# design 1

Fig. 1: design 1, cell outlines without signal wires
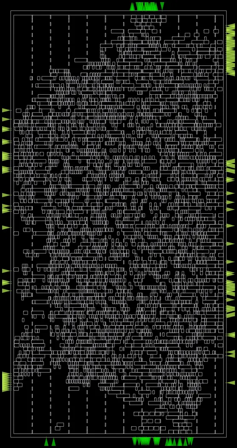

===== src/rtl/hilo_muldiv_unit.sv =====
// ============================================================================
// hilo_muldiv_unit: HI/LO registers with a shared one-bit-per-cycle mul/div engine.
// Revision: 1.0
// ============================================================================
`default_nettype none

module hilo_muldiv_unit #(
   parameter int WIDTH = 32,
   parameter int CNT_W = 6
) (
   input  logic             clk,
   input  logic             rst,
   input  logic             start,
   input  logic [2:0]       op,
   input  logic [WIDTH-1:0] a,
   input  logic [WIDTH-1:0] b,
   input  logic             cancel,
   output logic             busy,
   output logic             done,
   output logic             dz,
   output logic [WIDTH-1:0] hi,
   output logic [WIDTH-1:0] lo
);

   typedef enum logic [1:0] {
      IDLE = 2'd0,
      CALC = 2'd1,
      FIX  = 2'd2
   } state_t;

   state_t             state;
   state_t             state_nxt;
   logic [CNT_W-1:0]   cnt;
   logic [2*WIDTH-1:0] acc;
   logic [WIDTH-1:0]   opnd;
   logic               is_div;
   logic               res_neg;
   logic               rem_neg;
   logic               div_zero;

   logic               signed_op;
   logic [WIDTH-1:0]   a_mag;
   logic [WIDTH-1:0]   b_mag;
   logic [WIDTH:0]     mul_sum;
   logic [WIDTH:0]     div_shift;
   logic [WIDTH:0]     div_diff;
   logic               div_ok;
   logic [2*WIDTH-1:0] step_acc;
   logic [2*WIDTH-1:0] prod_fix;
   logic [WIDTH-1:0]   quo;
   logic [WIDTH-1:0]   rem;
   logic [WIDTH-1:0]   fix_hi;
   logic [WIDTH-1:0]   fix_lo;

   assign busy = (state != IDLE);

   // Sign handling happens once at accept and once in FIX; the loop is unsigned.
   assign signed_op = ~op[0];
   assign a_mag     = (signed_op && a[WIDTH-1]) ? -a : a;
   assign b_mag     = (signed_op && b[WIDTH-1]) ? -b : b;

   assign mul_sum   = {1'b0, acc[2*WIDTH-1:WIDTH]} + {1'b0, (acc[0] ? opnd : {WIDTH{1'b0}})};
   assign div_shift = {acc[2*WIDTH-1:WIDTH], acc[WIDTH-1]};
   assign div_diff  = div_shift - {1'b0, opnd};
   assign div_ok    = ~div_diff[WIDTH];
   assign step_acc  = is_div
                    ? {(div_ok ? div_diff[WIDTH-1:0] : div_shift[WIDTH-1:0]), acc[WIDTH-2:0], div_ok}
                    : {mul_sum, acc[WIDTH-1:1]};

   // Divide-by-zero leaves |a| as remainder, so the normal sign fix restores hi=a.
   assign prod_fix = res_neg ? -acc : acc;
   assign quo      = acc[WIDTH-1:0];
   assign rem      = acc[2*WIDTH-1:WIDTH];
   assign fix_hi   = is_div ? (rem_neg ? -rem : rem) : prod_fix[2*WIDTH-1:WIDTH];
   assign fix_lo   = is_div ? (div_zero ? {WIDTH{1'b1}} : (res_neg ? -quo : quo))
                            : prod_fix[WIDTH-1:0];

   always_ff @(posedge clk or negedge rst) begin
      if (!rst) begin
         state <= IDLE;
      end else begin
         state <= state_nxt;
      end
   end

   always_comb begin
      state_nxt = state;
      case (state)
         IDLE:    if (start && !cancel && !op[2]) state_nxt = CALC;
         CALC:    if (cancel) state_nxt = IDLE;
                  else if (cnt == '0) state_nxt = FIX;
         FIX:     state_nxt = IDLE;
         default: state_nxt = IDLE;
      endcase
   end

   always_ff @(posedge clk or negedge rst) begin
      if (!rst) begin
         hi       <= '0;
         lo       <= '0;
         dz       <= 1'b0;
         done     <= 1'b0;
         cnt      <= '0;
         acc      <= '0;
         opnd     <= '0;
         is_div   <= 1'b0;
         res_neg  <= 1'b0;
         rem_neg  <= 1'b0;
         div_zero <= 1'b0;
      end else begin
         done <= 1'b0;
         case (state)
            IDLE: begin
               if (start && !cancel) begin
                  if (op == 3'b100) begin
                     hi <= a;
                  end else if (op == 3'b101) begin
                     lo <= a;
                  end else if (!op[2]) begin
                     acc      <= {{WIDTH{1'b0}}, a_mag};
                     opnd     <= b_mag;
                     is_div   <= op[1];
                     res_neg  <= signed_op & (a[WIDTH-1] ^ b[WIDTH-1]);
                     rem_neg  <= signed_op & op[1] & a[WIDTH-1];
                     div_zero <= (b == '0);
                     cnt      <= CNT_W'(WIDTH - 1);
                  end
               end
            end
            CALC: begin
               if (!cancel) begin
                  acc <= step_acc;
                  if (cnt != '0) cnt <= cnt - 1'b1;
               end
            end
            FIX: begin
               if (!cancel) begin
                  hi   <= fix_hi;
                  lo   <= fix_lo;
                  dz   <= is_div & div_zero;
                  done <= 1'b1;
               end
            end
            default: ;
         endcase
      end
   end

endmodule

`default_nettype wire

===== config.mk =====
export PLATFORM = sky130hd
export DESIGN_NAME = hilo_muldiv_unit
export DESIGN_NICKNAME = d
export VERILOG_FILES = /design/src/rtl/hilo_muldiv_unit.sv
export SDC_FILE = /design/constraint.sdc
export NUM_CORES = 1
export LEC_CHECK = 0
export ABC_AREA = 1
export CAP_MARGIN = 40
export CORE_ASPECT_RATIO = 2
export CORE_MARGIN = 2
export CORE_UTILIZATION = 35
export DETAILED_ROUTE_END_ITERATION = 16
export PLACE_DENSITY = 0.62
export SYNTH_ARGS = -nofsm -noshare
export SYNTH_HDL_FRONTEND = slang
export SYNTH_SLANG_ARGS = --single-unit

===== constraint.sdc =====
create_clock -name clk -period 2.68 [get_ports clk]
set_input_delay 0.268 -clock clk [delete_from_list [all_inputs] [get_ports clk]]
set_output_delay 0.268 -clock clk [all_outputs]
set_load 0.01 [all_outputs]

# design 2

[src/rtl/boot_loader_pkg.sv]
// Shared CPU constants for the boot loader: opcode field position, the
// halt opcode that ends a program image, and the loader state encodings.
package boot_loader_pkg;

    localparam int ADDR_W = 26;
    localparam int DATA_W = 32;

    // Opcode field position inside an instruction word.
    localparam int OPCODE_MSB = 31;
    localparam int OPCODE_LSB = 26;

    // Opcode definitions.
    localparam logic [5:0] HALT_OPCODE = 6'b011000;

    // Loader FSM state encodings.
    typedef enum logic [2:0] {
        ST_IDLE  = 3'd0,
        ST_READ  = 3'd1,
        ST_WRITE = 3'd2,
        ST_DONE  = 3'd3,
        ST_ERROR = 3'd4
    } state_t;

    // Extract the opcode field from an instruction word.
    function automatic logic [5:0] opcode_of(input logic [DATA_W-1:0] word);
        return word[OPCODE_MSB:OPCODE_LSB];
    endfunction

endpackage

[src/rtl/boot_loader_if.sv]
// Disk read port and instruction-memory write port used by the boot loader.
// The master side is the loader itself; the slave side is disk plus memory.
interface boot_loader_if;
    import boot_loader_pkg::*;

    logic              disk_rd;
    logic [ADDR_W-1:0] disk_addr;
    logic [DATA_W-1:0] disk_data;
    logic              disk_valid;
    logic              im_we;
    logic [ADDR_W-1:0] im_addr;
    logic [DATA_W-1:0] im_wdata;

    modport master (
        output disk_rd, disk_addr, im_we, im_addr, im_wdata,
        input  disk_data, disk_valid
    );

    modport slave (
        input  disk_rd, disk_addr, im_we, im_addr, im_wdata,
        output disk_data, disk_valid
    );

endinterface

[src/rtl/boot_loader.sv]
// Boot loader: copies a program image word by word from disk into
// instruction memory, stopping on the halt opcode or at MAX_WORDS.
module boot_loader
    import boot_loader_pkg::*;
#(
    parameter int unsigned MAX_WORDS = 1024,
    parameter logic [5:0]  HALT_OP   = HALT_OPCODE
) (
    input  logic              clk,
    input  logic              rst,
    input  logic              start,
    input  logic [ADDR_W-1:0] base_addr,
    boot_loader_if.master     bus,
    output logic              busy,
    output logic              done,
    output logic              error,
    output logic [ADDR_W-1:0] word_count
);

    localparam logic [ADDR_W-1:0] MAX_COUNT = ADDR_W'(MAX_WORDS);

    state_t            state_q;
    logic              disk_rd_q;
    logic [ADDR_W-1:0] disk_addr_q;
    logic              im_we_q;
    logic [ADDR_W-1:0] im_addr_q;
    logic [DATA_W-1:0] im_wdata_q;
    logic              busy_q;
    logic              done_q;
    logic              error_q;
    logic [ADDR_W-1:0] word_count_q;

    // Count after the word currently being written is accounted for.
    logic [ADDR_W-1:0] word_count_d;
    assign word_count_d = word_count_q + ADDR_W'(1);

    // Loader FSM; every output is a register updated alongside the state.
    always_ff @(posedge clk or posedge rst) begin
        if (rst) begin
            state_q      <= ST_IDLE;
            disk_rd_q    <= 1'b0;
            disk_addr_q  <= '0;
            im_we_q      <= 1'b0;
            im_addr_q    <= '0;
            im_wdata_q   <= '0;
            busy_q       <= 1'b0;
            done_q       <= 1'b0;
            error_q      <= 1'b0;
            word_count_q <= '0;
        end else begin
            case (state_q)
                ST_IDLE, ST_DONE, ST_ERROR: begin
                    if (start) begin
                        state_q      <= ST_READ;
                        disk_addr_q  <= base_addr;
                        word_count_q <= '0;
                        done_q       <= 1'b0;
                        error_q      <= 1'b0;
                        disk_rd_q    <= 1'b1;
                        busy_q       <= 1'b1;
                    end
                end
                ST_READ: begin
                    // Request stays up with a stable address until the disk answers.
                    if (bus.disk_valid) begin
                        state_q    <= ST_WRITE;
                        disk_rd_q  <= 1'b0;
                        im_wdata_q <= bus.disk_data;
                        im_addr_q  <= word_count_q;
                        im_we_q    <= 1'b1;
                    end
                end
                ST_WRITE: begin
                    // The word being written always counts, halt word included.
                    im_we_q      <= 1'b0;
                    word_count_q <= word_count_d;
                    if (opcode_of(im_wdata_q) == HALT_OP) begin
                        state_q <= ST_DONE;
                        busy_q  <= 1'b0;
                        done_q  <= 1'b1;
                    end else if (word_count_d == MAX_COUNT) begin
                        state_q <= ST_ERROR;
                        busy_q  <= 1'b0;
                        error_q <= 1'b1;
                    end else begin
                        state_q     <= ST_READ;
                        disk_addr_q <= disk_addr_q + ADDR_W'(1);
                        disk_rd_q   <= 1'b1;
                    end
                end
                default: begin
                    state_q   <= ST_IDLE;
                    disk_rd_q <= 1'b0;
                    im_we_q   <= 1'b0;
                    busy_q    <= 1'b0;
                end
            endcase
        end
    end

    assign bus.disk_rd   = disk_rd_q;
    assign bus.disk_addr = disk_addr_q;
    assign bus.im_we     = im_we_q;
    assign bus.im_addr   = im_addr_q;
    assign bus.im_wdata  = im_wdata_q;
    assign busy          = busy_q;
    assign done          = done_q;
    assign error         = error_q;
    assign word_count    = word_count_q;

endmodule

[src/flat_wrapper.sv]
// flat-port wrapper written by rule: the top's interface ports become plain ports
module boot_loader_flat import boot_loader_pkg::*;
#(
    parameter int unsigned MAX_WORDS = 1024,
    parameter logic [5:0]  HALT_OP   = HALT_OPCODE
)
  (clk, rst, start, base_addr, busy, done, error, word_count, bus_disk_rd, bus_disk_addr, bus_im_we, bus_im_addr, bus_im_wdata, bus_disk_data, bus_disk_valid);
  boot_loader_if bus_i ();
  input  logic clk;
  input  logic rst;
  input  logic start;
  input  logic [ADDR_W-1:0] base_addr;
  output logic busy;
  output logic done;
  output logic error;
  output logic [ADDR_W-1:0] word_count;
  output wire logic [$bits(bus_i.disk_rd)-1:0] bus_disk_rd;
  output wire logic [$bits(bus_i.disk_addr)-1:0] bus_disk_addr;
  output wire logic [$bits(bus_i.im_we)-1:0] bus_im_we;
  output wire logic [$bits(bus_i.im_addr)-1:0] bus_im_addr;
  output wire logic [$bits(bus_i.im_wdata)-1:0] bus_im_wdata;
  input wire logic [$bits(bus_i.disk_data)-1:0] bus_disk_data;
  input wire logic [$bits(bus_i.disk_valid)-1:0] bus_disk_valid;
  assign bus_disk_rd = bus_i.disk_rd;
  assign bus_disk_addr = bus_i.disk_addr;
  assign bus_im_we = bus_i.im_we;
  assign bus_im_addr = bus_i.im_addr;
  assign bus_im_wdata = bus_i.im_wdata;
  assign bus_i.disk_data = bus_disk_data;
  assign bus_i.disk_valid = bus_disk_valid;
  boot_loader #(.MAX_WORDS(MAX_WORDS), .HALT_OP(HALT_OP)) u_core (.clk(clk), .rst(rst), .start(start), .base_addr(base_addr), .bus(bus_i), .busy(busy), .done(done), .error(error), .word_count(word_count));
endmodule
[config.mk]
export PLATFORM = sky130hd
export DESIGN_NAME = boot_loader_flat
export DESIGN_NICKNAME = d
export VERILOG_FILES = /design/src/rtl/boot_loader_pkg.sv /design/src/rtl/boot_loader_if.sv /design/src/rtl/boot_loader.sv /design/src/flat_wrapper.sv
export SDC_FILE = /design/constraint.sdc
export NUM_CORES = 1
export LEC_CHECK = 0
export CORE_MARGIN = 1.5
export CORE_UTILIZATION = 48
export DETAILED_ROUTE_END_ITERATION = 8
export PLACE_DENSITY = 0.81
export SYNTH_ARGS = -nofsm -noshare
export SYNTH_HDL_FRONTEND = slang
export SYNTH_SLANG_ARGS = --single-unit
[constraint.sdc]
create_clock -name clk -period 5.35 [get_ports clk]
set_clock_uncertainty 0.15 [all_clocks]
set_input_delay 1.07 -clock clk [delete_from_list [all_inputs] [get_ports clk]]
set_output_delay 1.07 -clock clk [all_outputs]
set_load 0.01 [all_outputs]
# design 3

`src/rtl/cmd_parse_regs_if.sv`:
```
// Signal bundle between the UART command parser, its receive / echo / response
// neighbours and the car control logic fed from the register bank.
interface cmd_parse_regs_if #(
    parameter int NUM_REGS = 4,
    parameter int ARG_CH   = 8
);
    localparam int DW = 4 * ARG_CH;

    logic [7:0]             rx_data;
    logic                   rx_data_rdy;
    logic                   char_fifo_full;
    logic                   send_char_val;
    logic [7:0]             send_char;
    logic                   send_resp_val;
    logic [1:0]             send_resp_type;
    logic [DW-1:0]          send_resp_data;
    logic                   send_resp_done;
    logic [NUM_REGS*DW-1:0] reg_bus;
    logic                   reg_wr_stb;
    logic [3:0]             reg_wr_idx;

    modport slave (
        input  rx_data, rx_data_rdy, char_fifo_full, send_resp_done,
        output send_char_val, send_char, send_resp_val, send_resp_type,
        output send_resp_data, reg_bus, reg_wr_stb, reg_wr_idx
    );

    modport master (
        output rx_data, rx_data_rdy, char_fifo_full, send_resp_done,
        input  send_char_val, send_char, send_resp_val, send_resp_type,
        input  send_resp_data, reg_bus, reg_wr_stb, reg_wr_idx
    );
endinterface

```
`src/rtl/cmd_parse_regs.sv`:
```
// ASCII command parser ("*W<i><hex>", "*R<i>", "*C") loading a bank of hex
// registers, with echo, inter-character timeout and '*' resync.
module cmd_parse_regs #(
    parameter int NUM_REGS = 4,
    parameter int ARG_CH   = 8,
    parameter int TO_CYC   = 1000000
) (
    input  logic            clk_rx,
    input  logic            rst_clk_rx_n,
    cmd_parse_regs_if.slave bus
);
    localparam int DW = 4 * ARG_CH;
    localparam int CW = (ARG_CH > 1) ? $clog2(ARG_CH) : 1;
    localparam int TW = $clog2(TO_CYC);

    localparam logic [6:0] CH_STAR = 7'h2A;
    localparam logic [6:0] CH_W    = 7'h57;
    localparam logic [6:0] CH_R    = 7'h52;
    localparam logic [6:0] CH_C    = 7'h43;

    typedef enum logic [2:0] {IDLE, CMD_WAIT, GET_IDX, GET_ARG, SEND_RESP} state_t;
    typedef enum logic [1:0] {RESP_OK = 2'b00, RESP_ERR = 2'b01, RESP_DATA = 2'b10} resp_t;

    state_t          state_q, state_d;
    logic            rdy_d1_q, rdy_d1_d;
    logic            echo_val_q, echo_val_d;
    logic [7:0]      echo_char_q, echo_char_d;
    logic            is_wr_q, is_wr_d;
    logic [3:0]      idx_q, idx_d;
    logic [CW-1:0]   cnt_q, cnt_d;
    logic [DW-1:0]   shift_q, shift_d;
    logic [DW-1:0]   regs_q [NUM_REGS];
    logic [DW-1:0]   regs_d [NUM_REGS];
    logic            resp_val_q, resp_val_d;
    resp_t           resp_type_q, resp_type_d;
    logic [DW-1:0]   resp_data_q, resp_data_d;
    logic            wr_stb_q, wr_stb_d;
    logic [3:0]      wr_idx_q, wr_idx_d;
    logic [TW-1:0]   to_cnt_q, to_cnt_d;

    logic            new_char, timeout, hex_ok, idx_ok, rsp;
    logic [6:0]      ch, ch_uc;
    logic [3:0]      hex_val;
    logic [DW-1:0]   rd_data, shift_next;
    resp_t           rsp_type;

    assign new_char = bus.rx_data_rdy & ~rdy_d1_q & ~bus.char_fifo_full;
    assign timeout  = (to_cnt_q == TW'(TO_CYC - 1));

    // Character classification: case-folded letter and hex digit value.
    always_comb begin
        ch      = bus.rx_data[6:0];
        ch_uc   = (ch >= 7'h61 && ch <= 7'h7A) ? ch - 7'h20 : ch;
        hex_ok  = 1'b0;
        hex_val = 4'h0;
        if (ch_uc >= 7'h30 && ch_uc <= 7'h39) begin
            hex_ok  = 1'b1;
            hex_val = 4'(ch_uc - 7'h30);
        end else if (ch_uc >= 7'h41 && ch_uc <= 7'h46) begin
            hex_ok  = 1'b1;
            hex_val = 4'(ch_uc - 7'h37);
        end
        idx_ok     = ({1'b0, hex_val} < 5'(NUM_REGS));
        shift_next = (shift_q << 4) | DW'(hex_val);
        rd_data    = '0;
        for (int i = 0; i < NUM_REGS; i++)
            if (hex_val == 4'(i)) rd_data = regs_q[i];
    end

    always_comb begin
        // NOTE: every variable gets its hold/default value first so no path infers a latch.
        state_d     = state_q;
        rdy_d1_d    = bus.rx_data_rdy;
        echo_val_d  = new_char;
        echo_char_d = new_char ? bus.rx_data : echo_char_q;
        is_wr_d     = is_wr_q;
        idx_d       = idx_q;
        cnt_d       = cnt_q;
        shift_d     = shift_q;
        regs_d      = regs_q;
        resp_val_d  = resp_val_q;
        resp_type_d = resp_type_q;
        resp_data_d = resp_data_q;
        wr_stb_d    = 1'b0;
        wr_idx_d    = wr_idx_q;
        rsp         = 1'b0;
        rsp_type    = RESP_ERR;

        case (state_q)
            IDLE: if (new_char && ch == CH_STAR) state_d = CMD_WAIT;
            CMD_WAIT: begin
                if (new_char) begin
                    if (ch_uc == CH_W || ch_uc == CH_R) begin
                        is_wr_d = (ch_uc == CH_W);
                        state_d = GET_IDX;
                    end else if (ch_uc == CH_C) begin
                        for (int i = 0; i < NUM_REGS; i++) regs_d[i] = '0;
                        wr_stb_d = 1'b1;
                        wr_idx_d = 4'h0;
                        rsp      = 1'b1;
                        rsp_type = RESP_OK;
                    end else if (ch != CH_STAR) begin
                        rsp = 1'b1;
                    end
                end else if (timeout) begin
                    rsp = 1'b1;
                end
            end
            GET_IDX: begin
                if (new_char) begin
                    if (ch == CH_STAR) begin
                        state_d = CMD_WAIT;
                    end else if (!hex_ok || !idx_ok) begin
                        rsp = 1'b1;
                    end else if (is_wr_q) begin
                        idx_d   = hex_val;
                        cnt_d   = CW'(ARG_CH - 1);
                        shift_d = '0;
                        state_d = GET_ARG;
                    end else begin
                        rsp         = 1'b1;
                        rsp_type    = RESP_DATA;
                        resp_data_d = rd_data;
                    end
                end else if (timeout) begin
                    rsp = 1'b1;
                end
            end
            GET_ARG: begin
                if (new_char) begin
                    if (ch == CH_STAR) begin
                        state_d = CMD_WAIT;
                    end else if (!hex_ok) begin
                        rsp = 1'b1;
                    end else if (cnt_q == '0) begin
                        for (int i = 0; i < NUM_REGS; i++)
                            if (idx_q == 4'(i)) regs_d[i] = shift_next;
                        wr_stb_d = 1'b1;
                        wr_idx_d = idx_q;
                        rsp      = 1'b1;
                        rsp_type = RESP_OK;
                    end else begin
                        cnt_d   = cnt_q - 1'b1;
                        shift_d = shift_next;
                    end
                end else if (timeout) begin
                    rsp = 1'b1;
                end
            end
            SEND_RESP: begin
                if (bus.send_resp_done) begin
                    resp_val_d = 1'b0;
                    state_d    = IDLE;
                end
            end
            default: state_d = IDLE;
        endcase

        if (rsp) begin
            resp_val_d  = 1'b1;
            resp_type_d = rsp_type;
            state_d     = SEND_RESP;
        end

        // Idle-time counter only runs while a command is partially received.
        if (state_q inside {IDLE, SEND_RESP} || new_char || timeout) to_cnt_d = '0;
        else                                                         to_cnt_d = to_cnt_q + TW'(1);
    end

    always_ff @(posedge clk_rx or negedge rst_clk_rx_n) begin
        if (!rst_clk_rx_n) begin
            state_q     <= IDLE;
            rdy_d1_q    <= 1'b0;
            echo_val_q  <= 1'b0;
            echo_char_q <= 8'h00;
            is_wr_q     <= 1'b0;
            idx_q       <= 4'h0;
            cnt_q       <= '0;
            shift_q     <= '0;
            resp_val_q  <= 1'b0;
            resp_type_q <= RESP_ERR;
            resp_data_q <= '0;
            wr_stb_q    <= 1'b0;
            wr_idx_q    <= 4'h0;
            to_cnt_q    <= '0;
            // NOTE: the register bank is reset too; it drives car control directly and must never be X.
            for (int i = 0; i < NUM_REGS; i++) regs_q[i] <= '0;
        end else begin
            // NOTE: non-blocking assignments so every flop samples the pre-edge value of the others.
            state_q     <= state_d;
            rdy_d1_q    <= rdy_d1_d;
            echo_val_q  <= echo_val_d;
            echo_char_q <= echo_char_d;
            is_wr_q     <= is_wr_d;
            idx_q       <= idx_d;
            cnt_q       <= cnt_d;
            shift_q     <= shift_d;
            resp_val_q  <= resp_val_d;
            resp_type_q <= resp_type_d;
            resp_data_q <= resp_data_d;
            wr_stb_q    <= wr_stb_d;
            wr_idx_q    <= wr_idx_d;
            to_cnt_q    <= to_cnt_d;
            regs_q      <= regs_d;
        end
    end

    assign bus.send_char_val  = echo_val_q;
    assign bus.send_char      = echo_char_q;
    assign bus.send_resp_val  = resp_val_q;
    assign bus.send_resp_type = resp_type_q;
    assign bus.send_resp_data = resp_data_q;
    assign bus.reg_wr_stb     = wr_stb_q;
    assign bus.reg_wr_idx     = wr_idx_q;

    for (genvar g = 0; g < NUM_REGS; g++) begin : g_bus
        assign bus.reg_bus[g*DW +: DW] = regs_q[g];
    end
endmodule

```
`src/flat_wrapper.sv`:
```
// flat-port wrapper written by rule: the top's interface ports become plain ports
module cmd_parse_regs_flat 
#(
    parameter int NUM_REGS = 4,
    parameter int ARG_CH   = 8,
    parameter int TO_CYC   = 1000000
)
  (clk_rx, rst_clk_rx_n, bus_rx_data, bus_rx_data_rdy, bus_char_fifo_full, bus_send_resp_done, bus_send_char_val, bus_send_char, bus_send_resp_val, bus_send_resp_type, bus_send_resp_data, bus_reg_bus, bus_reg_wr_stb, bus_reg_wr_idx);
  cmd_parse_regs_if #(.NUM_REGS(NUM_REGS), .ARG_CH(ARG_CH)) bus_i ();
  input  logic clk_rx;
  input  logic rst_clk_rx_n;
  input wire logic [$bits(bus_i.rx_data)-1:0] bus_rx_data;
  input wire logic [$bits(bus_i.rx_data_rdy)-1:0] bus_rx_data_rdy;
  input wire logic [$bits(bus_i.char_fifo_full)-1:0] bus_char_fifo_full;
  input wire logic [$bits(bus_i.send_resp_done)-1:0] bus_send_resp_done;
  output wire logic [$bits(bus_i.send_char_val)-1:0] bus_send_char_val;
  output wire logic [$bits(bus_i.send_char)-1:0] bus_send_char;
  output wire logic [$bits(bus_i.send_resp_val)-1:0] bus_send_resp_val;
  output wire logic [$bits(bus_i.send_resp_type)-1:0] bus_send_resp_type;
  output wire logic [$bits(bus_i.send_resp_data)-1:0] bus_send_resp_data;
  output wire logic [$bits(bus_i.reg_bus)-1:0] bus_reg_bus;
  output wire logic [$bits(bus_i.reg_wr_stb)-1:0] bus_reg_wr_stb;
  output wire logic [$bits(bus_i.reg_wr_idx)-1:0] bus_reg_wr_idx;
  assign bus_i.rx_data = bus_rx_data;
  assign bus_i.rx_data_rdy = bus_rx_data_rdy;
  assign bus_i.char_fifo_full = bus_char_fifo_full;
  assign bus_i.send_resp_done = bus_send_resp_done;
  assign bus_send_char_val = bus_i.send_char_val;
  assign bus_send_char = bus_i.send_char;
  assign bus_send_resp_val = bus_i.send_resp_val;
  assign bus_send_resp_type = bus_i.send_resp_type;
  assign bus_send_resp_data = bus_i.send_resp_data;
  assign bus_reg_bus = bus_i.reg_bus;
  assign bus_reg_wr_stb = bus_i.reg_wr_stb;
  assign bus_reg_wr_idx = bus_i.reg_wr_idx;
  cmd_parse_regs #(.NUM_REGS(NUM_REGS), .ARG_CH(ARG_CH), .TO_CYC(TO_CYC)) u_core (.clk_rx(clk_rx), .rst_clk_rx_n(rst_clk_rx_n), .bus(bus_i));
endmodule
```
`config.mk`:
```
export PLATFORM = sky130hd
export DESIGN_NAME = cmd_parse_regs_flat
export DESIGN_NICKNAME = d
export VERILOG_FILES = /design/src/rtl/cmd_parse_regs_if.sv /design/src/rtl/cmd_parse_regs.sv /design/src/flat_wrapper.sv
export SDC_FILE = /design/constraint.sdc
export NUM_CORES = 1
export LEC_CHECK = 0
export CELL_PAD_IN_SITES_DETAIL_PLACEMENT = 1
export CELL_PAD_IN_SITES_GLOBAL_PLACEMENT = 2
export CORE_UTILIZATION = 37
export CTS_BUF_LIST = sky130_fd_sc_hd__clkbuf_8
export CTS_CLUSTER_SIZE = 14
export DETAILED_ROUTE_END_ITERATION = 7
export GPL_TIMING_DRIVEN = 1
export PLACE_DENSITY_LB_ADDON = 0.05
export SYNTH_ARGS = -nofsm -noshare
export SYNTH_HDL_FRONTEND = slang
export SYNTH_SLANG_ARGS = --single-unit
```
`constraint.sdc`:
```
create_clock -name clk_rx -period 7.9 [get_ports clk_rx]
set_input_delay 1.185 -clock clk_rx [delete_from_list [all_inputs] [get_ports clk_rx]]
set_output_delay 1.185 -clock clk_rx [all_outputs]
set_load 0.02 [all_outputs]
```
# design 4

[src/rtl/uart_pkg.sv]
// Shared UART framing definitions for the transmitter and the receiver.
// Holds the FSM state enum, framing constants and the default bit period.
package uart_pkg;

  typedef enum logic [1:0] {
    IDLE  = 2'd0,
    START = 2'd1,
    DATA  = 2'd2,
    STOP  = 2'd3
  } uart_state_t;

  localparam int UART_DATA_BITS = 8;
  localparam int FRAME_BYTES    = 2;

  // 50 MHz system clock, 9600 baud.
  localparam int DEFAULT_CLKS_PER_BIT = 5208;

endpackage

[src/rtl/uart_baud_timer.sv]
// Bit-period timer: counts 0..CLKS_PER_BIT-1 and flags the last cycle.
// Ports: clock, reset (sync, high), clear (restart at 0), tick (last cycle of bit).
module uart_baud_timer
  import uart_pkg::*;
#(
  parameter int CLKS_PER_BIT = DEFAULT_CLKS_PER_BIT
) (
  input  logic clock,
  input  logic reset,
  input  logic clear,
  output logic tick
);

  localparam int W = $clog2(CLKS_PER_BIT);
  localparam logic [W-1:0] LAST = W'(CLKS_PER_BIT - 1);

  logic [W-1:0] count;

  always_ff @(posedge clock) begin
    if (reset || clear) begin
      count <= '0;
    end else if (count == LAST) begin
      count <= '0;
    end else begin
      count <= count + 1'b1;
    end
  end

  // A held clear keeps the counter at 0 and suppresses the tick.
  assign tick = (count == LAST) && !clear;

endmodule

[src/rtl/uart_tx_frame.sv]
// Two-byte UART 8N1 frame transmitter, LSB first, byte 0 = command.
// Ports: clock, reset (sync, high), send_request, response_command,
// response_value in; busy, tx_serial, frame_done (all registered) out.
module uart_tx_frame
  import uart_pkg::*;
#(
  parameter int CLKS_PER_BIT = DEFAULT_CLKS_PER_BIT,
  parameter int NUM_BYTES    = FRAME_BYTES
) (
  input  logic       clock,
  input  logic       reset,
  input  logic       send_request,
  input  logic [7:0] response_command,
  input  logic [7:0] response_value,
  output logic       busy,
  output logic       tx_serial,
  output logic       frame_done
);

  localparam int BUF_W = UART_DATA_BITS * FRAME_BYTES;
  localparam logic [2:0] LAST_BIT  = 3'(UART_DATA_BITS - 1);
  localparam logic       LAST_BYTE = 1'(NUM_BYTES - 1);

  uart_state_t      state;
  logic [BUF_W-1:0] shift_buf;
  logic [2:0]       bit_idx;
  logic             byte_idx;
  logic             tick;
  logic             clear;

  // Timer is held at 0 while idle, so the start bit gets a full period.
  // Every later state change happens on a tick, where the timer wraps.
  assign clear = (state == IDLE);

  uart_baud_timer #(
    .CLKS_PER_BIT(CLKS_PER_BIT)
  ) u_timer (
    .clock(clock),
    .reset(reset),
    .clear(clear),
    .tick (tick)
  );

  always_ff @(posedge clock) begin
    if (reset) begin
      state      <= IDLE;
      tx_serial  <= 1'b1;
      busy       <= 1'b0;
      frame_done <= 1'b0;
      shift_buf  <= '0;
      bit_idx    <= '0;
      byte_idx   <= 1'b0;
    end else begin
      frame_done <= 1'b0;
      unique case (state)
        IDLE: begin
          tx_serial <= 1'b1;
          if (send_request) begin
            shift_buf <= {response_value, response_command};
            byte_idx  <= 1'b0;
            busy      <= 1'b1;
            tx_serial <= 1'b0;
            state     <= START;
          end
        end
        START: begin
          if (tick) begin
            state     <= DATA;
            bit_idx   <= '0;
            tx_serial <= shift_buf[0];
            shift_buf <= shift_buf >> 1;
          end
        end
        DATA: begin
          if (tick) begin
            if (bit_idx == LAST_BIT) begin
              state     <= STOP;
              tx_serial <= 1'b1;
            end else begin
              bit_idx   <= bit_idx + 3'd1;
              tx_serial <= shift_buf[0];
              shift_buf <= shift_buf >> 1;
            end
          end
        end
        STOP: begin
          if (tick) begin
            if (byte_idx != LAST_BYTE) begin
              // Next byte follows with no idle gap.
              byte_idx  <= byte_idx + 1'b1;
              state     <= START;
              tx_serial <= 1'b0;
            end else begin
              state      <= IDLE;
              busy       <= 1'b0;
              frame_done <= 1'b1;
            end
          end
        end
        default: state <= IDLE;
      endcase
    end
  end

endmodule

[config.mk]
export PLATFORM = sky130hd
export DESIGN_NAME = uart_tx_frame
export DESIGN_NICKNAME = d
export VERILOG_FILES = /design/src/rtl/uart_pkg.sv /design/src/rtl/uart_baud_timer.sv /design/src/rtl/uart_tx_frame.sv
export SDC_FILE = /design/constraint.sdc
export NUM_CORES = 1
export LEC_CHECK = 0
export CAP_MARGIN = 10
export CORE_ASPECT_RATIO = 0.75
export CORE_MARGIN = 8
export CORE_UTILIZATION = 50
export DETAILED_ROUTE_END_ITERATION = 16
export PLACE_DENSITY = 0.74
export SYNTH_ARGS = -nofsm -noshare
export SYNTH_HDL_FRONTEND = slang
export SYNTH_SLANG_ARGS = --single-unit
[constraint.sdc]
create_clock -name clock -period 2.2 [get_ports clock]
set_clock_uncertainty 0.1 [all_clocks]
set_input_delay 0.55 -clock clock [delete_from_list [all_inputs] [get_ports clock]]
set_output_delay 0.55 -clock clock [all_outputs]
set_load 0.01 [all_outputs]
Fig. 2: design 2, ports around the boundary
Pins as bars across the die edge, other pins in gray.
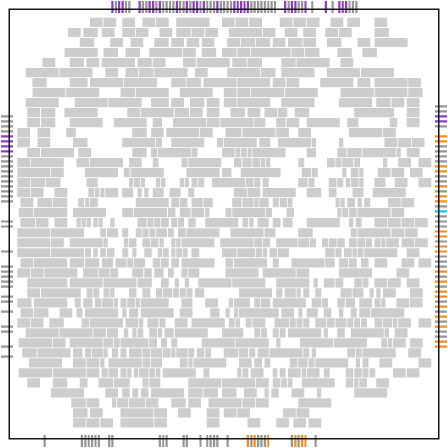
legend:
  purple:
    port: bus_disk_data
    pins: 32
    direction: input
    edge: 26 top, 4 left, 2 right
  cyan:
    port: error
    pins: 1
    direction: output
    edge: right
  orange:
    port: bus_disk_addr
    pins: 26
    direction: output
    edge: 20 right, 6 bottom
all pins by edge: 63 top, 48 right, 33 bottom, 33 left
die height: 116 um
number of buffers added on ports: 176
Die Span X: 116 um

==> run summary, design 2 <==
Implementation numbers.

- The pin count of the biggest net entering global routing reads 59.
- The highest cell delay on the worst timing path is 0.77 ns.
- The detailed-routed wire length on met2 reads 8.66 mm.
- Checking hold timing, the worst path is listed with class register to register.
- The worst-case hold slack is 0.347 ns.
- The area share of the largest cell type after synthesis reads 47.9%.
- In this run the maximum-capacitance check reported violations numbering 0.
- The area of the mapped netlist is 6160 sq um.
- The number of top-level design ports is 177.
- The detailed router finished its first iteration with 692 violations.
- The area of all placed cells without fillers is 8690 sq um.
- The worst setup path is launched from a register.
- The run finished with clean final reports.
- In this run, flip-flops and latches consume 33.4% of the power.
- The async set-reset flop share out of synthesis is 100%.
- The number of buffers added by the clock tree synthesis step is 17.
- The HPWL reported at the end of detailed placement reads 11.9 mm.
- The layout sequential cell count is 118.
- The met3 usage is 6.69%.
- In this run the critical path is formed by ha_1, nand3_2, nor4_4, nand3_1, a2111oi_0, nand4_1, nor3_4, o21ai_2, mux2_2.
- The synthesis stat section lists a flop and latch total of 118.
- The reported leakage power is 3.53 nW.
- The area growth from synthesis to layout is 41.1%.
- The final worst-path cycle share is 78.0%.
- The worst setup timing slack at the placement stage is 1.31 ns.
- The met1 track utilization from global routing is 35.3%.
- The diode insertion count for antenna repair is 0.
- Of the total power, the share spent switching nets is 33.2%.
- The number of max-slew violations in the final report is 0.
- In this run the cell area measured after placement is 8000 sq um.
- The post-synthesis average cell area is 10.2 sq um.
- Global route summary, busiest routing layer listed as met2.
- The cell chosen for the clock root reads clkbuf_16.
- The path length in cells of the critical path reads 9.
- The first-pass GRT wire length is 28.5 mm.
- The complex-gate fraction of the synthesized area reads 14.7%.
- The worst setup path is captured at a register.
- The hold path startpoint is u_core.done.
- The combinational fraction of the cell area is 34.2%.
- Setup repair after global routing left no endpoint under its margin.
- The power attributed to the clock group reads 1.32 mW.
- The sequential standard cell area is 2950 sq um.
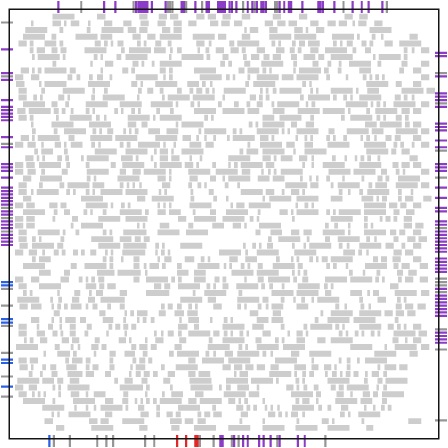
Fig. 3. Ports around the boundary (design 3).
Pins as bars across the die edge, other pins in gray.
legend:
  red:
    port: bus_reg_wr_idx
    pins: 4
    direction: output
    edge: bottom
  purple:
    port: bus_reg_bus
    pins: 128
    direction: output
    edge: 45 right, 42 top, 30 left, 11 bottom
  blue:
    port: bus_rx_data
    pins: 8
    direction: input
    edge: 7 left, 1 bottom
all pins by edge: 57 right, 55 top, 49 left, 29 bottom

==> run summary, design 3 <==
Implementation numbers.

- For reference, the critical path is captured by u_core.bus.send_resp_data[1].
- For the sequential group, total power comes out at 1.32 mW.
- The routed metal-1 wire length is 15.7 mm.
- The share of the core filled by cells before placement is 37.5%.
- The highest layer touched by signal routing is met4.
- The met3 usage reads 3.80%.
- The detailed-routed wire length on met2 is 15.7 mm.
- The final clock skew reads 0.0115 ns.
- At the worst endpoint, the required time is 8.37 ns.
- The cell with the biggest individual delay on the critical path reads a221oi_4.
- The mux share of post-synthesis cell area is 2.81%.
- The fraction of synthesized cell area in xor and xnor cells is 1.14%.
- The number of standard cells reported by yosys is 1116.
- The number of rows created at floorplan reads 62.
- The layout report lists the combined flip-flop and latch area as 5930 sq um.
- The number of max-slew violations in the final report is 0.
- The register bit total from synthesis reads 237.
- The complex-gate fraction of the synthesized area is 18.5%.
- The area of all placed cells without fillers reads 13800 sq um.
- The run finished with clean final reports.
- The power attributed to the clock group is 1.12 mW.
- The pin count of the biggest net entering global routing reads 95.
- After synthesis, the most frequently instantiated cells are nand2_1 (238), dfrtp_1 (236), o21ai_1 (158).
- The cell depth of the worst flop-to-flop path is 10.
Fig. 4: design 1, clock network drawn from the DEF
Bar = 50 um.
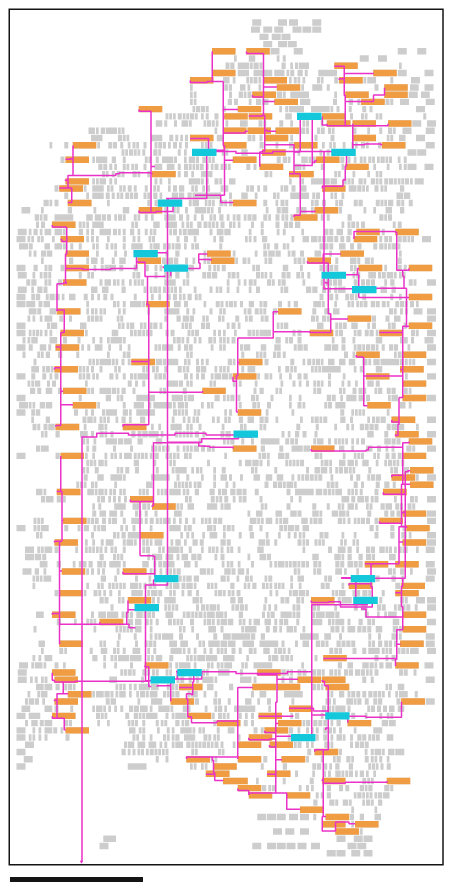
legend:
  orange:
    item: flip-flops
    count: 174
  magenta:
    item: clock wires
    length: 3060 um
  cyan:
    item: clock-net drivers
    count: 17
flops lie: spread over the die
share of total power in the clock network: 11.0%
final setup skew: 0.0131 ns
worst-skew pair later-pin latency: 0.48 ns
total clock network power: 2.54 mW

Fig. 5: design 1, routed metal, one color a layer
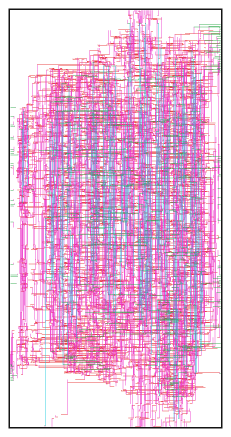
legend:
  red:
    layer: M1
    wire_length: 26.0 mm
  cyan:
    layer: M4
    wire_length: 9620 um
  green:
    layer: M3
    wire_length: 3560 um
  magenta:
    layer: M2
    wire_length: 41.1 mm

About Fig. 1:
sequential portion of the cell area: 20.3%
Tap Cells: 649
number of sequential cells in the layout: 174
area of the core region: 49900 sq um
final cell count without fillers: 3927

==> run summary, design 1 <==
Implementation numbers.

- The sum of buffers and inverters on the critical path is 0.
- The number of rows created at floorplan reads 116.
- The run finished with clean final reports.
- Summing the areas of all and, or, nand and nor instances in the mapped netlist gives 41.1% of the synthesized area.
- Looking at the clock tree report, the H-tree level count equals 4.
- The total met3 wirelength after detailed routing reads 3.56 mm.
- The capture point of the worst register-to-register path is recorded as hi[23].
- The power drawn by the combinational cells reads 15.9 mW.
- The area of all placed cells without fillers reads 21400 sq um.
- The post-placement cell area is 20800 sq um.
- The worst setup timing slack at the placement stage reads 0.0557 ns.
- The script logs the mean routed wire length per placed instance as 20.4 um.
- The met1 track utilization from global routing reads 28.0%.
- In the routed layout, each cell is associated on average with a via count of 5.36.
- The critical path data arrival time reads 3.00 ns.
- The kind of end point of the critical path is a register.
- By instance count, the leading cell after synthesis is nand2_1.
- The count of flip-flops with a built-in enable after synthesis reads 0.
- The via count reads 21100.
- The layout report lists the combined flip-flop and latch area as 4360 sq um.
- The number of buffers outside the clock class in the layout is 294.
- Entering global routing, the biggest net connects 94 pins.
- The share of the core filled by cells before placement reads 35.3%.
- The global placement routability congestion reads 1.03.
- The register bit total from synthesis reads 174.
- In the final layout, the multi-input gates occupy 11200 sq um.
- The tally of max-capacitance violations is 0.
- The cell occurring most often along the worst timing path is nand3_1.
- The number of global-route vias before repair reads 21100.
- The area of the chip is 52300 sq um.
Fig. 6: design 4, routed metal, one color a layer
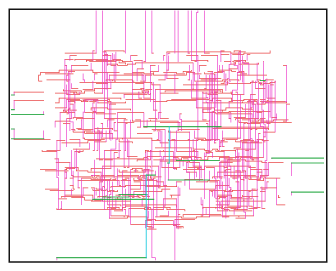
legend:
  cyan:
    layer: M4
    wire_length: 33.3 um
  red:
    layer: M1
    wire_length: 2030 um
  green:
    layer: M3
    wire_length: 159 um
  magenta:
    layer: M2
    wire_length: 1960 um

Fig. 7: design 4, placed cells, one color a class
Fill, decap, tap and diode cells in gray.
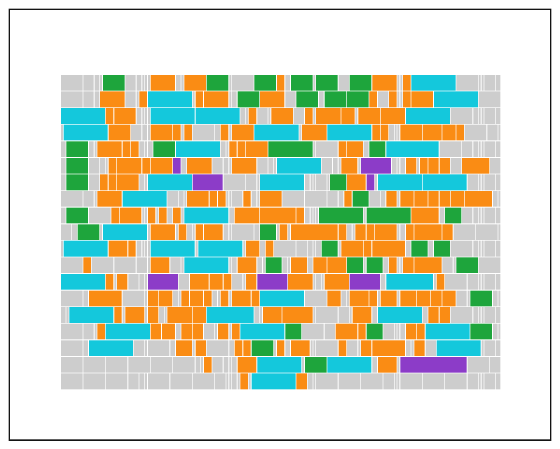
legend:
  orange:
    class: remaining logic cells
    cells: 174
    share_of_their_area: 49%
  green:
    class: remaining buffers and delay cells
    cells: 37
    share_of_their_area: 15%
  purple:
    class: clock drivers and dummy loads
    cells: 8
    share_of_their_area: 4.4%
  cyan:
    class: sequential cells
    cells: 38
    share_of_their_area: 32%

==> run summary, design 4 <==
Implementation numbers.

- The cell chosen for the clock root is clkbuf_8.
- The hold path startpoint is u_timer.count[0].
- Signal nets in the final route climb as high as met4.
- The report lists the number of standard-cell rows as 19.
- For the pin with the worst max-slew slack, the measured transition is 0.379 ns.
- Synthesis instantiated 41 different standard cells from the library.
- Along the worst path, the maximum fanout reaches 5.
- In the hold report, the worst path ends at u_timer.count[0].
- The power after layout reads 2.73 mW.
- The run finished with clean final reports.
- The share of final layout cell area taken by non-clock buffers reads 14.7%.
- The clock net sink count reads 38.
- The number of buffers added by the clock tree synthesis step reads 5.
- The TritonCTS clock tree is built.
- The detailed-route vias per instance reads 5.30.
- The highest supply drop recorded on VDD is 0.000548 V.
- The final critical path takes up 96.3% of the cycle.
- Summing all multiplexer cells gives an area fraction of 17.2%.
- Traced cell by cell, the critical path runs through inv_1, ha_2, nand3b_1, or4_4, a211o_1, a221oi_2.
- The most repeated cell in the gate-level netlist after synthesis is nand2_1.
- The final layout net count is 282.
- The vertical die size reads 70.4 um.
- The register with the most flip-flops in the layout has 16 of them.

# design 5

Fig. 8: design 5, routed metal, one color a layer
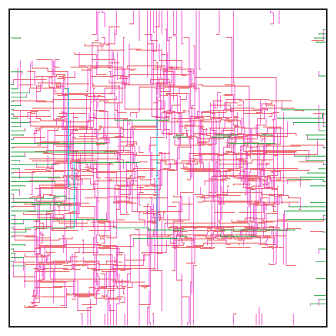

[src/rtl/dm_pkg.sv]
// rtl/dm_pkg.sv - shared debug-module types, codes and command field layout
//
// Purpose: definitions used by the abstract-command front end and by core
// control: cmderror codes, cmdtype codes, command field positions, the
// front-end state encoding and the DMI register addresses it decodes.
// Ports: none (package).

package dm_pkg;

  typedef enum logic [2:0] {
    CmdErrNone         = 3'd0,
    CmdErrBusy         = 3'd1,
    CmdErrNotSupported = 3'd2,
    CmdErrException    = 3'd3,
    CmdErrHaltResume   = 3'd4,
    CmdErrBus          = 3'd5,
    CmdErrOther        = 3'd7
  } cmderr_e;

  typedef enum logic [7:0] {
    AccessRegister = 8'h00,
    QuickAccess    = 8'h01,
    AccessMemory   = 8'h02
  } cmdtype_e;

  // Access-register command layout
  localparam int unsigned CmdRegnoLsb    = 0;
  localparam int unsigned CmdRegnoW      = 16;
  localparam int unsigned CmdWriteBit    = 16;
  localparam int unsigned CmdTransferBit = 17;
  localparam int unsigned CmdPostexecBit = 18;
  localparam int unsigned CmdPostincBit  = 19;
  localparam int unsigned CmdAarsizeLsb  = 20;
  localparam int unsigned CmdAarsizeW    = 3;
  localparam int unsigned CmdTypeLsb     = 24;
  localparam int unsigned CmdTypeW       = 8;

  localparam logic [2:0]  Aarsize32    = 3'd2;
  // CSRs 0x0000-0x0FFF and GPRs 0x1000-0x101F form one contiguous range
  localparam logic [15:0] RegnoGprLast = 16'h101F;

  typedef enum logic [1:0] {
    CmdIdle  = 2'd0,
    CmdIssue = 2'd1,
    CmdWait  = 2'd2
  } cmd_state_e;

  localparam logic [6:0] DmiAbstractcs   = 7'h16;
  localparam logic [6:0] DmiCommand      = 7'h17;
  localparam logic [6:0] DmiAbstractauto = 7'h18;

endpackage

[src/rtl/dm_cmd_decode.sv]
// rtl/dm_cmd_decode.sv - combinational support check of the latched abstract command
//
// Purpose: decides whether the latched command can be executed and provides
// the postincrement flag and the wrapped regno+1 used on completion.
// Ports:
//   command_i        latched 32-bit abstract command
//   supported_o      1 when the command is an executable access-register command
//   postincrement_o  aarpostincrement bit
//   regno_inc_o      regno + 1, 16-bit wrap

module dm_cmd_decode
  import dm_pkg::*;
(
  input  logic [31:0] command_i,
  output logic        supported_o,
  output logic        postincrement_o,
  output logic [15:0] regno_inc_o
);

  logic [CmdTypeW-1:0]    cmdtype;
  logic [CmdAarsizeW-1:0] aarsize;
  logic                   transfer;
  logic [CmdRegnoW-1:0]   regno;
  logic                   unused_cmd_bits;

  assign cmdtype  = command_i[CmdTypeLsb +: CmdTypeW];
  assign aarsize  = command_i[CmdAarsizeLsb +: CmdAarsizeW];
  assign transfer = command_i[CmdTransferBit];
  assign regno    = command_i[CmdRegnoLsb +: CmdRegnoW];

  // write/postexec and the reserved bit do not affect support
  assign unused_cmd_bits = ^{command_i[CmdWriteBit], command_i[CmdPostexecBit], command_i[23]};

  // Without transfer, size and regno are irrelevant
  assign supported_o = (cmdtype == AccessRegister) &&
                       (!transfer || ((aarsize == Aarsize32) && (regno <= RegnoGprLast)));

  assign postincrement_o = command_i[CmdPostincBit];
  assign regno_inc_o     = regno + 16'd1;

endmodule

[src/rtl/dm_abstract_cmd.sv]
// rtl/dm_abstract_cmd.sv - abstract-command front end of the debug module
//
// Purpose: captures DMI writes to command/abstractcs/abstractauto, accepts or
// rejects command triggers, issues a one-cycle request to core control, tracks
// completion, owns the sticky cmderror field, autoexec and regno postincrement.
// Ports:
//   clk_i, rst_ni                    clock, asynchronous active-low reset
//   dmactive_i                       0 clears all state synchronously
//   command_we_i / abstractcs_we_i / abstractauto_we_i   DMI write strobes
//   dmi_wdata_i                      DMI write data
//   data_access_i / progbuf_access_i one-hot DMI access pulses (autoexec)
//   cmdbusy_i, cmderror_valid_i, cmderror_i   status from core control
//   cmd_valid_o, unsupported_command_o        issue pulse and its qualifier
//   command_o                        latched command
//   busy_o, cmderror_o               abstractcs.busy / abstractcs.cmderror
//   abstractauto_o                   abstractauto register readback

module dm_abstract_cmd
  import dm_pkg::*;
#(
  parameter int unsigned NrData    = 2,
  parameter int unsigned NrProgBuf = 8
) (
  input  logic                 clk_i,
  input  logic                 rst_ni,
  input  logic                 dmactive_i,
  input  logic                 command_we_i,
  input  logic                 abstractcs_we_i,
  input  logic                 abstractauto_we_i,
  input  logic [31:0]          dmi_wdata_i,
  input  logic [NrData-1:0]    data_access_i,
  input  logic [NrProgBuf-1:0] progbuf_access_i,
  input  logic                 cmdbusy_i,
  input  logic                 cmderror_valid_i,
  input  logic [2:0]           cmderror_i,
  output logic                 cmd_valid_o,
  output logic                 unsupported_command_o,
  output logic [31:0]          command_o,
  output logic                 busy_o,
  output logic [2:0]           cmderror_o,
  output logic [31:0]          abstractauto_o
);

  cmd_state_e           state_q, state_d;
  logic [31:0]          command_q, command_d;
  logic [2:0]           cmderror_q, cmderror_d;
  logic [NrData-1:0]    autodata_q, autodata_d;
  logic [NrProgBuf-1:0] autopb_q, autopb_d;
  logic                 err_seen_q, err_seen_d;

  logic        supported;
  logic        postincrement;
  logic [15:0] regno_inc;
  logic        busy;
  logic        auto_hit;
  logic        trig_access;
  logic        busy_err;
  logic        issue_req;
  logic        capture;

  dm_cmd_decode u_decode (
    .command_i       (command_q),
    .supported_o     (supported),
    .postincrement_o (postincrement),
    .regno_inc_o     (regno_inc)
  );

  assign busy        = (state_q != CmdIdle) | cmdbusy_i;
  assign auto_hit    = (|(data_access_i & autodata_q)) | (|(progbuf_access_i & autopb_q));
  // Every access that could start or alter a command counts against a busy engine
  assign trig_access = command_we_i | abstractauto_we_i | auto_hit;
  assign busy_err    = busy & trig_access & (cmderror_q == CmdErrNone);
  assign issue_req   = ~busy & (cmderror_q == CmdErrNone) & (command_we_i | auto_hit);
  assign capture     = cmderror_valid_i & (cmderror_q == CmdErrNone);

  always_comb begin
    state_d    = state_q;
    command_d  = command_q;
    cmderror_d = cmderror_q;
    autodata_d = autodata_q;
    autopb_d   = autopb_q;
    err_seen_d = err_seen_q;

    // Priority: captured error over busy error over W1C clear
    if (abstractcs_we_i) cmderror_d = cmderror_q & ~dmi_wdata_i[10:8];
    if (busy_err)        cmderror_d = CmdErrBusy;
    if (capture)         cmderror_d = cmderror_i;

    if (abstractauto_we_i && !busy) begin
      autodata_d = dmi_wdata_i[NrData-1:0];
      autopb_d   = dmi_wdata_i[16 +: NrProgBuf];
    end

    // Any error reported while a command runs suppresses its postincrement,
    // even if cmderror already held an earlier value
    if ((state_q != CmdIdle) && cmderror_valid_i) err_seen_d = 1'b1;

    unique case (state_q)
      CmdIdle: begin
        if (issue_req) begin
          // A concurrent autoexec access merges into this single trigger
          if (command_we_i) command_d = dmi_wdata_i;
          err_seen_d = 1'b0;
          state_d    = CmdIssue;
        end
      end
      CmdIssue: begin
        // Unsupported commands are reported by core control in this cycle
        if (!supported || cmderror_valid_i) state_d = CmdIdle;
        else                                state_d = CmdWait;
      end
      CmdWait: begin
        if (!cmdbusy_i) begin
          state_d = CmdIdle;
          if (postincrement && !err_seen_q && !cmderror_valid_i) begin
            command_d[CmdRegnoLsb +: CmdRegnoW] = regno_inc;
          end
        end
      end
      default: state_d = CmdIdle;
    endcase

    if (!dmactive_i) begin
      state_d    = CmdIdle;
      command_d  = '0;
      cmderror_d = '0;
      autodata_d = '0;
      autopb_d   = '0;
      err_seen_d = 1'b0;
    end
  end

  always_ff @(posedge clk_i or negedge rst_ni) begin
    if (!rst_ni) begin
      state_q    <= CmdIdle;
      command_q  <= '0;
      cmderror_q <= '0;
      autodata_q <= '0;
      autopb_q   <= '0;
      err_seen_q <= 1'b0;
    end else begin
      state_q    <= state_d;
      command_q  <= command_d;
      cmderror_q <= cmderror_d;
      autodata_q <= autodata_d;
      autopb_q   <= autopb_d;
      err_seen_q <= err_seen_d;
    end
  end

  assign cmd_valid_o           = (state_q == CmdIssue);
  assign unsupported_command_o = cmd_valid_o & ~supported;
  assign command_o             = command_q;
  assign busy_o                = busy;
  assign cmderror_o            = cmderror_q;

  always_comb begin
    abstractauto_o                   = '0;
    abstractauto_o[NrData-1:0]       = autodata_q;
    abstractauto_o[16 +: NrProgBuf]  = autopb_q;
  end

endmodule

[config.mk]
export PLATFORM = sky130hd
export DESIGN_NAME = dm_abstract_cmd
export DESIGN_NICKNAME = d
export VERILOG_FILES = /design/src/rtl/dm_pkg.sv /design/src/rtl/dm_cmd_decode.sv /design/src/rtl/dm_abstract_cmd.sv
export SDC_FILE = /design/constraint.sdc
export NUM_CORES = 1
export LEC_CHECK = 0
export CORE_MARGIN = 2
export CORE_UTILIZATION = 30
export CTS_CLUSTER_SIZE = 30
export DETAILED_ROUTE_END_ITERATION = 10
export HOLD_SLACK_MARGIN = 0.03
export SLEW_MARGIN = 0
export SYNTH_ARGS = -nofsm -noshare
export SYNTH_HDL_FRONTEND = slang
export SYNTH_SLANG_ARGS = --single-unit
[constraint.sdc]
create_clock -name clk_i -period 2.6 [get_ports clk_i]
set_input_delay 0.65 -clock clk_i [delete_from_list [all_inputs] [get_ports clk_i]]
set_output_delay 0.65 -clock clk_i [all_outputs]
set_load 0.005 [all_outputs]
# design 6

==> src/rtl/basic_op_sequencer.sv <==
// Request/response initiator that walks a bitwise logic unit through AND/OR/XOR/NOR
// for one operand pair, captures each result and flags disagreements with a golden model.
module basic_op_sequencer #(
    parameter int WIDTH = 2
) (
    input  logic                 clk,
    input  logic                 rst_n,
    input  logic                 req_valid,
    output logic                 req_ready,
    input  logic [WIDTH-1:0]     req_a,
    input  logic [WIDTH-1:0]     req_b,
    output logic [WIDTH-1:0]     op_a,
    output logic [WIDTH-1:0]     op_b,
    output logic [1:0]           op_s,
    input  logic [WIDTH-1:0]     op_res,
    output logic                 rsp_valid,
    input  logic                 rsp_ready,
    output logic [4*WIDTH-1:0]   rsp_data,
    output logic [3:0]           rsp_err_mask
);

    typedef enum logic [1:0] {
        IDLE  = 2'd0,
        ISSUE = 2'd1,
        RESP  = 2'd2
    } state_t;

    state_t             r_state;
    state_t             w_next_state;
    logic               r_alive;
    logic [1:0]         r_cnt;
    logic [WIDTH-1:0]   r_op_a;
    logic [WIDTH-1:0]   r_op_b;
    logic [4*WIDTH-1:0] r_rsp_data;
    logic [3:0]         r_err_mask;
    logic [WIDTH-1:0]   w_golden;
    logic               w_accept;
    logic               w_mismatch;

    // r_alive keeps req_ready low while reset is held and for no longer.
    // NOTE: sequential state is written with non-blocking assignments so every flop
    // samples the pre-edge value of every other flop, independent of statement order.
    always_ff @(posedge clk or negedge rst_n) begin
        if (!rst_n) begin
            r_state <= IDLE;
            r_alive <= 1'b0;
        end else begin
            r_state <= w_next_state;
            r_alive <= 1'b1;
        end
    end

    // NOTE: every combinational output gets a default first so no path infers a latch.
    always_comb begin
        w_next_state = r_state;
        case (r_state)
            IDLE:    if (w_accept) w_next_state = ISSUE;
            ISSUE:   if (r_cnt == 2'd3) w_next_state = RESP;
            RESP:    if (rsp_ready) w_next_state = IDLE;
            default: w_next_state = IDLE;
        endcase
    end

    always_comb begin
        req_ready = 1'b0;
        op_s      = 2'b00;
        rsp_valid = 1'b0;
        case (r_state)
            IDLE:  req_ready = r_alive;
            ISSUE: op_s      = r_cnt;
            RESP: begin
                op_s      = 2'b11;
                rsp_valid = 1'b1;
            end
            default: ;
        endcase
    end

    assign w_accept = req_valid && req_ready;

    // Golden model for the select currently presented to the unit.
    always_comb begin
        w_golden = '0;
        case (r_cnt)
            2'd0: w_golden = r_op_a & r_op_b;
            2'd1: w_golden = r_op_a | r_op_b;
            2'd2: w_golden = r_op_a ^ r_op_b;
            2'd3: w_golden = ~(r_op_a | r_op_b);
            default: ;
        endcase
    end

    assign w_mismatch = (op_res != w_golden);

    // Result slots are overwritten one per ISSUE cycle; stale slots stay visible until then.
    always_ff @(posedge clk or negedge rst_n) begin
        if (!rst_n) begin
            r_cnt      <= 2'd0;
            r_op_a     <= '0;
            r_op_b     <= '0;
            r_rsp_data <= '0;
            r_err_mask <= 4'b0000;
        end else begin
            if (w_accept) begin
                r_op_a <= req_a;
                r_op_b <= req_b;
                r_cnt  <= 2'd0;
            end else if (r_state == ISSUE) begin
                for (int s = 0; s < 4; s++) begin
                    if (r_cnt == s[1:0]) r_rsp_data[s*WIDTH +: WIDTH] <= op_res;
                end
                r_err_mask[r_cnt] <= w_mismatch;
                r_cnt             <= r_cnt + 2'd1;
            end
        end
    end

    assign op_a         = r_op_a;
    assign op_b         = r_op_b;
    assign rsp_data     = r_rsp_data;
    assign rsp_err_mask = r_err_mask;

endmodule
==> config.mk <==
export PLATFORM = sky130hd
export DESIGN_NAME = basic_op_sequencer
export DESIGN_NICKNAME = d
export VERILOG_FILES = /design/src/rtl/basic_op_sequencer.sv
export SDC_FILE = /design/constraint.sdc
export NUM_CORES = 1
export LEC_CHECK = 0
export CAP_MARGIN = 5
export CORE_UTILIZATION = 42
export DETAILED_ROUTE_END_ITERATION = 8
export HOLD_SLACK_MARGIN = 0.15
export PLACE_DENSITY = 0.81
export SLEW_MARGIN = 10
export SYNTH_ARGS = -nofsm -noshare
export SYNTH_HDL_FRONTEND = slang
export SYNTH_SLANG_ARGS = --single-unit
export TNS_END_PERCENT = 5
==> constraint.sdc <==
create_clock -name clk -period 1.6 [get_ports clk]
set_input_delay 0.32 -clock clk [delete_from_list [all_inputs] [get_ports clk]]
set_output_delay 0.32 -clock clk [all_outputs]
set_load 0.02 [all_outputs]
# design 7

**src/rtl/data_path_muxs_pkg.sv**
```systemverilog
// Shared datapath mux selects and fetch-sequencer types.
// pcsrc_t drives the next-PC mux; redir_sel_t is ordered by priority.
package data_path_muxs_pkg;

  typedef enum logic [1:0] {
    SEL_LOAD_NXT_INSTR = 2'd0,
    SEL_LOAD_BR_ADDR   = 2'd1,
    SEL_LOAD_JR_ADDR   = 2'd2,
    SEL_LOAD_JMP_ADDR  = 2'd3
  } pcsrc_t;

  // Encoded so a larger value means a higher-priority redirect.
  typedef enum logic [1:0] {
    NONE = 2'd0,
    JMP  = 2'd1,
    JR   = 2'd2,
    BR   = 2'd3
  } redir_sel_t;

  typedef enum logic [2:0] {
    RST_GAP    = 3'd0,
    FETCH      = 3'd1,
    REDIR_WAIT = 3'd2,
    DRAIN      = 3'd3,
    HALTED     = 3'd4
  } fseq_state_t;

  function automatic redir_sel_t redir_max(
    input redir_sel_t a,
    input redir_sel_t b
  );
    return (a > b) ? a : b;
  endfunction

  function automatic pcsrc_t to_pcsrc(input redir_sel_t r);
    pcsrc_t s;
    unique case (r)
      BR:      s = SEL_LOAD_BR_ADDR;
      JR:      s = SEL_LOAD_JR_ADDR;
      JMP:     s = SEL_LOAD_JMP_ADDR;
      default: s = SEL_LOAD_NXT_INSTR;
    endcase
    return s;
  endfunction

endpackage

```
**src/rtl/fetch_sequencer_if.sv**
```systemverilog
// Fetch sequencer <-> datapath bundle.
// master: sequencer (drives iREN/pc_adv/PCSrc/flushes/halted/stall_cnt).
interface fetch_sequencer_if
  import data_path_muxs_pkg::*;
#(
  parameter int CNT_W = 16
) ();

  logic             ihit;
  logic             hz_stall;
  logic             jump_id;
  logic             jr_ex;
  logic             br_taken_ex;
  logic             halt_id;
  logic             iREN;
  logic             pc_adv;
  pcsrc_t           PCSrc;
  logic             flush_ifid;
  logic             flush_idex;
  logic             halted;
  logic [CNT_W-1:0] stall_cnt;

  modport master (
    input  ihit, hz_stall, jump_id,
    input  jr_ex, br_taken_ex, halt_id,
    output iREN, pc_adv, PCSrc,
    output flush_ifid, flush_idex,
    output halted, stall_cnt
  );

  modport slave (
    output ihit, hz_stall, jump_id,
    output jr_ex, br_taken_ex, halt_id,
    input  iREN, pc_adv, PCSrc,
    input  flush_ifid, flush_idex,
    input  halted, stall_cnt
  );

endinterface

```
**src/rtl/fetch_sequencer.sv**
```systemverilog
// PC-advance / next-PC-select controller with held redirects and halt.
// Ports: CLK, nRST (sync, active-high), bus (fetch_sequencer_if.master).
module fetch_sequencer
  import data_path_muxs_pkg::*;
#(
  parameter int CNT_W = 16
) (
  input logic               CLK,
  input logic               nRST,
  fetch_sequencer_if.master bus
);

  fseq_state_t      state_q, state_d;
  redir_sel_t       pend_q, pend_d;
  logic [CNT_W-1:0] cnt_q, cnt_d;

  redir_sel_t ex_sel, req;
  pcsrc_t     src;
  logic       iren, adv;
  logic       fl_ifid, fl_idex;

  always_comb begin
    ex_sel = NONE;
    if (bus.br_taken_ex)
      ex_sel = BR;
    else if (bus.jr_ex)
      ex_sel = JR;
  end

  always_comb begin
    state_d = state_q;
    pend_d  = pend_q;
    req     = NONE;
    iren    = 1'b0;
    adv     = 1'b0;
    unique case (state_q)
      RST_GAP: state_d = FETCH;
      FETCH: begin
        iren = 1'b1;
        // A jump under hz_stall is still frozen in ID; it comes back.
        if (ex_sel != NONE)
          req = ex_sel;
        else if (bus.jump_id && !bus.hz_stall)
          req = JMP;
        if (req != NONE) begin
          if (bus.ihit) begin
            adv = 1'b1;
          end else begin
            pend_d  = req;
            state_d = REDIR_WAIT;
          end
        end else begin
          adv = bus.ihit & ~bus.hz_stall;
          if (bus.halt_id)
            state_d = DRAIN;
        end
      end
      REDIR_WAIT: begin
        iren   = 1'b1;
        req    = redir_max(pend_q, ex_sel);
        pend_d = req;
        if (bus.ihit) begin
          adv     = 1'b1;
          pend_d  = NONE;
          state_d = FETCH;
        end
      end
      DRAIN: begin
        // No fetch is outstanding, so a squashing redirect loads now.
        req = ex_sel;
        if (ex_sel != NONE) begin
          adv     = 1'b1;
          state_d = FETCH;
        end else begin
          state_d = HALTED;
        end
      end
      HALTED: state_d = HALTED;
      default: state_d = RST_GAP;
    endcase
    src     = to_pcsrc(req);
    fl_ifid = adv & (req != NONE);
    fl_idex = adv & ((req == BR) | (req == JR));
    cnt_d   = cnt_q;
    if (iren && !adv && !(&cnt_q))
      cnt_d = cnt_q + 1'b1;
  end

  always_ff @(posedge CLK) begin
    if (nRST) begin
      state_q <= RST_GAP;
      pend_q  <= NONE;
      cnt_q   <= '0;
    end else begin
      state_q <= state_d;
      pend_q  <= pend_d;
      cnt_q   <= cnt_d;
    end
  end

  // Reset forces quiet outputs in the same cycle it is asserted.
  assign bus.iREN       = iren & ~nRST;
  assign bus.pc_adv     = adv & ~nRST;
  assign bus.PCSrc      = nRST ? SEL_LOAD_NXT_INSTR : src;
  assign bus.flush_ifid = fl_ifid & ~nRST;
  assign bus.flush_idex = fl_idex & ~nRST;
  assign bus.halted     = ~nRST & (state_q == HALTED);
  assign bus.stall_cnt  = cnt_q;

endmodule
```
**src/flat_wrapper.sv**
```systemverilog
// flat-port wrapper written by rule: the top's interface ports become plain ports
module fetch_sequencer_flat import data_path_muxs_pkg::*;
#(
  parameter int CNT_W = 16
)
  (CLK, nRST, bus_ihit, bus_hz_stall, bus_jump_id, bus_jr_ex, bus_br_taken_ex, bus_halt_id, bus_iREN, bus_pc_adv, bus_PCSrc, bus_flush_ifid, bus_flush_idex, bus_halted, bus_stall_cnt);
  fetch_sequencer_if #(.CNT_W(CNT_W)) bus_i ();
  input logic CLK;
  input logic nRST;
  input wire logic [$bits(bus_i.ihit)-1:0] bus_ihit;
  input wire logic [$bits(bus_i.hz_stall)-1:0] bus_hz_stall;
  input wire logic [$bits(bus_i.jump_id)-1:0] bus_jump_id;
  input wire logic [$bits(bus_i.jr_ex)-1:0] bus_jr_ex;
  input wire logic [$bits(bus_i.br_taken_ex)-1:0] bus_br_taken_ex;
  input wire logic [$bits(bus_i.halt_id)-1:0] bus_halt_id;
  output wire logic [$bits(bus_i.iREN)-1:0] bus_iREN;
  output wire logic [$bits(bus_i.pc_adv)-1:0] bus_pc_adv;
  output wire logic [$bits(bus_i.PCSrc)-1:0] bus_PCSrc;
  output wire logic [$bits(bus_i.flush_ifid)-1:0] bus_flush_ifid;
  output wire logic [$bits(bus_i.flush_idex)-1:0] bus_flush_idex;
  output wire logic [$bits(bus_i.halted)-1:0] bus_halted;
  output wire logic [$bits(bus_i.stall_cnt)-1:0] bus_stall_cnt;
  assign bus_i.ihit = bus_ihit;
  assign bus_i.hz_stall = bus_hz_stall;
  assign bus_i.jump_id = bus_jump_id;
  assign bus_i.jr_ex = bus_jr_ex;
  assign bus_i.br_taken_ex = bus_br_taken_ex;
  assign bus_i.halt_id = bus_halt_id;
  assign bus_iREN = bus_i.iREN;
  assign bus_pc_adv = bus_i.pc_adv;
  assign bus_PCSrc = bus_i.PCSrc;
  assign bus_flush_ifid = bus_i.flush_ifid;
  assign bus_flush_idex = bus_i.flush_idex;
  assign bus_halted = bus_i.halted;
  assign bus_stall_cnt = bus_i.stall_cnt;
  fetch_sequencer #(.CNT_W(CNT_W)) u_core (.CLK(CLK), .nRST(nRST), .bus(bus_i));
endmodule
```
**config.mk**
```make
export PLATFORM = sky130hd
export DESIGN_NAME = fetch_sequencer_flat
export DESIGN_NICKNAME = d
export VERILOG_FILES = /design/src/rtl/data_path_muxs_pkg.sv /design/src/rtl/fetch_sequencer_if.sv /design/src/rtl/fetch_sequencer.sv /design/src/flat_wrapper.sv
export SDC_FILE = /design/constraint.sdc
export NUM_CORES = 1
export LEC_CHECK = 0
export ABC_AREA = 0
export CAP_MARGIN = 20
export CELL_PAD_IN_SITES_DETAIL_PLACEMENT = 1
export CELL_PAD_IN_SITES_GLOBAL_PLACEMENT = 2
export CORE_ASPECT_RATIO = 1.4
export CORE_MARGIN = 4
export CORE_UTILIZATION = 32
export DETAILED_ROUTE_END_ITERATION = 8
export PLACE_DENSITY = 0.87
export RECOVER_POWER = 100
export SLEW_MARGIN = 15
export SYNTH_ARGS = -nofsm -noshare
export SYNTH_HDL_FRONTEND = slang
export SYNTH_SLANG_ARGS = --single-unit
```
**constraint.sdc**
```tcl
create_clock -name CLK -period 5.05 [get_ports CLK]
set_input_delay 1.01 -clock CLK [delete_from_list [all_inputs] [get_ports CLK]]
set_output_delay 1.01 -clock CLK [all_outputs]
set_load 0.05 [all_outputs]
```
# design 8

==> config.mk <==
export PLATFORM = sky130hd
export DESIGN_NAME = access_requester
export DESIGN_NICKNAME = d
export VERILOG_FILES = /design/src/rtl/access_requester.sv
export SDC_FILE = /design/constraint.sdc
export NUM_CORES = 1
export LEC_CHECK = 0
export ABC_AREA = 1
export CELL_PAD_IN_SITES_DETAIL_PLACEMENT = 1
export CELL_PAD_IN_SITES_GLOBAL_PLACEMENT = 1
export CORE_MARGIN = 2
export CORE_UTILIZATION = 27
export DETAILED_ROUTE_END_ITERATION = 16
export HOLD_SLACK_MARGIN = 0.05
export PLACE_DENSITY_LB_ADDON = 0.1
export SLEW_MARGIN = 0
export SYNTH_ARGS = -nofsm -noshare
export SYNTH_HDL_FRONTEND = slang
export SYNTH_SLANG_ARGS = --single-unit
==> constraint.sdc <==
create_clock -name clk -period 1.4 [get_ports clk]
set_clock_uncertainty 0.15 [all_clocks]
set_input_delay 0.28 -clock clk [delete_from_list [all_inputs] [get_ports clk]]
set_output_delay 0.28 -clock clk [all_outputs]
set_load 0.05 [all_outputs]
==> src/rtl/access_requester.sv <==
// Initiator side of the key/access-check handshake: encodes a host credential into a salted key,
// strobes it into the controller, samples the verdict, scrubs the key slot and enforces lockout.
module access_requester #(
  parameter int                FH_S       = 32,
  parameter int                KH_S       = 2 * FH_S,
  parameter int                DT_S       = 3,
  parameter logic [FH_S-1:0]   DEHASH_KEY = 32'hDEADBEEF,
  parameter int                SETTLE_CYC = 1,
  parameter int                LOCK_TH    = 4,
  parameter int                LOCK_CYC   = 16,
  localparam int               DC_W       = $clog2(LOCK_TH + 1)
) (
  input  logic              clk,
  input  logic              rst,
  input  logic              req_valid,
  output logic              req_ready,
  input  logic [FH_S-1:0]   req_cred,
  input  logic [FH_S-1:0]   req_salt,
  input  logic [DT_S-1:0]   req_type,
  output logic              rsp_valid,
  input  logic              rsp_ready,
  output logic              rsp_grant,
  output logic              rsp_locked,
  output logic [KH_S-1:0]   key_hash,
  output logic              key_en,
  output logic [DT_S-1:0]   acc_req_type,
  input  logic              access_en,
  output logic              lock_active,
  output logic [DC_W-1:0]   deny_cnt
);

  localparam int LC_W = $clog2(LOCK_CYC + 1);
  localparam int SC_W = (SETTLE_CYC > 1) ? $clog2(SETTLE_CYC) : 1;

  typedef enum logic [2:0] {
    S_IDLE, S_LOAD, S_SETTLE, S_SAMPLE, S_RESP, S_SCRUB
  } state_t;

  state_t            state, state_nxt;
  logic [FH_S-1:0]   cred_q, salt_q;
  logic [DT_S-1:0]   type_q;
  logic              loaded_q;
  logic [SC_W-1:0]   settle_q;
  logic              grant_q, locked_q;
  logic [DC_W-1:0]   deny_q;
  logic [LC_W-1:0]   lock_q;
  logic              accept, key_live, deny_trip;

  assign accept      = req_valid && req_ready;
  assign lock_active = (lock_q != '0);
  assign deny_trip   = (state == S_SAMPLE) && !access_en && (deny_q == DC_W'(LOCK_TH - 1));

  always_comb begin
    state_nxt = state;
    case (state)
      S_IDLE:   if (accept) state_nxt = lock_active ? S_RESP : S_LOAD;
      S_LOAD:   state_nxt = S_SETTLE;
      S_SETTLE: if (settle_q == SC_W'(SETTLE_CYC - 1)) state_nxt = S_SAMPLE;
      S_SAMPLE: state_nxt = S_RESP;
      S_RESP:   if (rsp_ready) state_nxt = loaded_q ? S_SCRUB : S_IDLE;
      S_SCRUB:  state_nxt = S_IDLE;
      default:  state_nxt = S_IDLE;
    endcase
  end

  // Key stays on the bus from load until the scrub overwrites it; locked rejects never drive it.
  always_comb begin
    req_ready    = (state == S_IDLE) && !rst;
    rsp_valid    = (state == S_RESP);
    key_en       = (state == S_LOAD) || (state == S_SCRUB);
    key_live     = loaded_q && ((state == S_LOAD) || (state == S_SETTLE) ||
                                (state == S_SAMPLE) || (state == S_RESP));
    key_hash     = '0;
    acc_req_type = '0;
    if (key_live) begin
      key_hash     = {salt_q, salt_q ^ cred_q ^ DEHASH_KEY};
      acc_req_type = type_q;
    end
  end

  assign rsp_grant  = grant_q;
  assign rsp_locked = locked_q;
  assign deny_cnt   = deny_q;

  always_ff @(posedge clk) begin
    if (rst) begin
      state    <= S_IDLE;
      cred_q   <= '0;
      salt_q   <= '0;
      type_q   <= '0;
      loaded_q <= 1'b0;
      settle_q <= '0;
      grant_q  <= 1'b0;
      locked_q <= 1'b0;
      deny_q   <= '0;
      lock_q   <= '0;
    end else begin
      state <= state_nxt;
      if (accept) begin
        cred_q   <= req_cred;
        salt_q   <= req_salt;
        type_q   <= req_type;
        loaded_q <= !lock_active;
        grant_q  <= 1'b0;
        locked_q <= lock_active;
      end
      if (state == S_SETTLE) settle_q <= settle_q + 1'b1;
      else                   settle_q <= '0;
      if (state == S_SAMPLE) begin
        grant_q  <= access_en;
        locked_q <= 1'b0;
        if (access_en || deny_trip) deny_q <= '0;
        else                        deny_q <= deny_q + 1'b1;
      end
      if (deny_trip)            lock_q <= LC_W'(LOCK_CYC);
      else if (lock_q != '0)    lock_q <= lock_q - 1'b1;
    end
  end

endmodule

Fig. 9: design 7, ports around the boundary
Pins as bars across the die edge, other pins in gray.
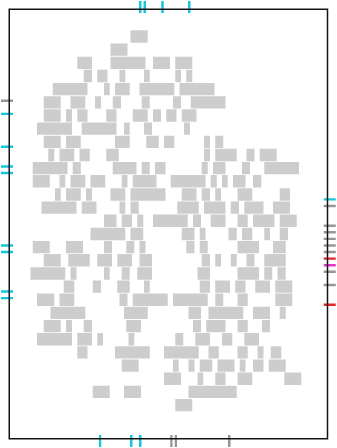
legend:
  red:
    port: bus_PCSrc
    pins: 2
    direction: output
    edge: right
  magenta:
    port: bus_jump_id
    pins: 1
    direction: input
    edge: right
  cyan:
    port: bus_stall_cnt
    pins: 16
    direction: output
    edge: 8 left, 4 top, 3 bottom, 1 right
Die Span X: 65.5 um
number of buffers added on ports: 30
die height: 88.4 um

Fig. 10: design 7, routed metal, one color a layer
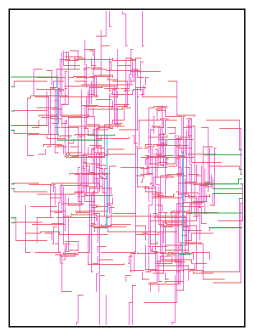
legend:
  cyan:
    layer: M4
    wire_length: 72.1 um
  red:
    layer: M1
    wire_length: 1590 um
  magenta:
    layer: M2
    wire_length: 2030 um
  green:
    layer: M3
    wire_length: 118 um
global routing usage summed across all routing layers: 14.1%
detailed-route wire length: 3.81 mm
total via count after detailed routing: 1356
average wire length per cell after detail routing: 14.6 um

==> run summary, design 7 <==
Implementation numbers.

- The setup TNS is 0 ns.
- The fmax reads 211 MHz.
- The number of global-route vias before repair is 1462.
- The flow ran to the end, and the final reports show no timing, DRC or antenna violations.
- The power drawn by the combinational cells is 0.0914 mW.
- The cell chosen for the clock root is clkbuf_8.
- The timing report gives the worst reg2reg path a setup slack of 2.63 ns.
- Along the worst path, the maximum fanout reaches 10.
- The post-synthesis simple-gate area fraction is 28.7%.
- The largest non-sequential cell family by area reads simple AND/OR/NAND/NOR gates.
- The complex-gate fraction of the synthesized area is 21.1%.
- Sequential cells make up 23.7% of the cell area.
- After synthesis, the largest area contributor takes up 28.4% of total cell area.
- STA lists the startpoint of the worst hold path as u_core.bus.stall_cnt[6].
- The routed metal-1 wire length is 1.59 mm.
- Setup repair after global routing left no endpoint under its margin.
- The number of top-level design ports is 31.
- In this run the critical path is formed by clkdlybuf4s50_1, nor2_4, ha_1, inv_1, a22oi_1, o221ai_1, o21ai_0, nand2b_1, ha_1, nor4_2, buf_12.
- The initial detailed-routing violation count reads 37.
- Once layout is complete, the cells apart from fillers number 261.
- The met3 usage is 2.29%.
- The worst setup timing slack at the placement stage reads 0.102 ns.
- The maximum clock path buffer count reads 2.
- Global route summary, busiest routing layer listed as met2.
- The mux share of post-synthesis cell area is 1.44%.
- In this run, placement finished with an instance count of 257.
- The count of warnings emitted by yosys is 0.
- The report counts max-capacitance violations totalling 0.
- In this run the remaining antenna-violating nets after routing total 0.
- The switching fraction of total power is 31.5%.
- The routed layout reports a DRC error count of 0.
- The global-route met2 utilization reads 27.1%.
- The total number of warnings across the stage logs reads 29.
- The total of cells resized after clock tree synthesis is 0.
- The number of combinational gates with multiple inputs reads 134.
- Counting endpoints that fail hold in the final report gives 0.
- The path length in cells of the critical path is 11.
- The net count after synthesis reads 189.
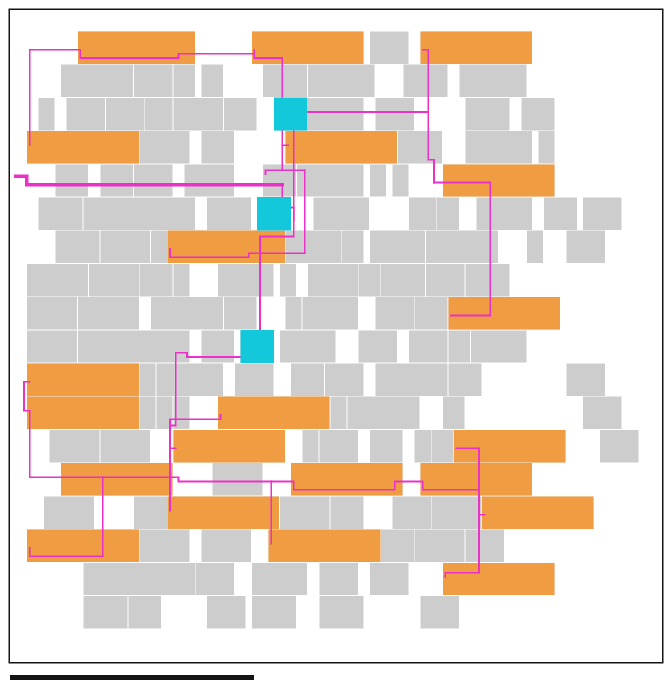
Fig. 11. Clock network drawn from the DEF (design 6).
Bar = 20 um.
legend:
  magenta:
    item: clock wires
    length: 264 um
  orange:
    item: flip-flops
    count: 21
  cyan:
    item: clock-net drivers
    count: 3
flops lie: spread over the die
worst-skew pair later-pin latency: 0.31 ns
final setup skew: 0.00407 ns
share of total power in the clock network: 7.8%

==> run summary, design 6 <==
Implementation numbers.

- STA reports a reg2reg setup slack of -0.05 ns.
- The run finished, with violations left.
- Per the OpenROAD timing report, the critical path contains 4 cells.
- The footprint of the multi-input gates reads 677 sq um.
- Once routing completed, OpenROAD measured the worst setup slack at -0.102 ns.
- The slowest stage of the critical path is the dfrtp_1 cell.
- The clock tree buffer count of the final layout reads 3.
- The source of the critical timing path reads r_state[0].
- The area of all placed cells without fillers is 1750 sq um.
- The vertical die size reads 53.4 um.
- The signal on the critical path passes through inv_2, ha_4, nor2b_4, buf_6.
- Setup violations remaining at the end of the flow were counted as 9.
- The combinational group share of total power is 65.2%.
- The most used routing layer is met2.
- Non-clock inverters in the final layout number 10.
- The hold-fix buffer count after cts is 0.
- In the Yosys stats the netlist draws on 17 distinct library cells.
- The cell accounting for the most synthesized area reads dfrtp_1.
- The placement-stage cell area reads 1560 sq um.
- The main area contributors are dfrtp_1 (47%), ha_1 (15%), mux2_2 (13%).
- The number of top-level design ports reads 30.
- The checks that failed: setup timing.
- The met1 track utilization from global routing reads 22.4%.
- The clock-pin slew on the worst setup and hold paths is 0.13 ns.
- The diode insertion count for antenna repair reads 0.
- Net switching is 42.8% of the power.
- The combined global-route utilization of all metal layers reads 20.5%.
- Per the post-place timing report, worst setup slack is -0.184 ns.
- The count of nets left with antenna violations once routing finished came out at 0.
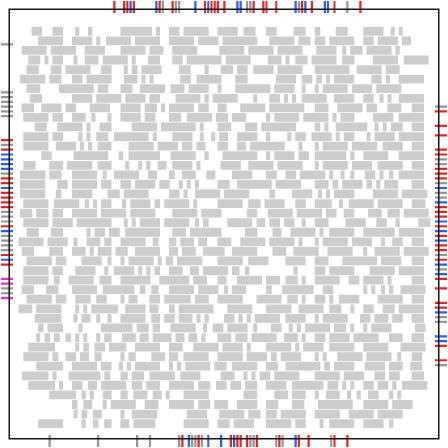
Fig. 12. Ports around the boundary (design 8).
Pins as bars across the die edge, other pins in gray.
legend:
  magenta:
    port: deny_cnt
    pins: 3
    direction: output
    edge: left
  red:
    port: key_hash
    pins: 64
    direction: output
    edge: 22 right, 19 top, 12 bottom, 11 left
  blue:
    port: req_salt
    pins: 32
    direction: input
    edge: 10 right, 10 top, 7 left, 5 bottom

==> run summary, design 8 <==
Implementation numbers.

- The run finished, with violations left.
- The final reports fail on setup timing.
- The tally of nets with antenna violations remaining after routing is 0.
- The hold-fix buffer count after cts reads 0.
- The area of the mapped netlist is 3740 sq um.
- The total number of warnings across the stage logs is 29.
- The highest cell delay on the worst timing path is 0.36 ns.
- The tally of max-capacitance violations is 0.
- The footprint of the multi-input gates is 3160 sq um.
- In the global route stage, met1 resource usage came out at 30.1%.
- The area of the chip reads 14800 sq um.
- Of all cell types, the one taking the most synthesized area is dfxtp_1.
- The termination of the worst setup path reads key_hash[0].
- The top logic cell by instance count in the layout reads buf_12.
- Once routing completed, OpenROAD measured the worst setup slack at -0.713 ns.
- The final timing report counts setup violations totalling 149.
- The sequential power is 3.32 mW.
- In this run, power in combinational logic comes to 7.47 mW.
Fig. 13: design 5, cell outlines without signal wires
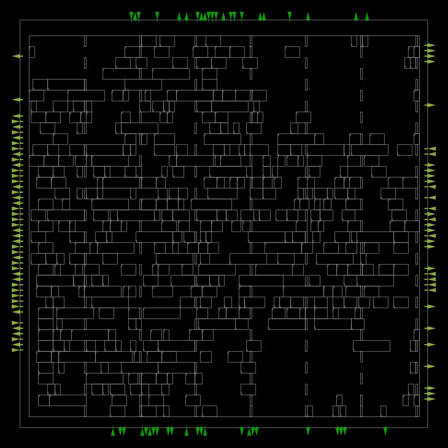
sequential portion of the cell area: 28.9%
area of the core region: 9280 sq um
number of sequential cells in the layout: 48
final cell count without fillers: 557
std cell rows: 35

## Picture notes: Fig. 8
legend:
  magenta:
    layer: M2
    wire_length: 4030 um
  green:
    layer: M3
    wire_length: 642 um
  cyan:
    layer: M4
    wire_length: 87.7 um
  red:
    layer: M1
    wire_length: 3920 um
total via count after detailed routing: 2764
detailed-route wire length: 8.68 mm

==> run summary, design 5 <==
Implementation numbers.

- Across all setup checks in the final design, the least slack found is -0.0202 ns.
- Summed over all failing endpoints, the final setup total negative slack is -0.0202 ns.
- The clock-pin slew on the worst setup and hold paths is 0.10 ns.
- In the Yosys stats the netlist draws on 53 distinct library cells.
- The detailed-route vias per instance reads 4.96.
- The count of endpoints failing hold in the final timing report is 0.
- The power dissipated by switching net loads is 0.639 mW.
- The flow ran to the end, but the final reports show violations.
- The number of standard cells reported by yosys reads 315.
- The area growth from synthesis to layout is 44.7%.
- The number of clock sinks came to 48.
- The biggest slice of the total power is consumed by registers.
- The TritonCTS clock tree is built.
- The total number of warnings across the stage logs is 28.
- The cell chosen for the clock root is clkbuf_8.
- The number of filler instances in the final layout reads 925.
- The critical setup path kind reads register to primary output.
- On met1, the global router reports a usage of 23.5%.
- The checks that failed: setup timing.
- The power attributed to the clock group is 0.593 mW.
- The count of final setup violators is 1.


==> layout pictures side by side <==
Clock network drawn from the DEF.
Plate I
Bar = 20 um.
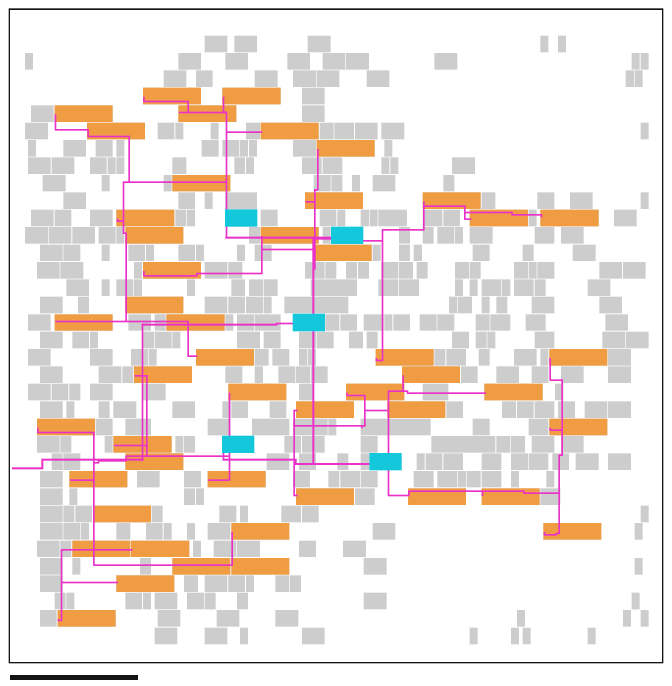
Plate II
Bar = 50 um.
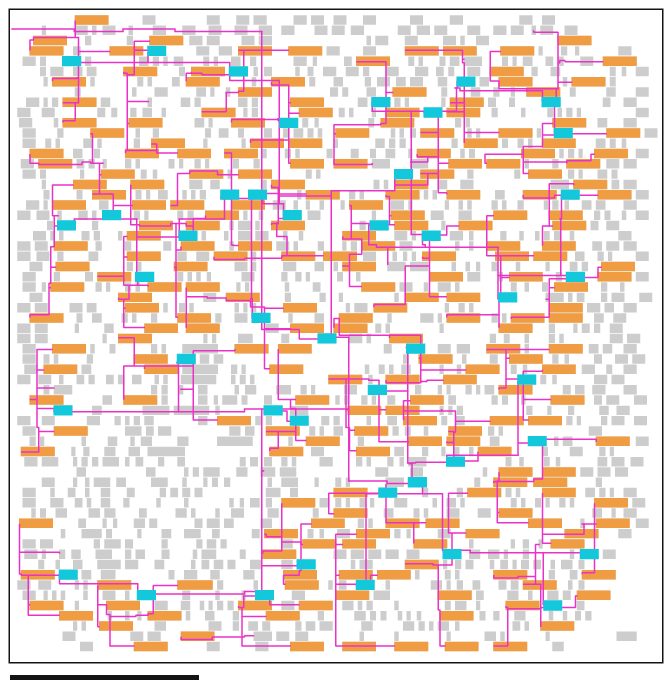
Plate III
Bar = 20 um.
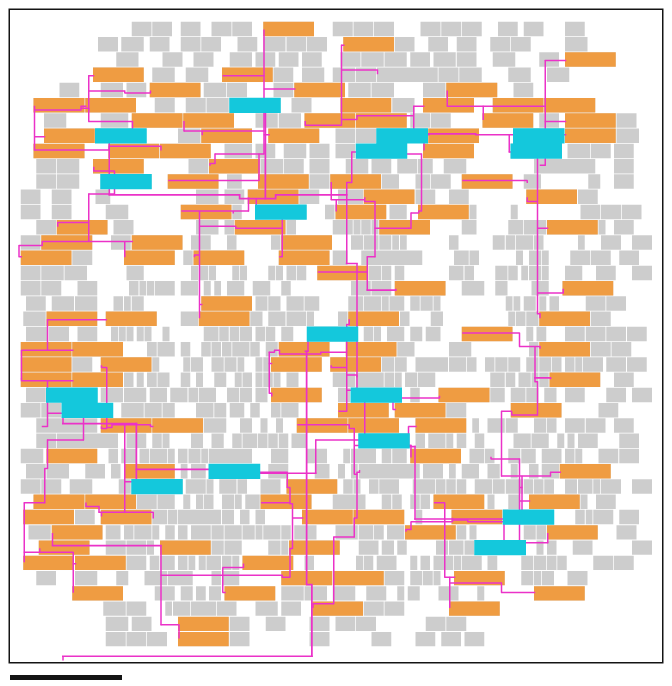
Plate IV
Bar = 20 um.
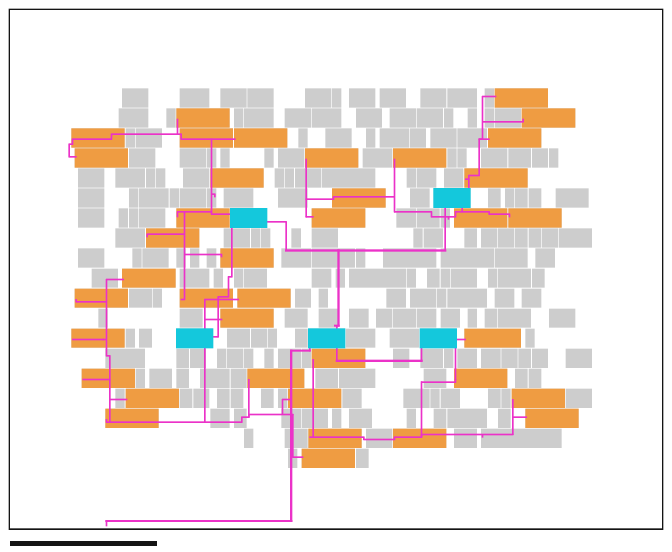
Plate V
Bar = 20 um.
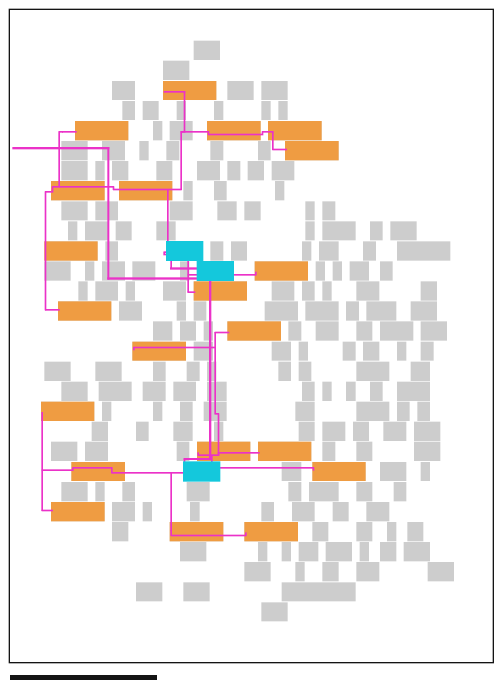
Plate VI
Bar = 20 um.
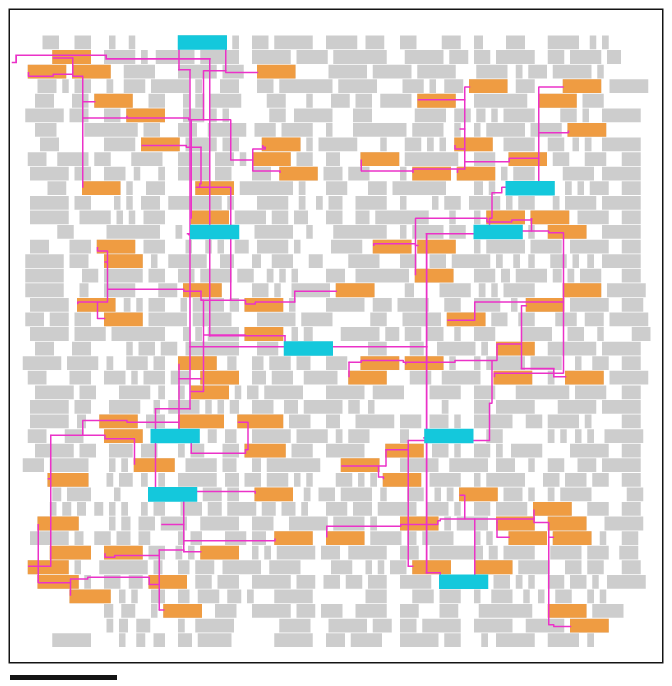
The one with the largest die is Plate II.
The one with the most sequential cells is Plate II.
- Plate VI = design 8
- Plate V = design 7
- Plate II = design 3
- Plate I = design 5
- Plate IV = design 4
- Plate III = design 2

Key to Plate VI:
legend:
  magenta:
    item: clock wires
    length: 1290 um
  cyan:
    item: clock-net drivers
    count: 9
  orange:
    item: flip-flops
    count: 82
routed clock nets: 10
flops lie: spread over the die


==> gallery <==
Cell outlines without signal wires.
shot_01.png
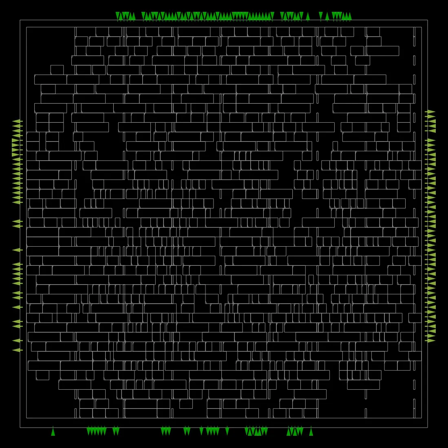
shot_02.png
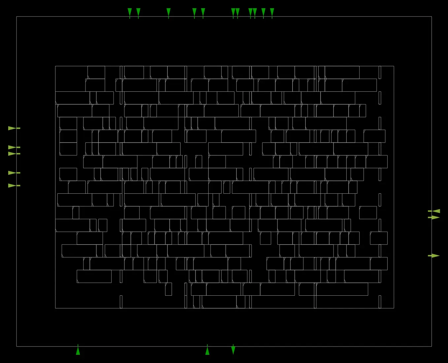
shot_03.png
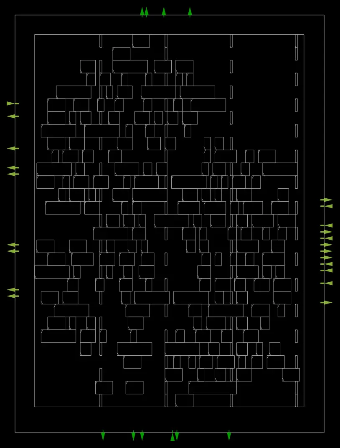
shot_04.png
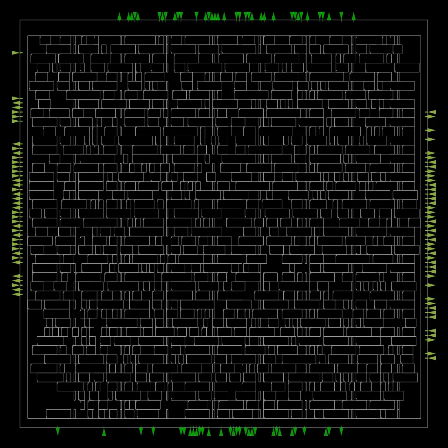
shot_05.png
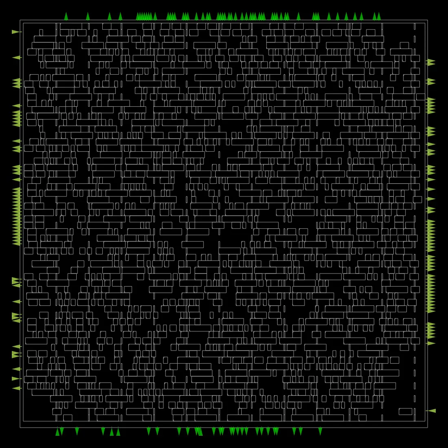
shot_06.png
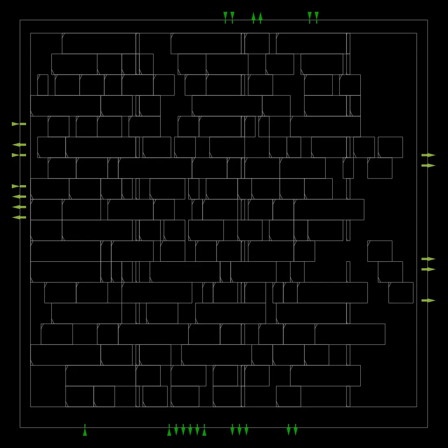
shot_06.png -> design 6
shot_04.png -> design 8
shot_03.png -> design 7
shot_05.png -> design 3
shot_02.png -> design 4
shot_01.png -> design 2

No activity file was given, so power comes from the tool's default toggle rates.
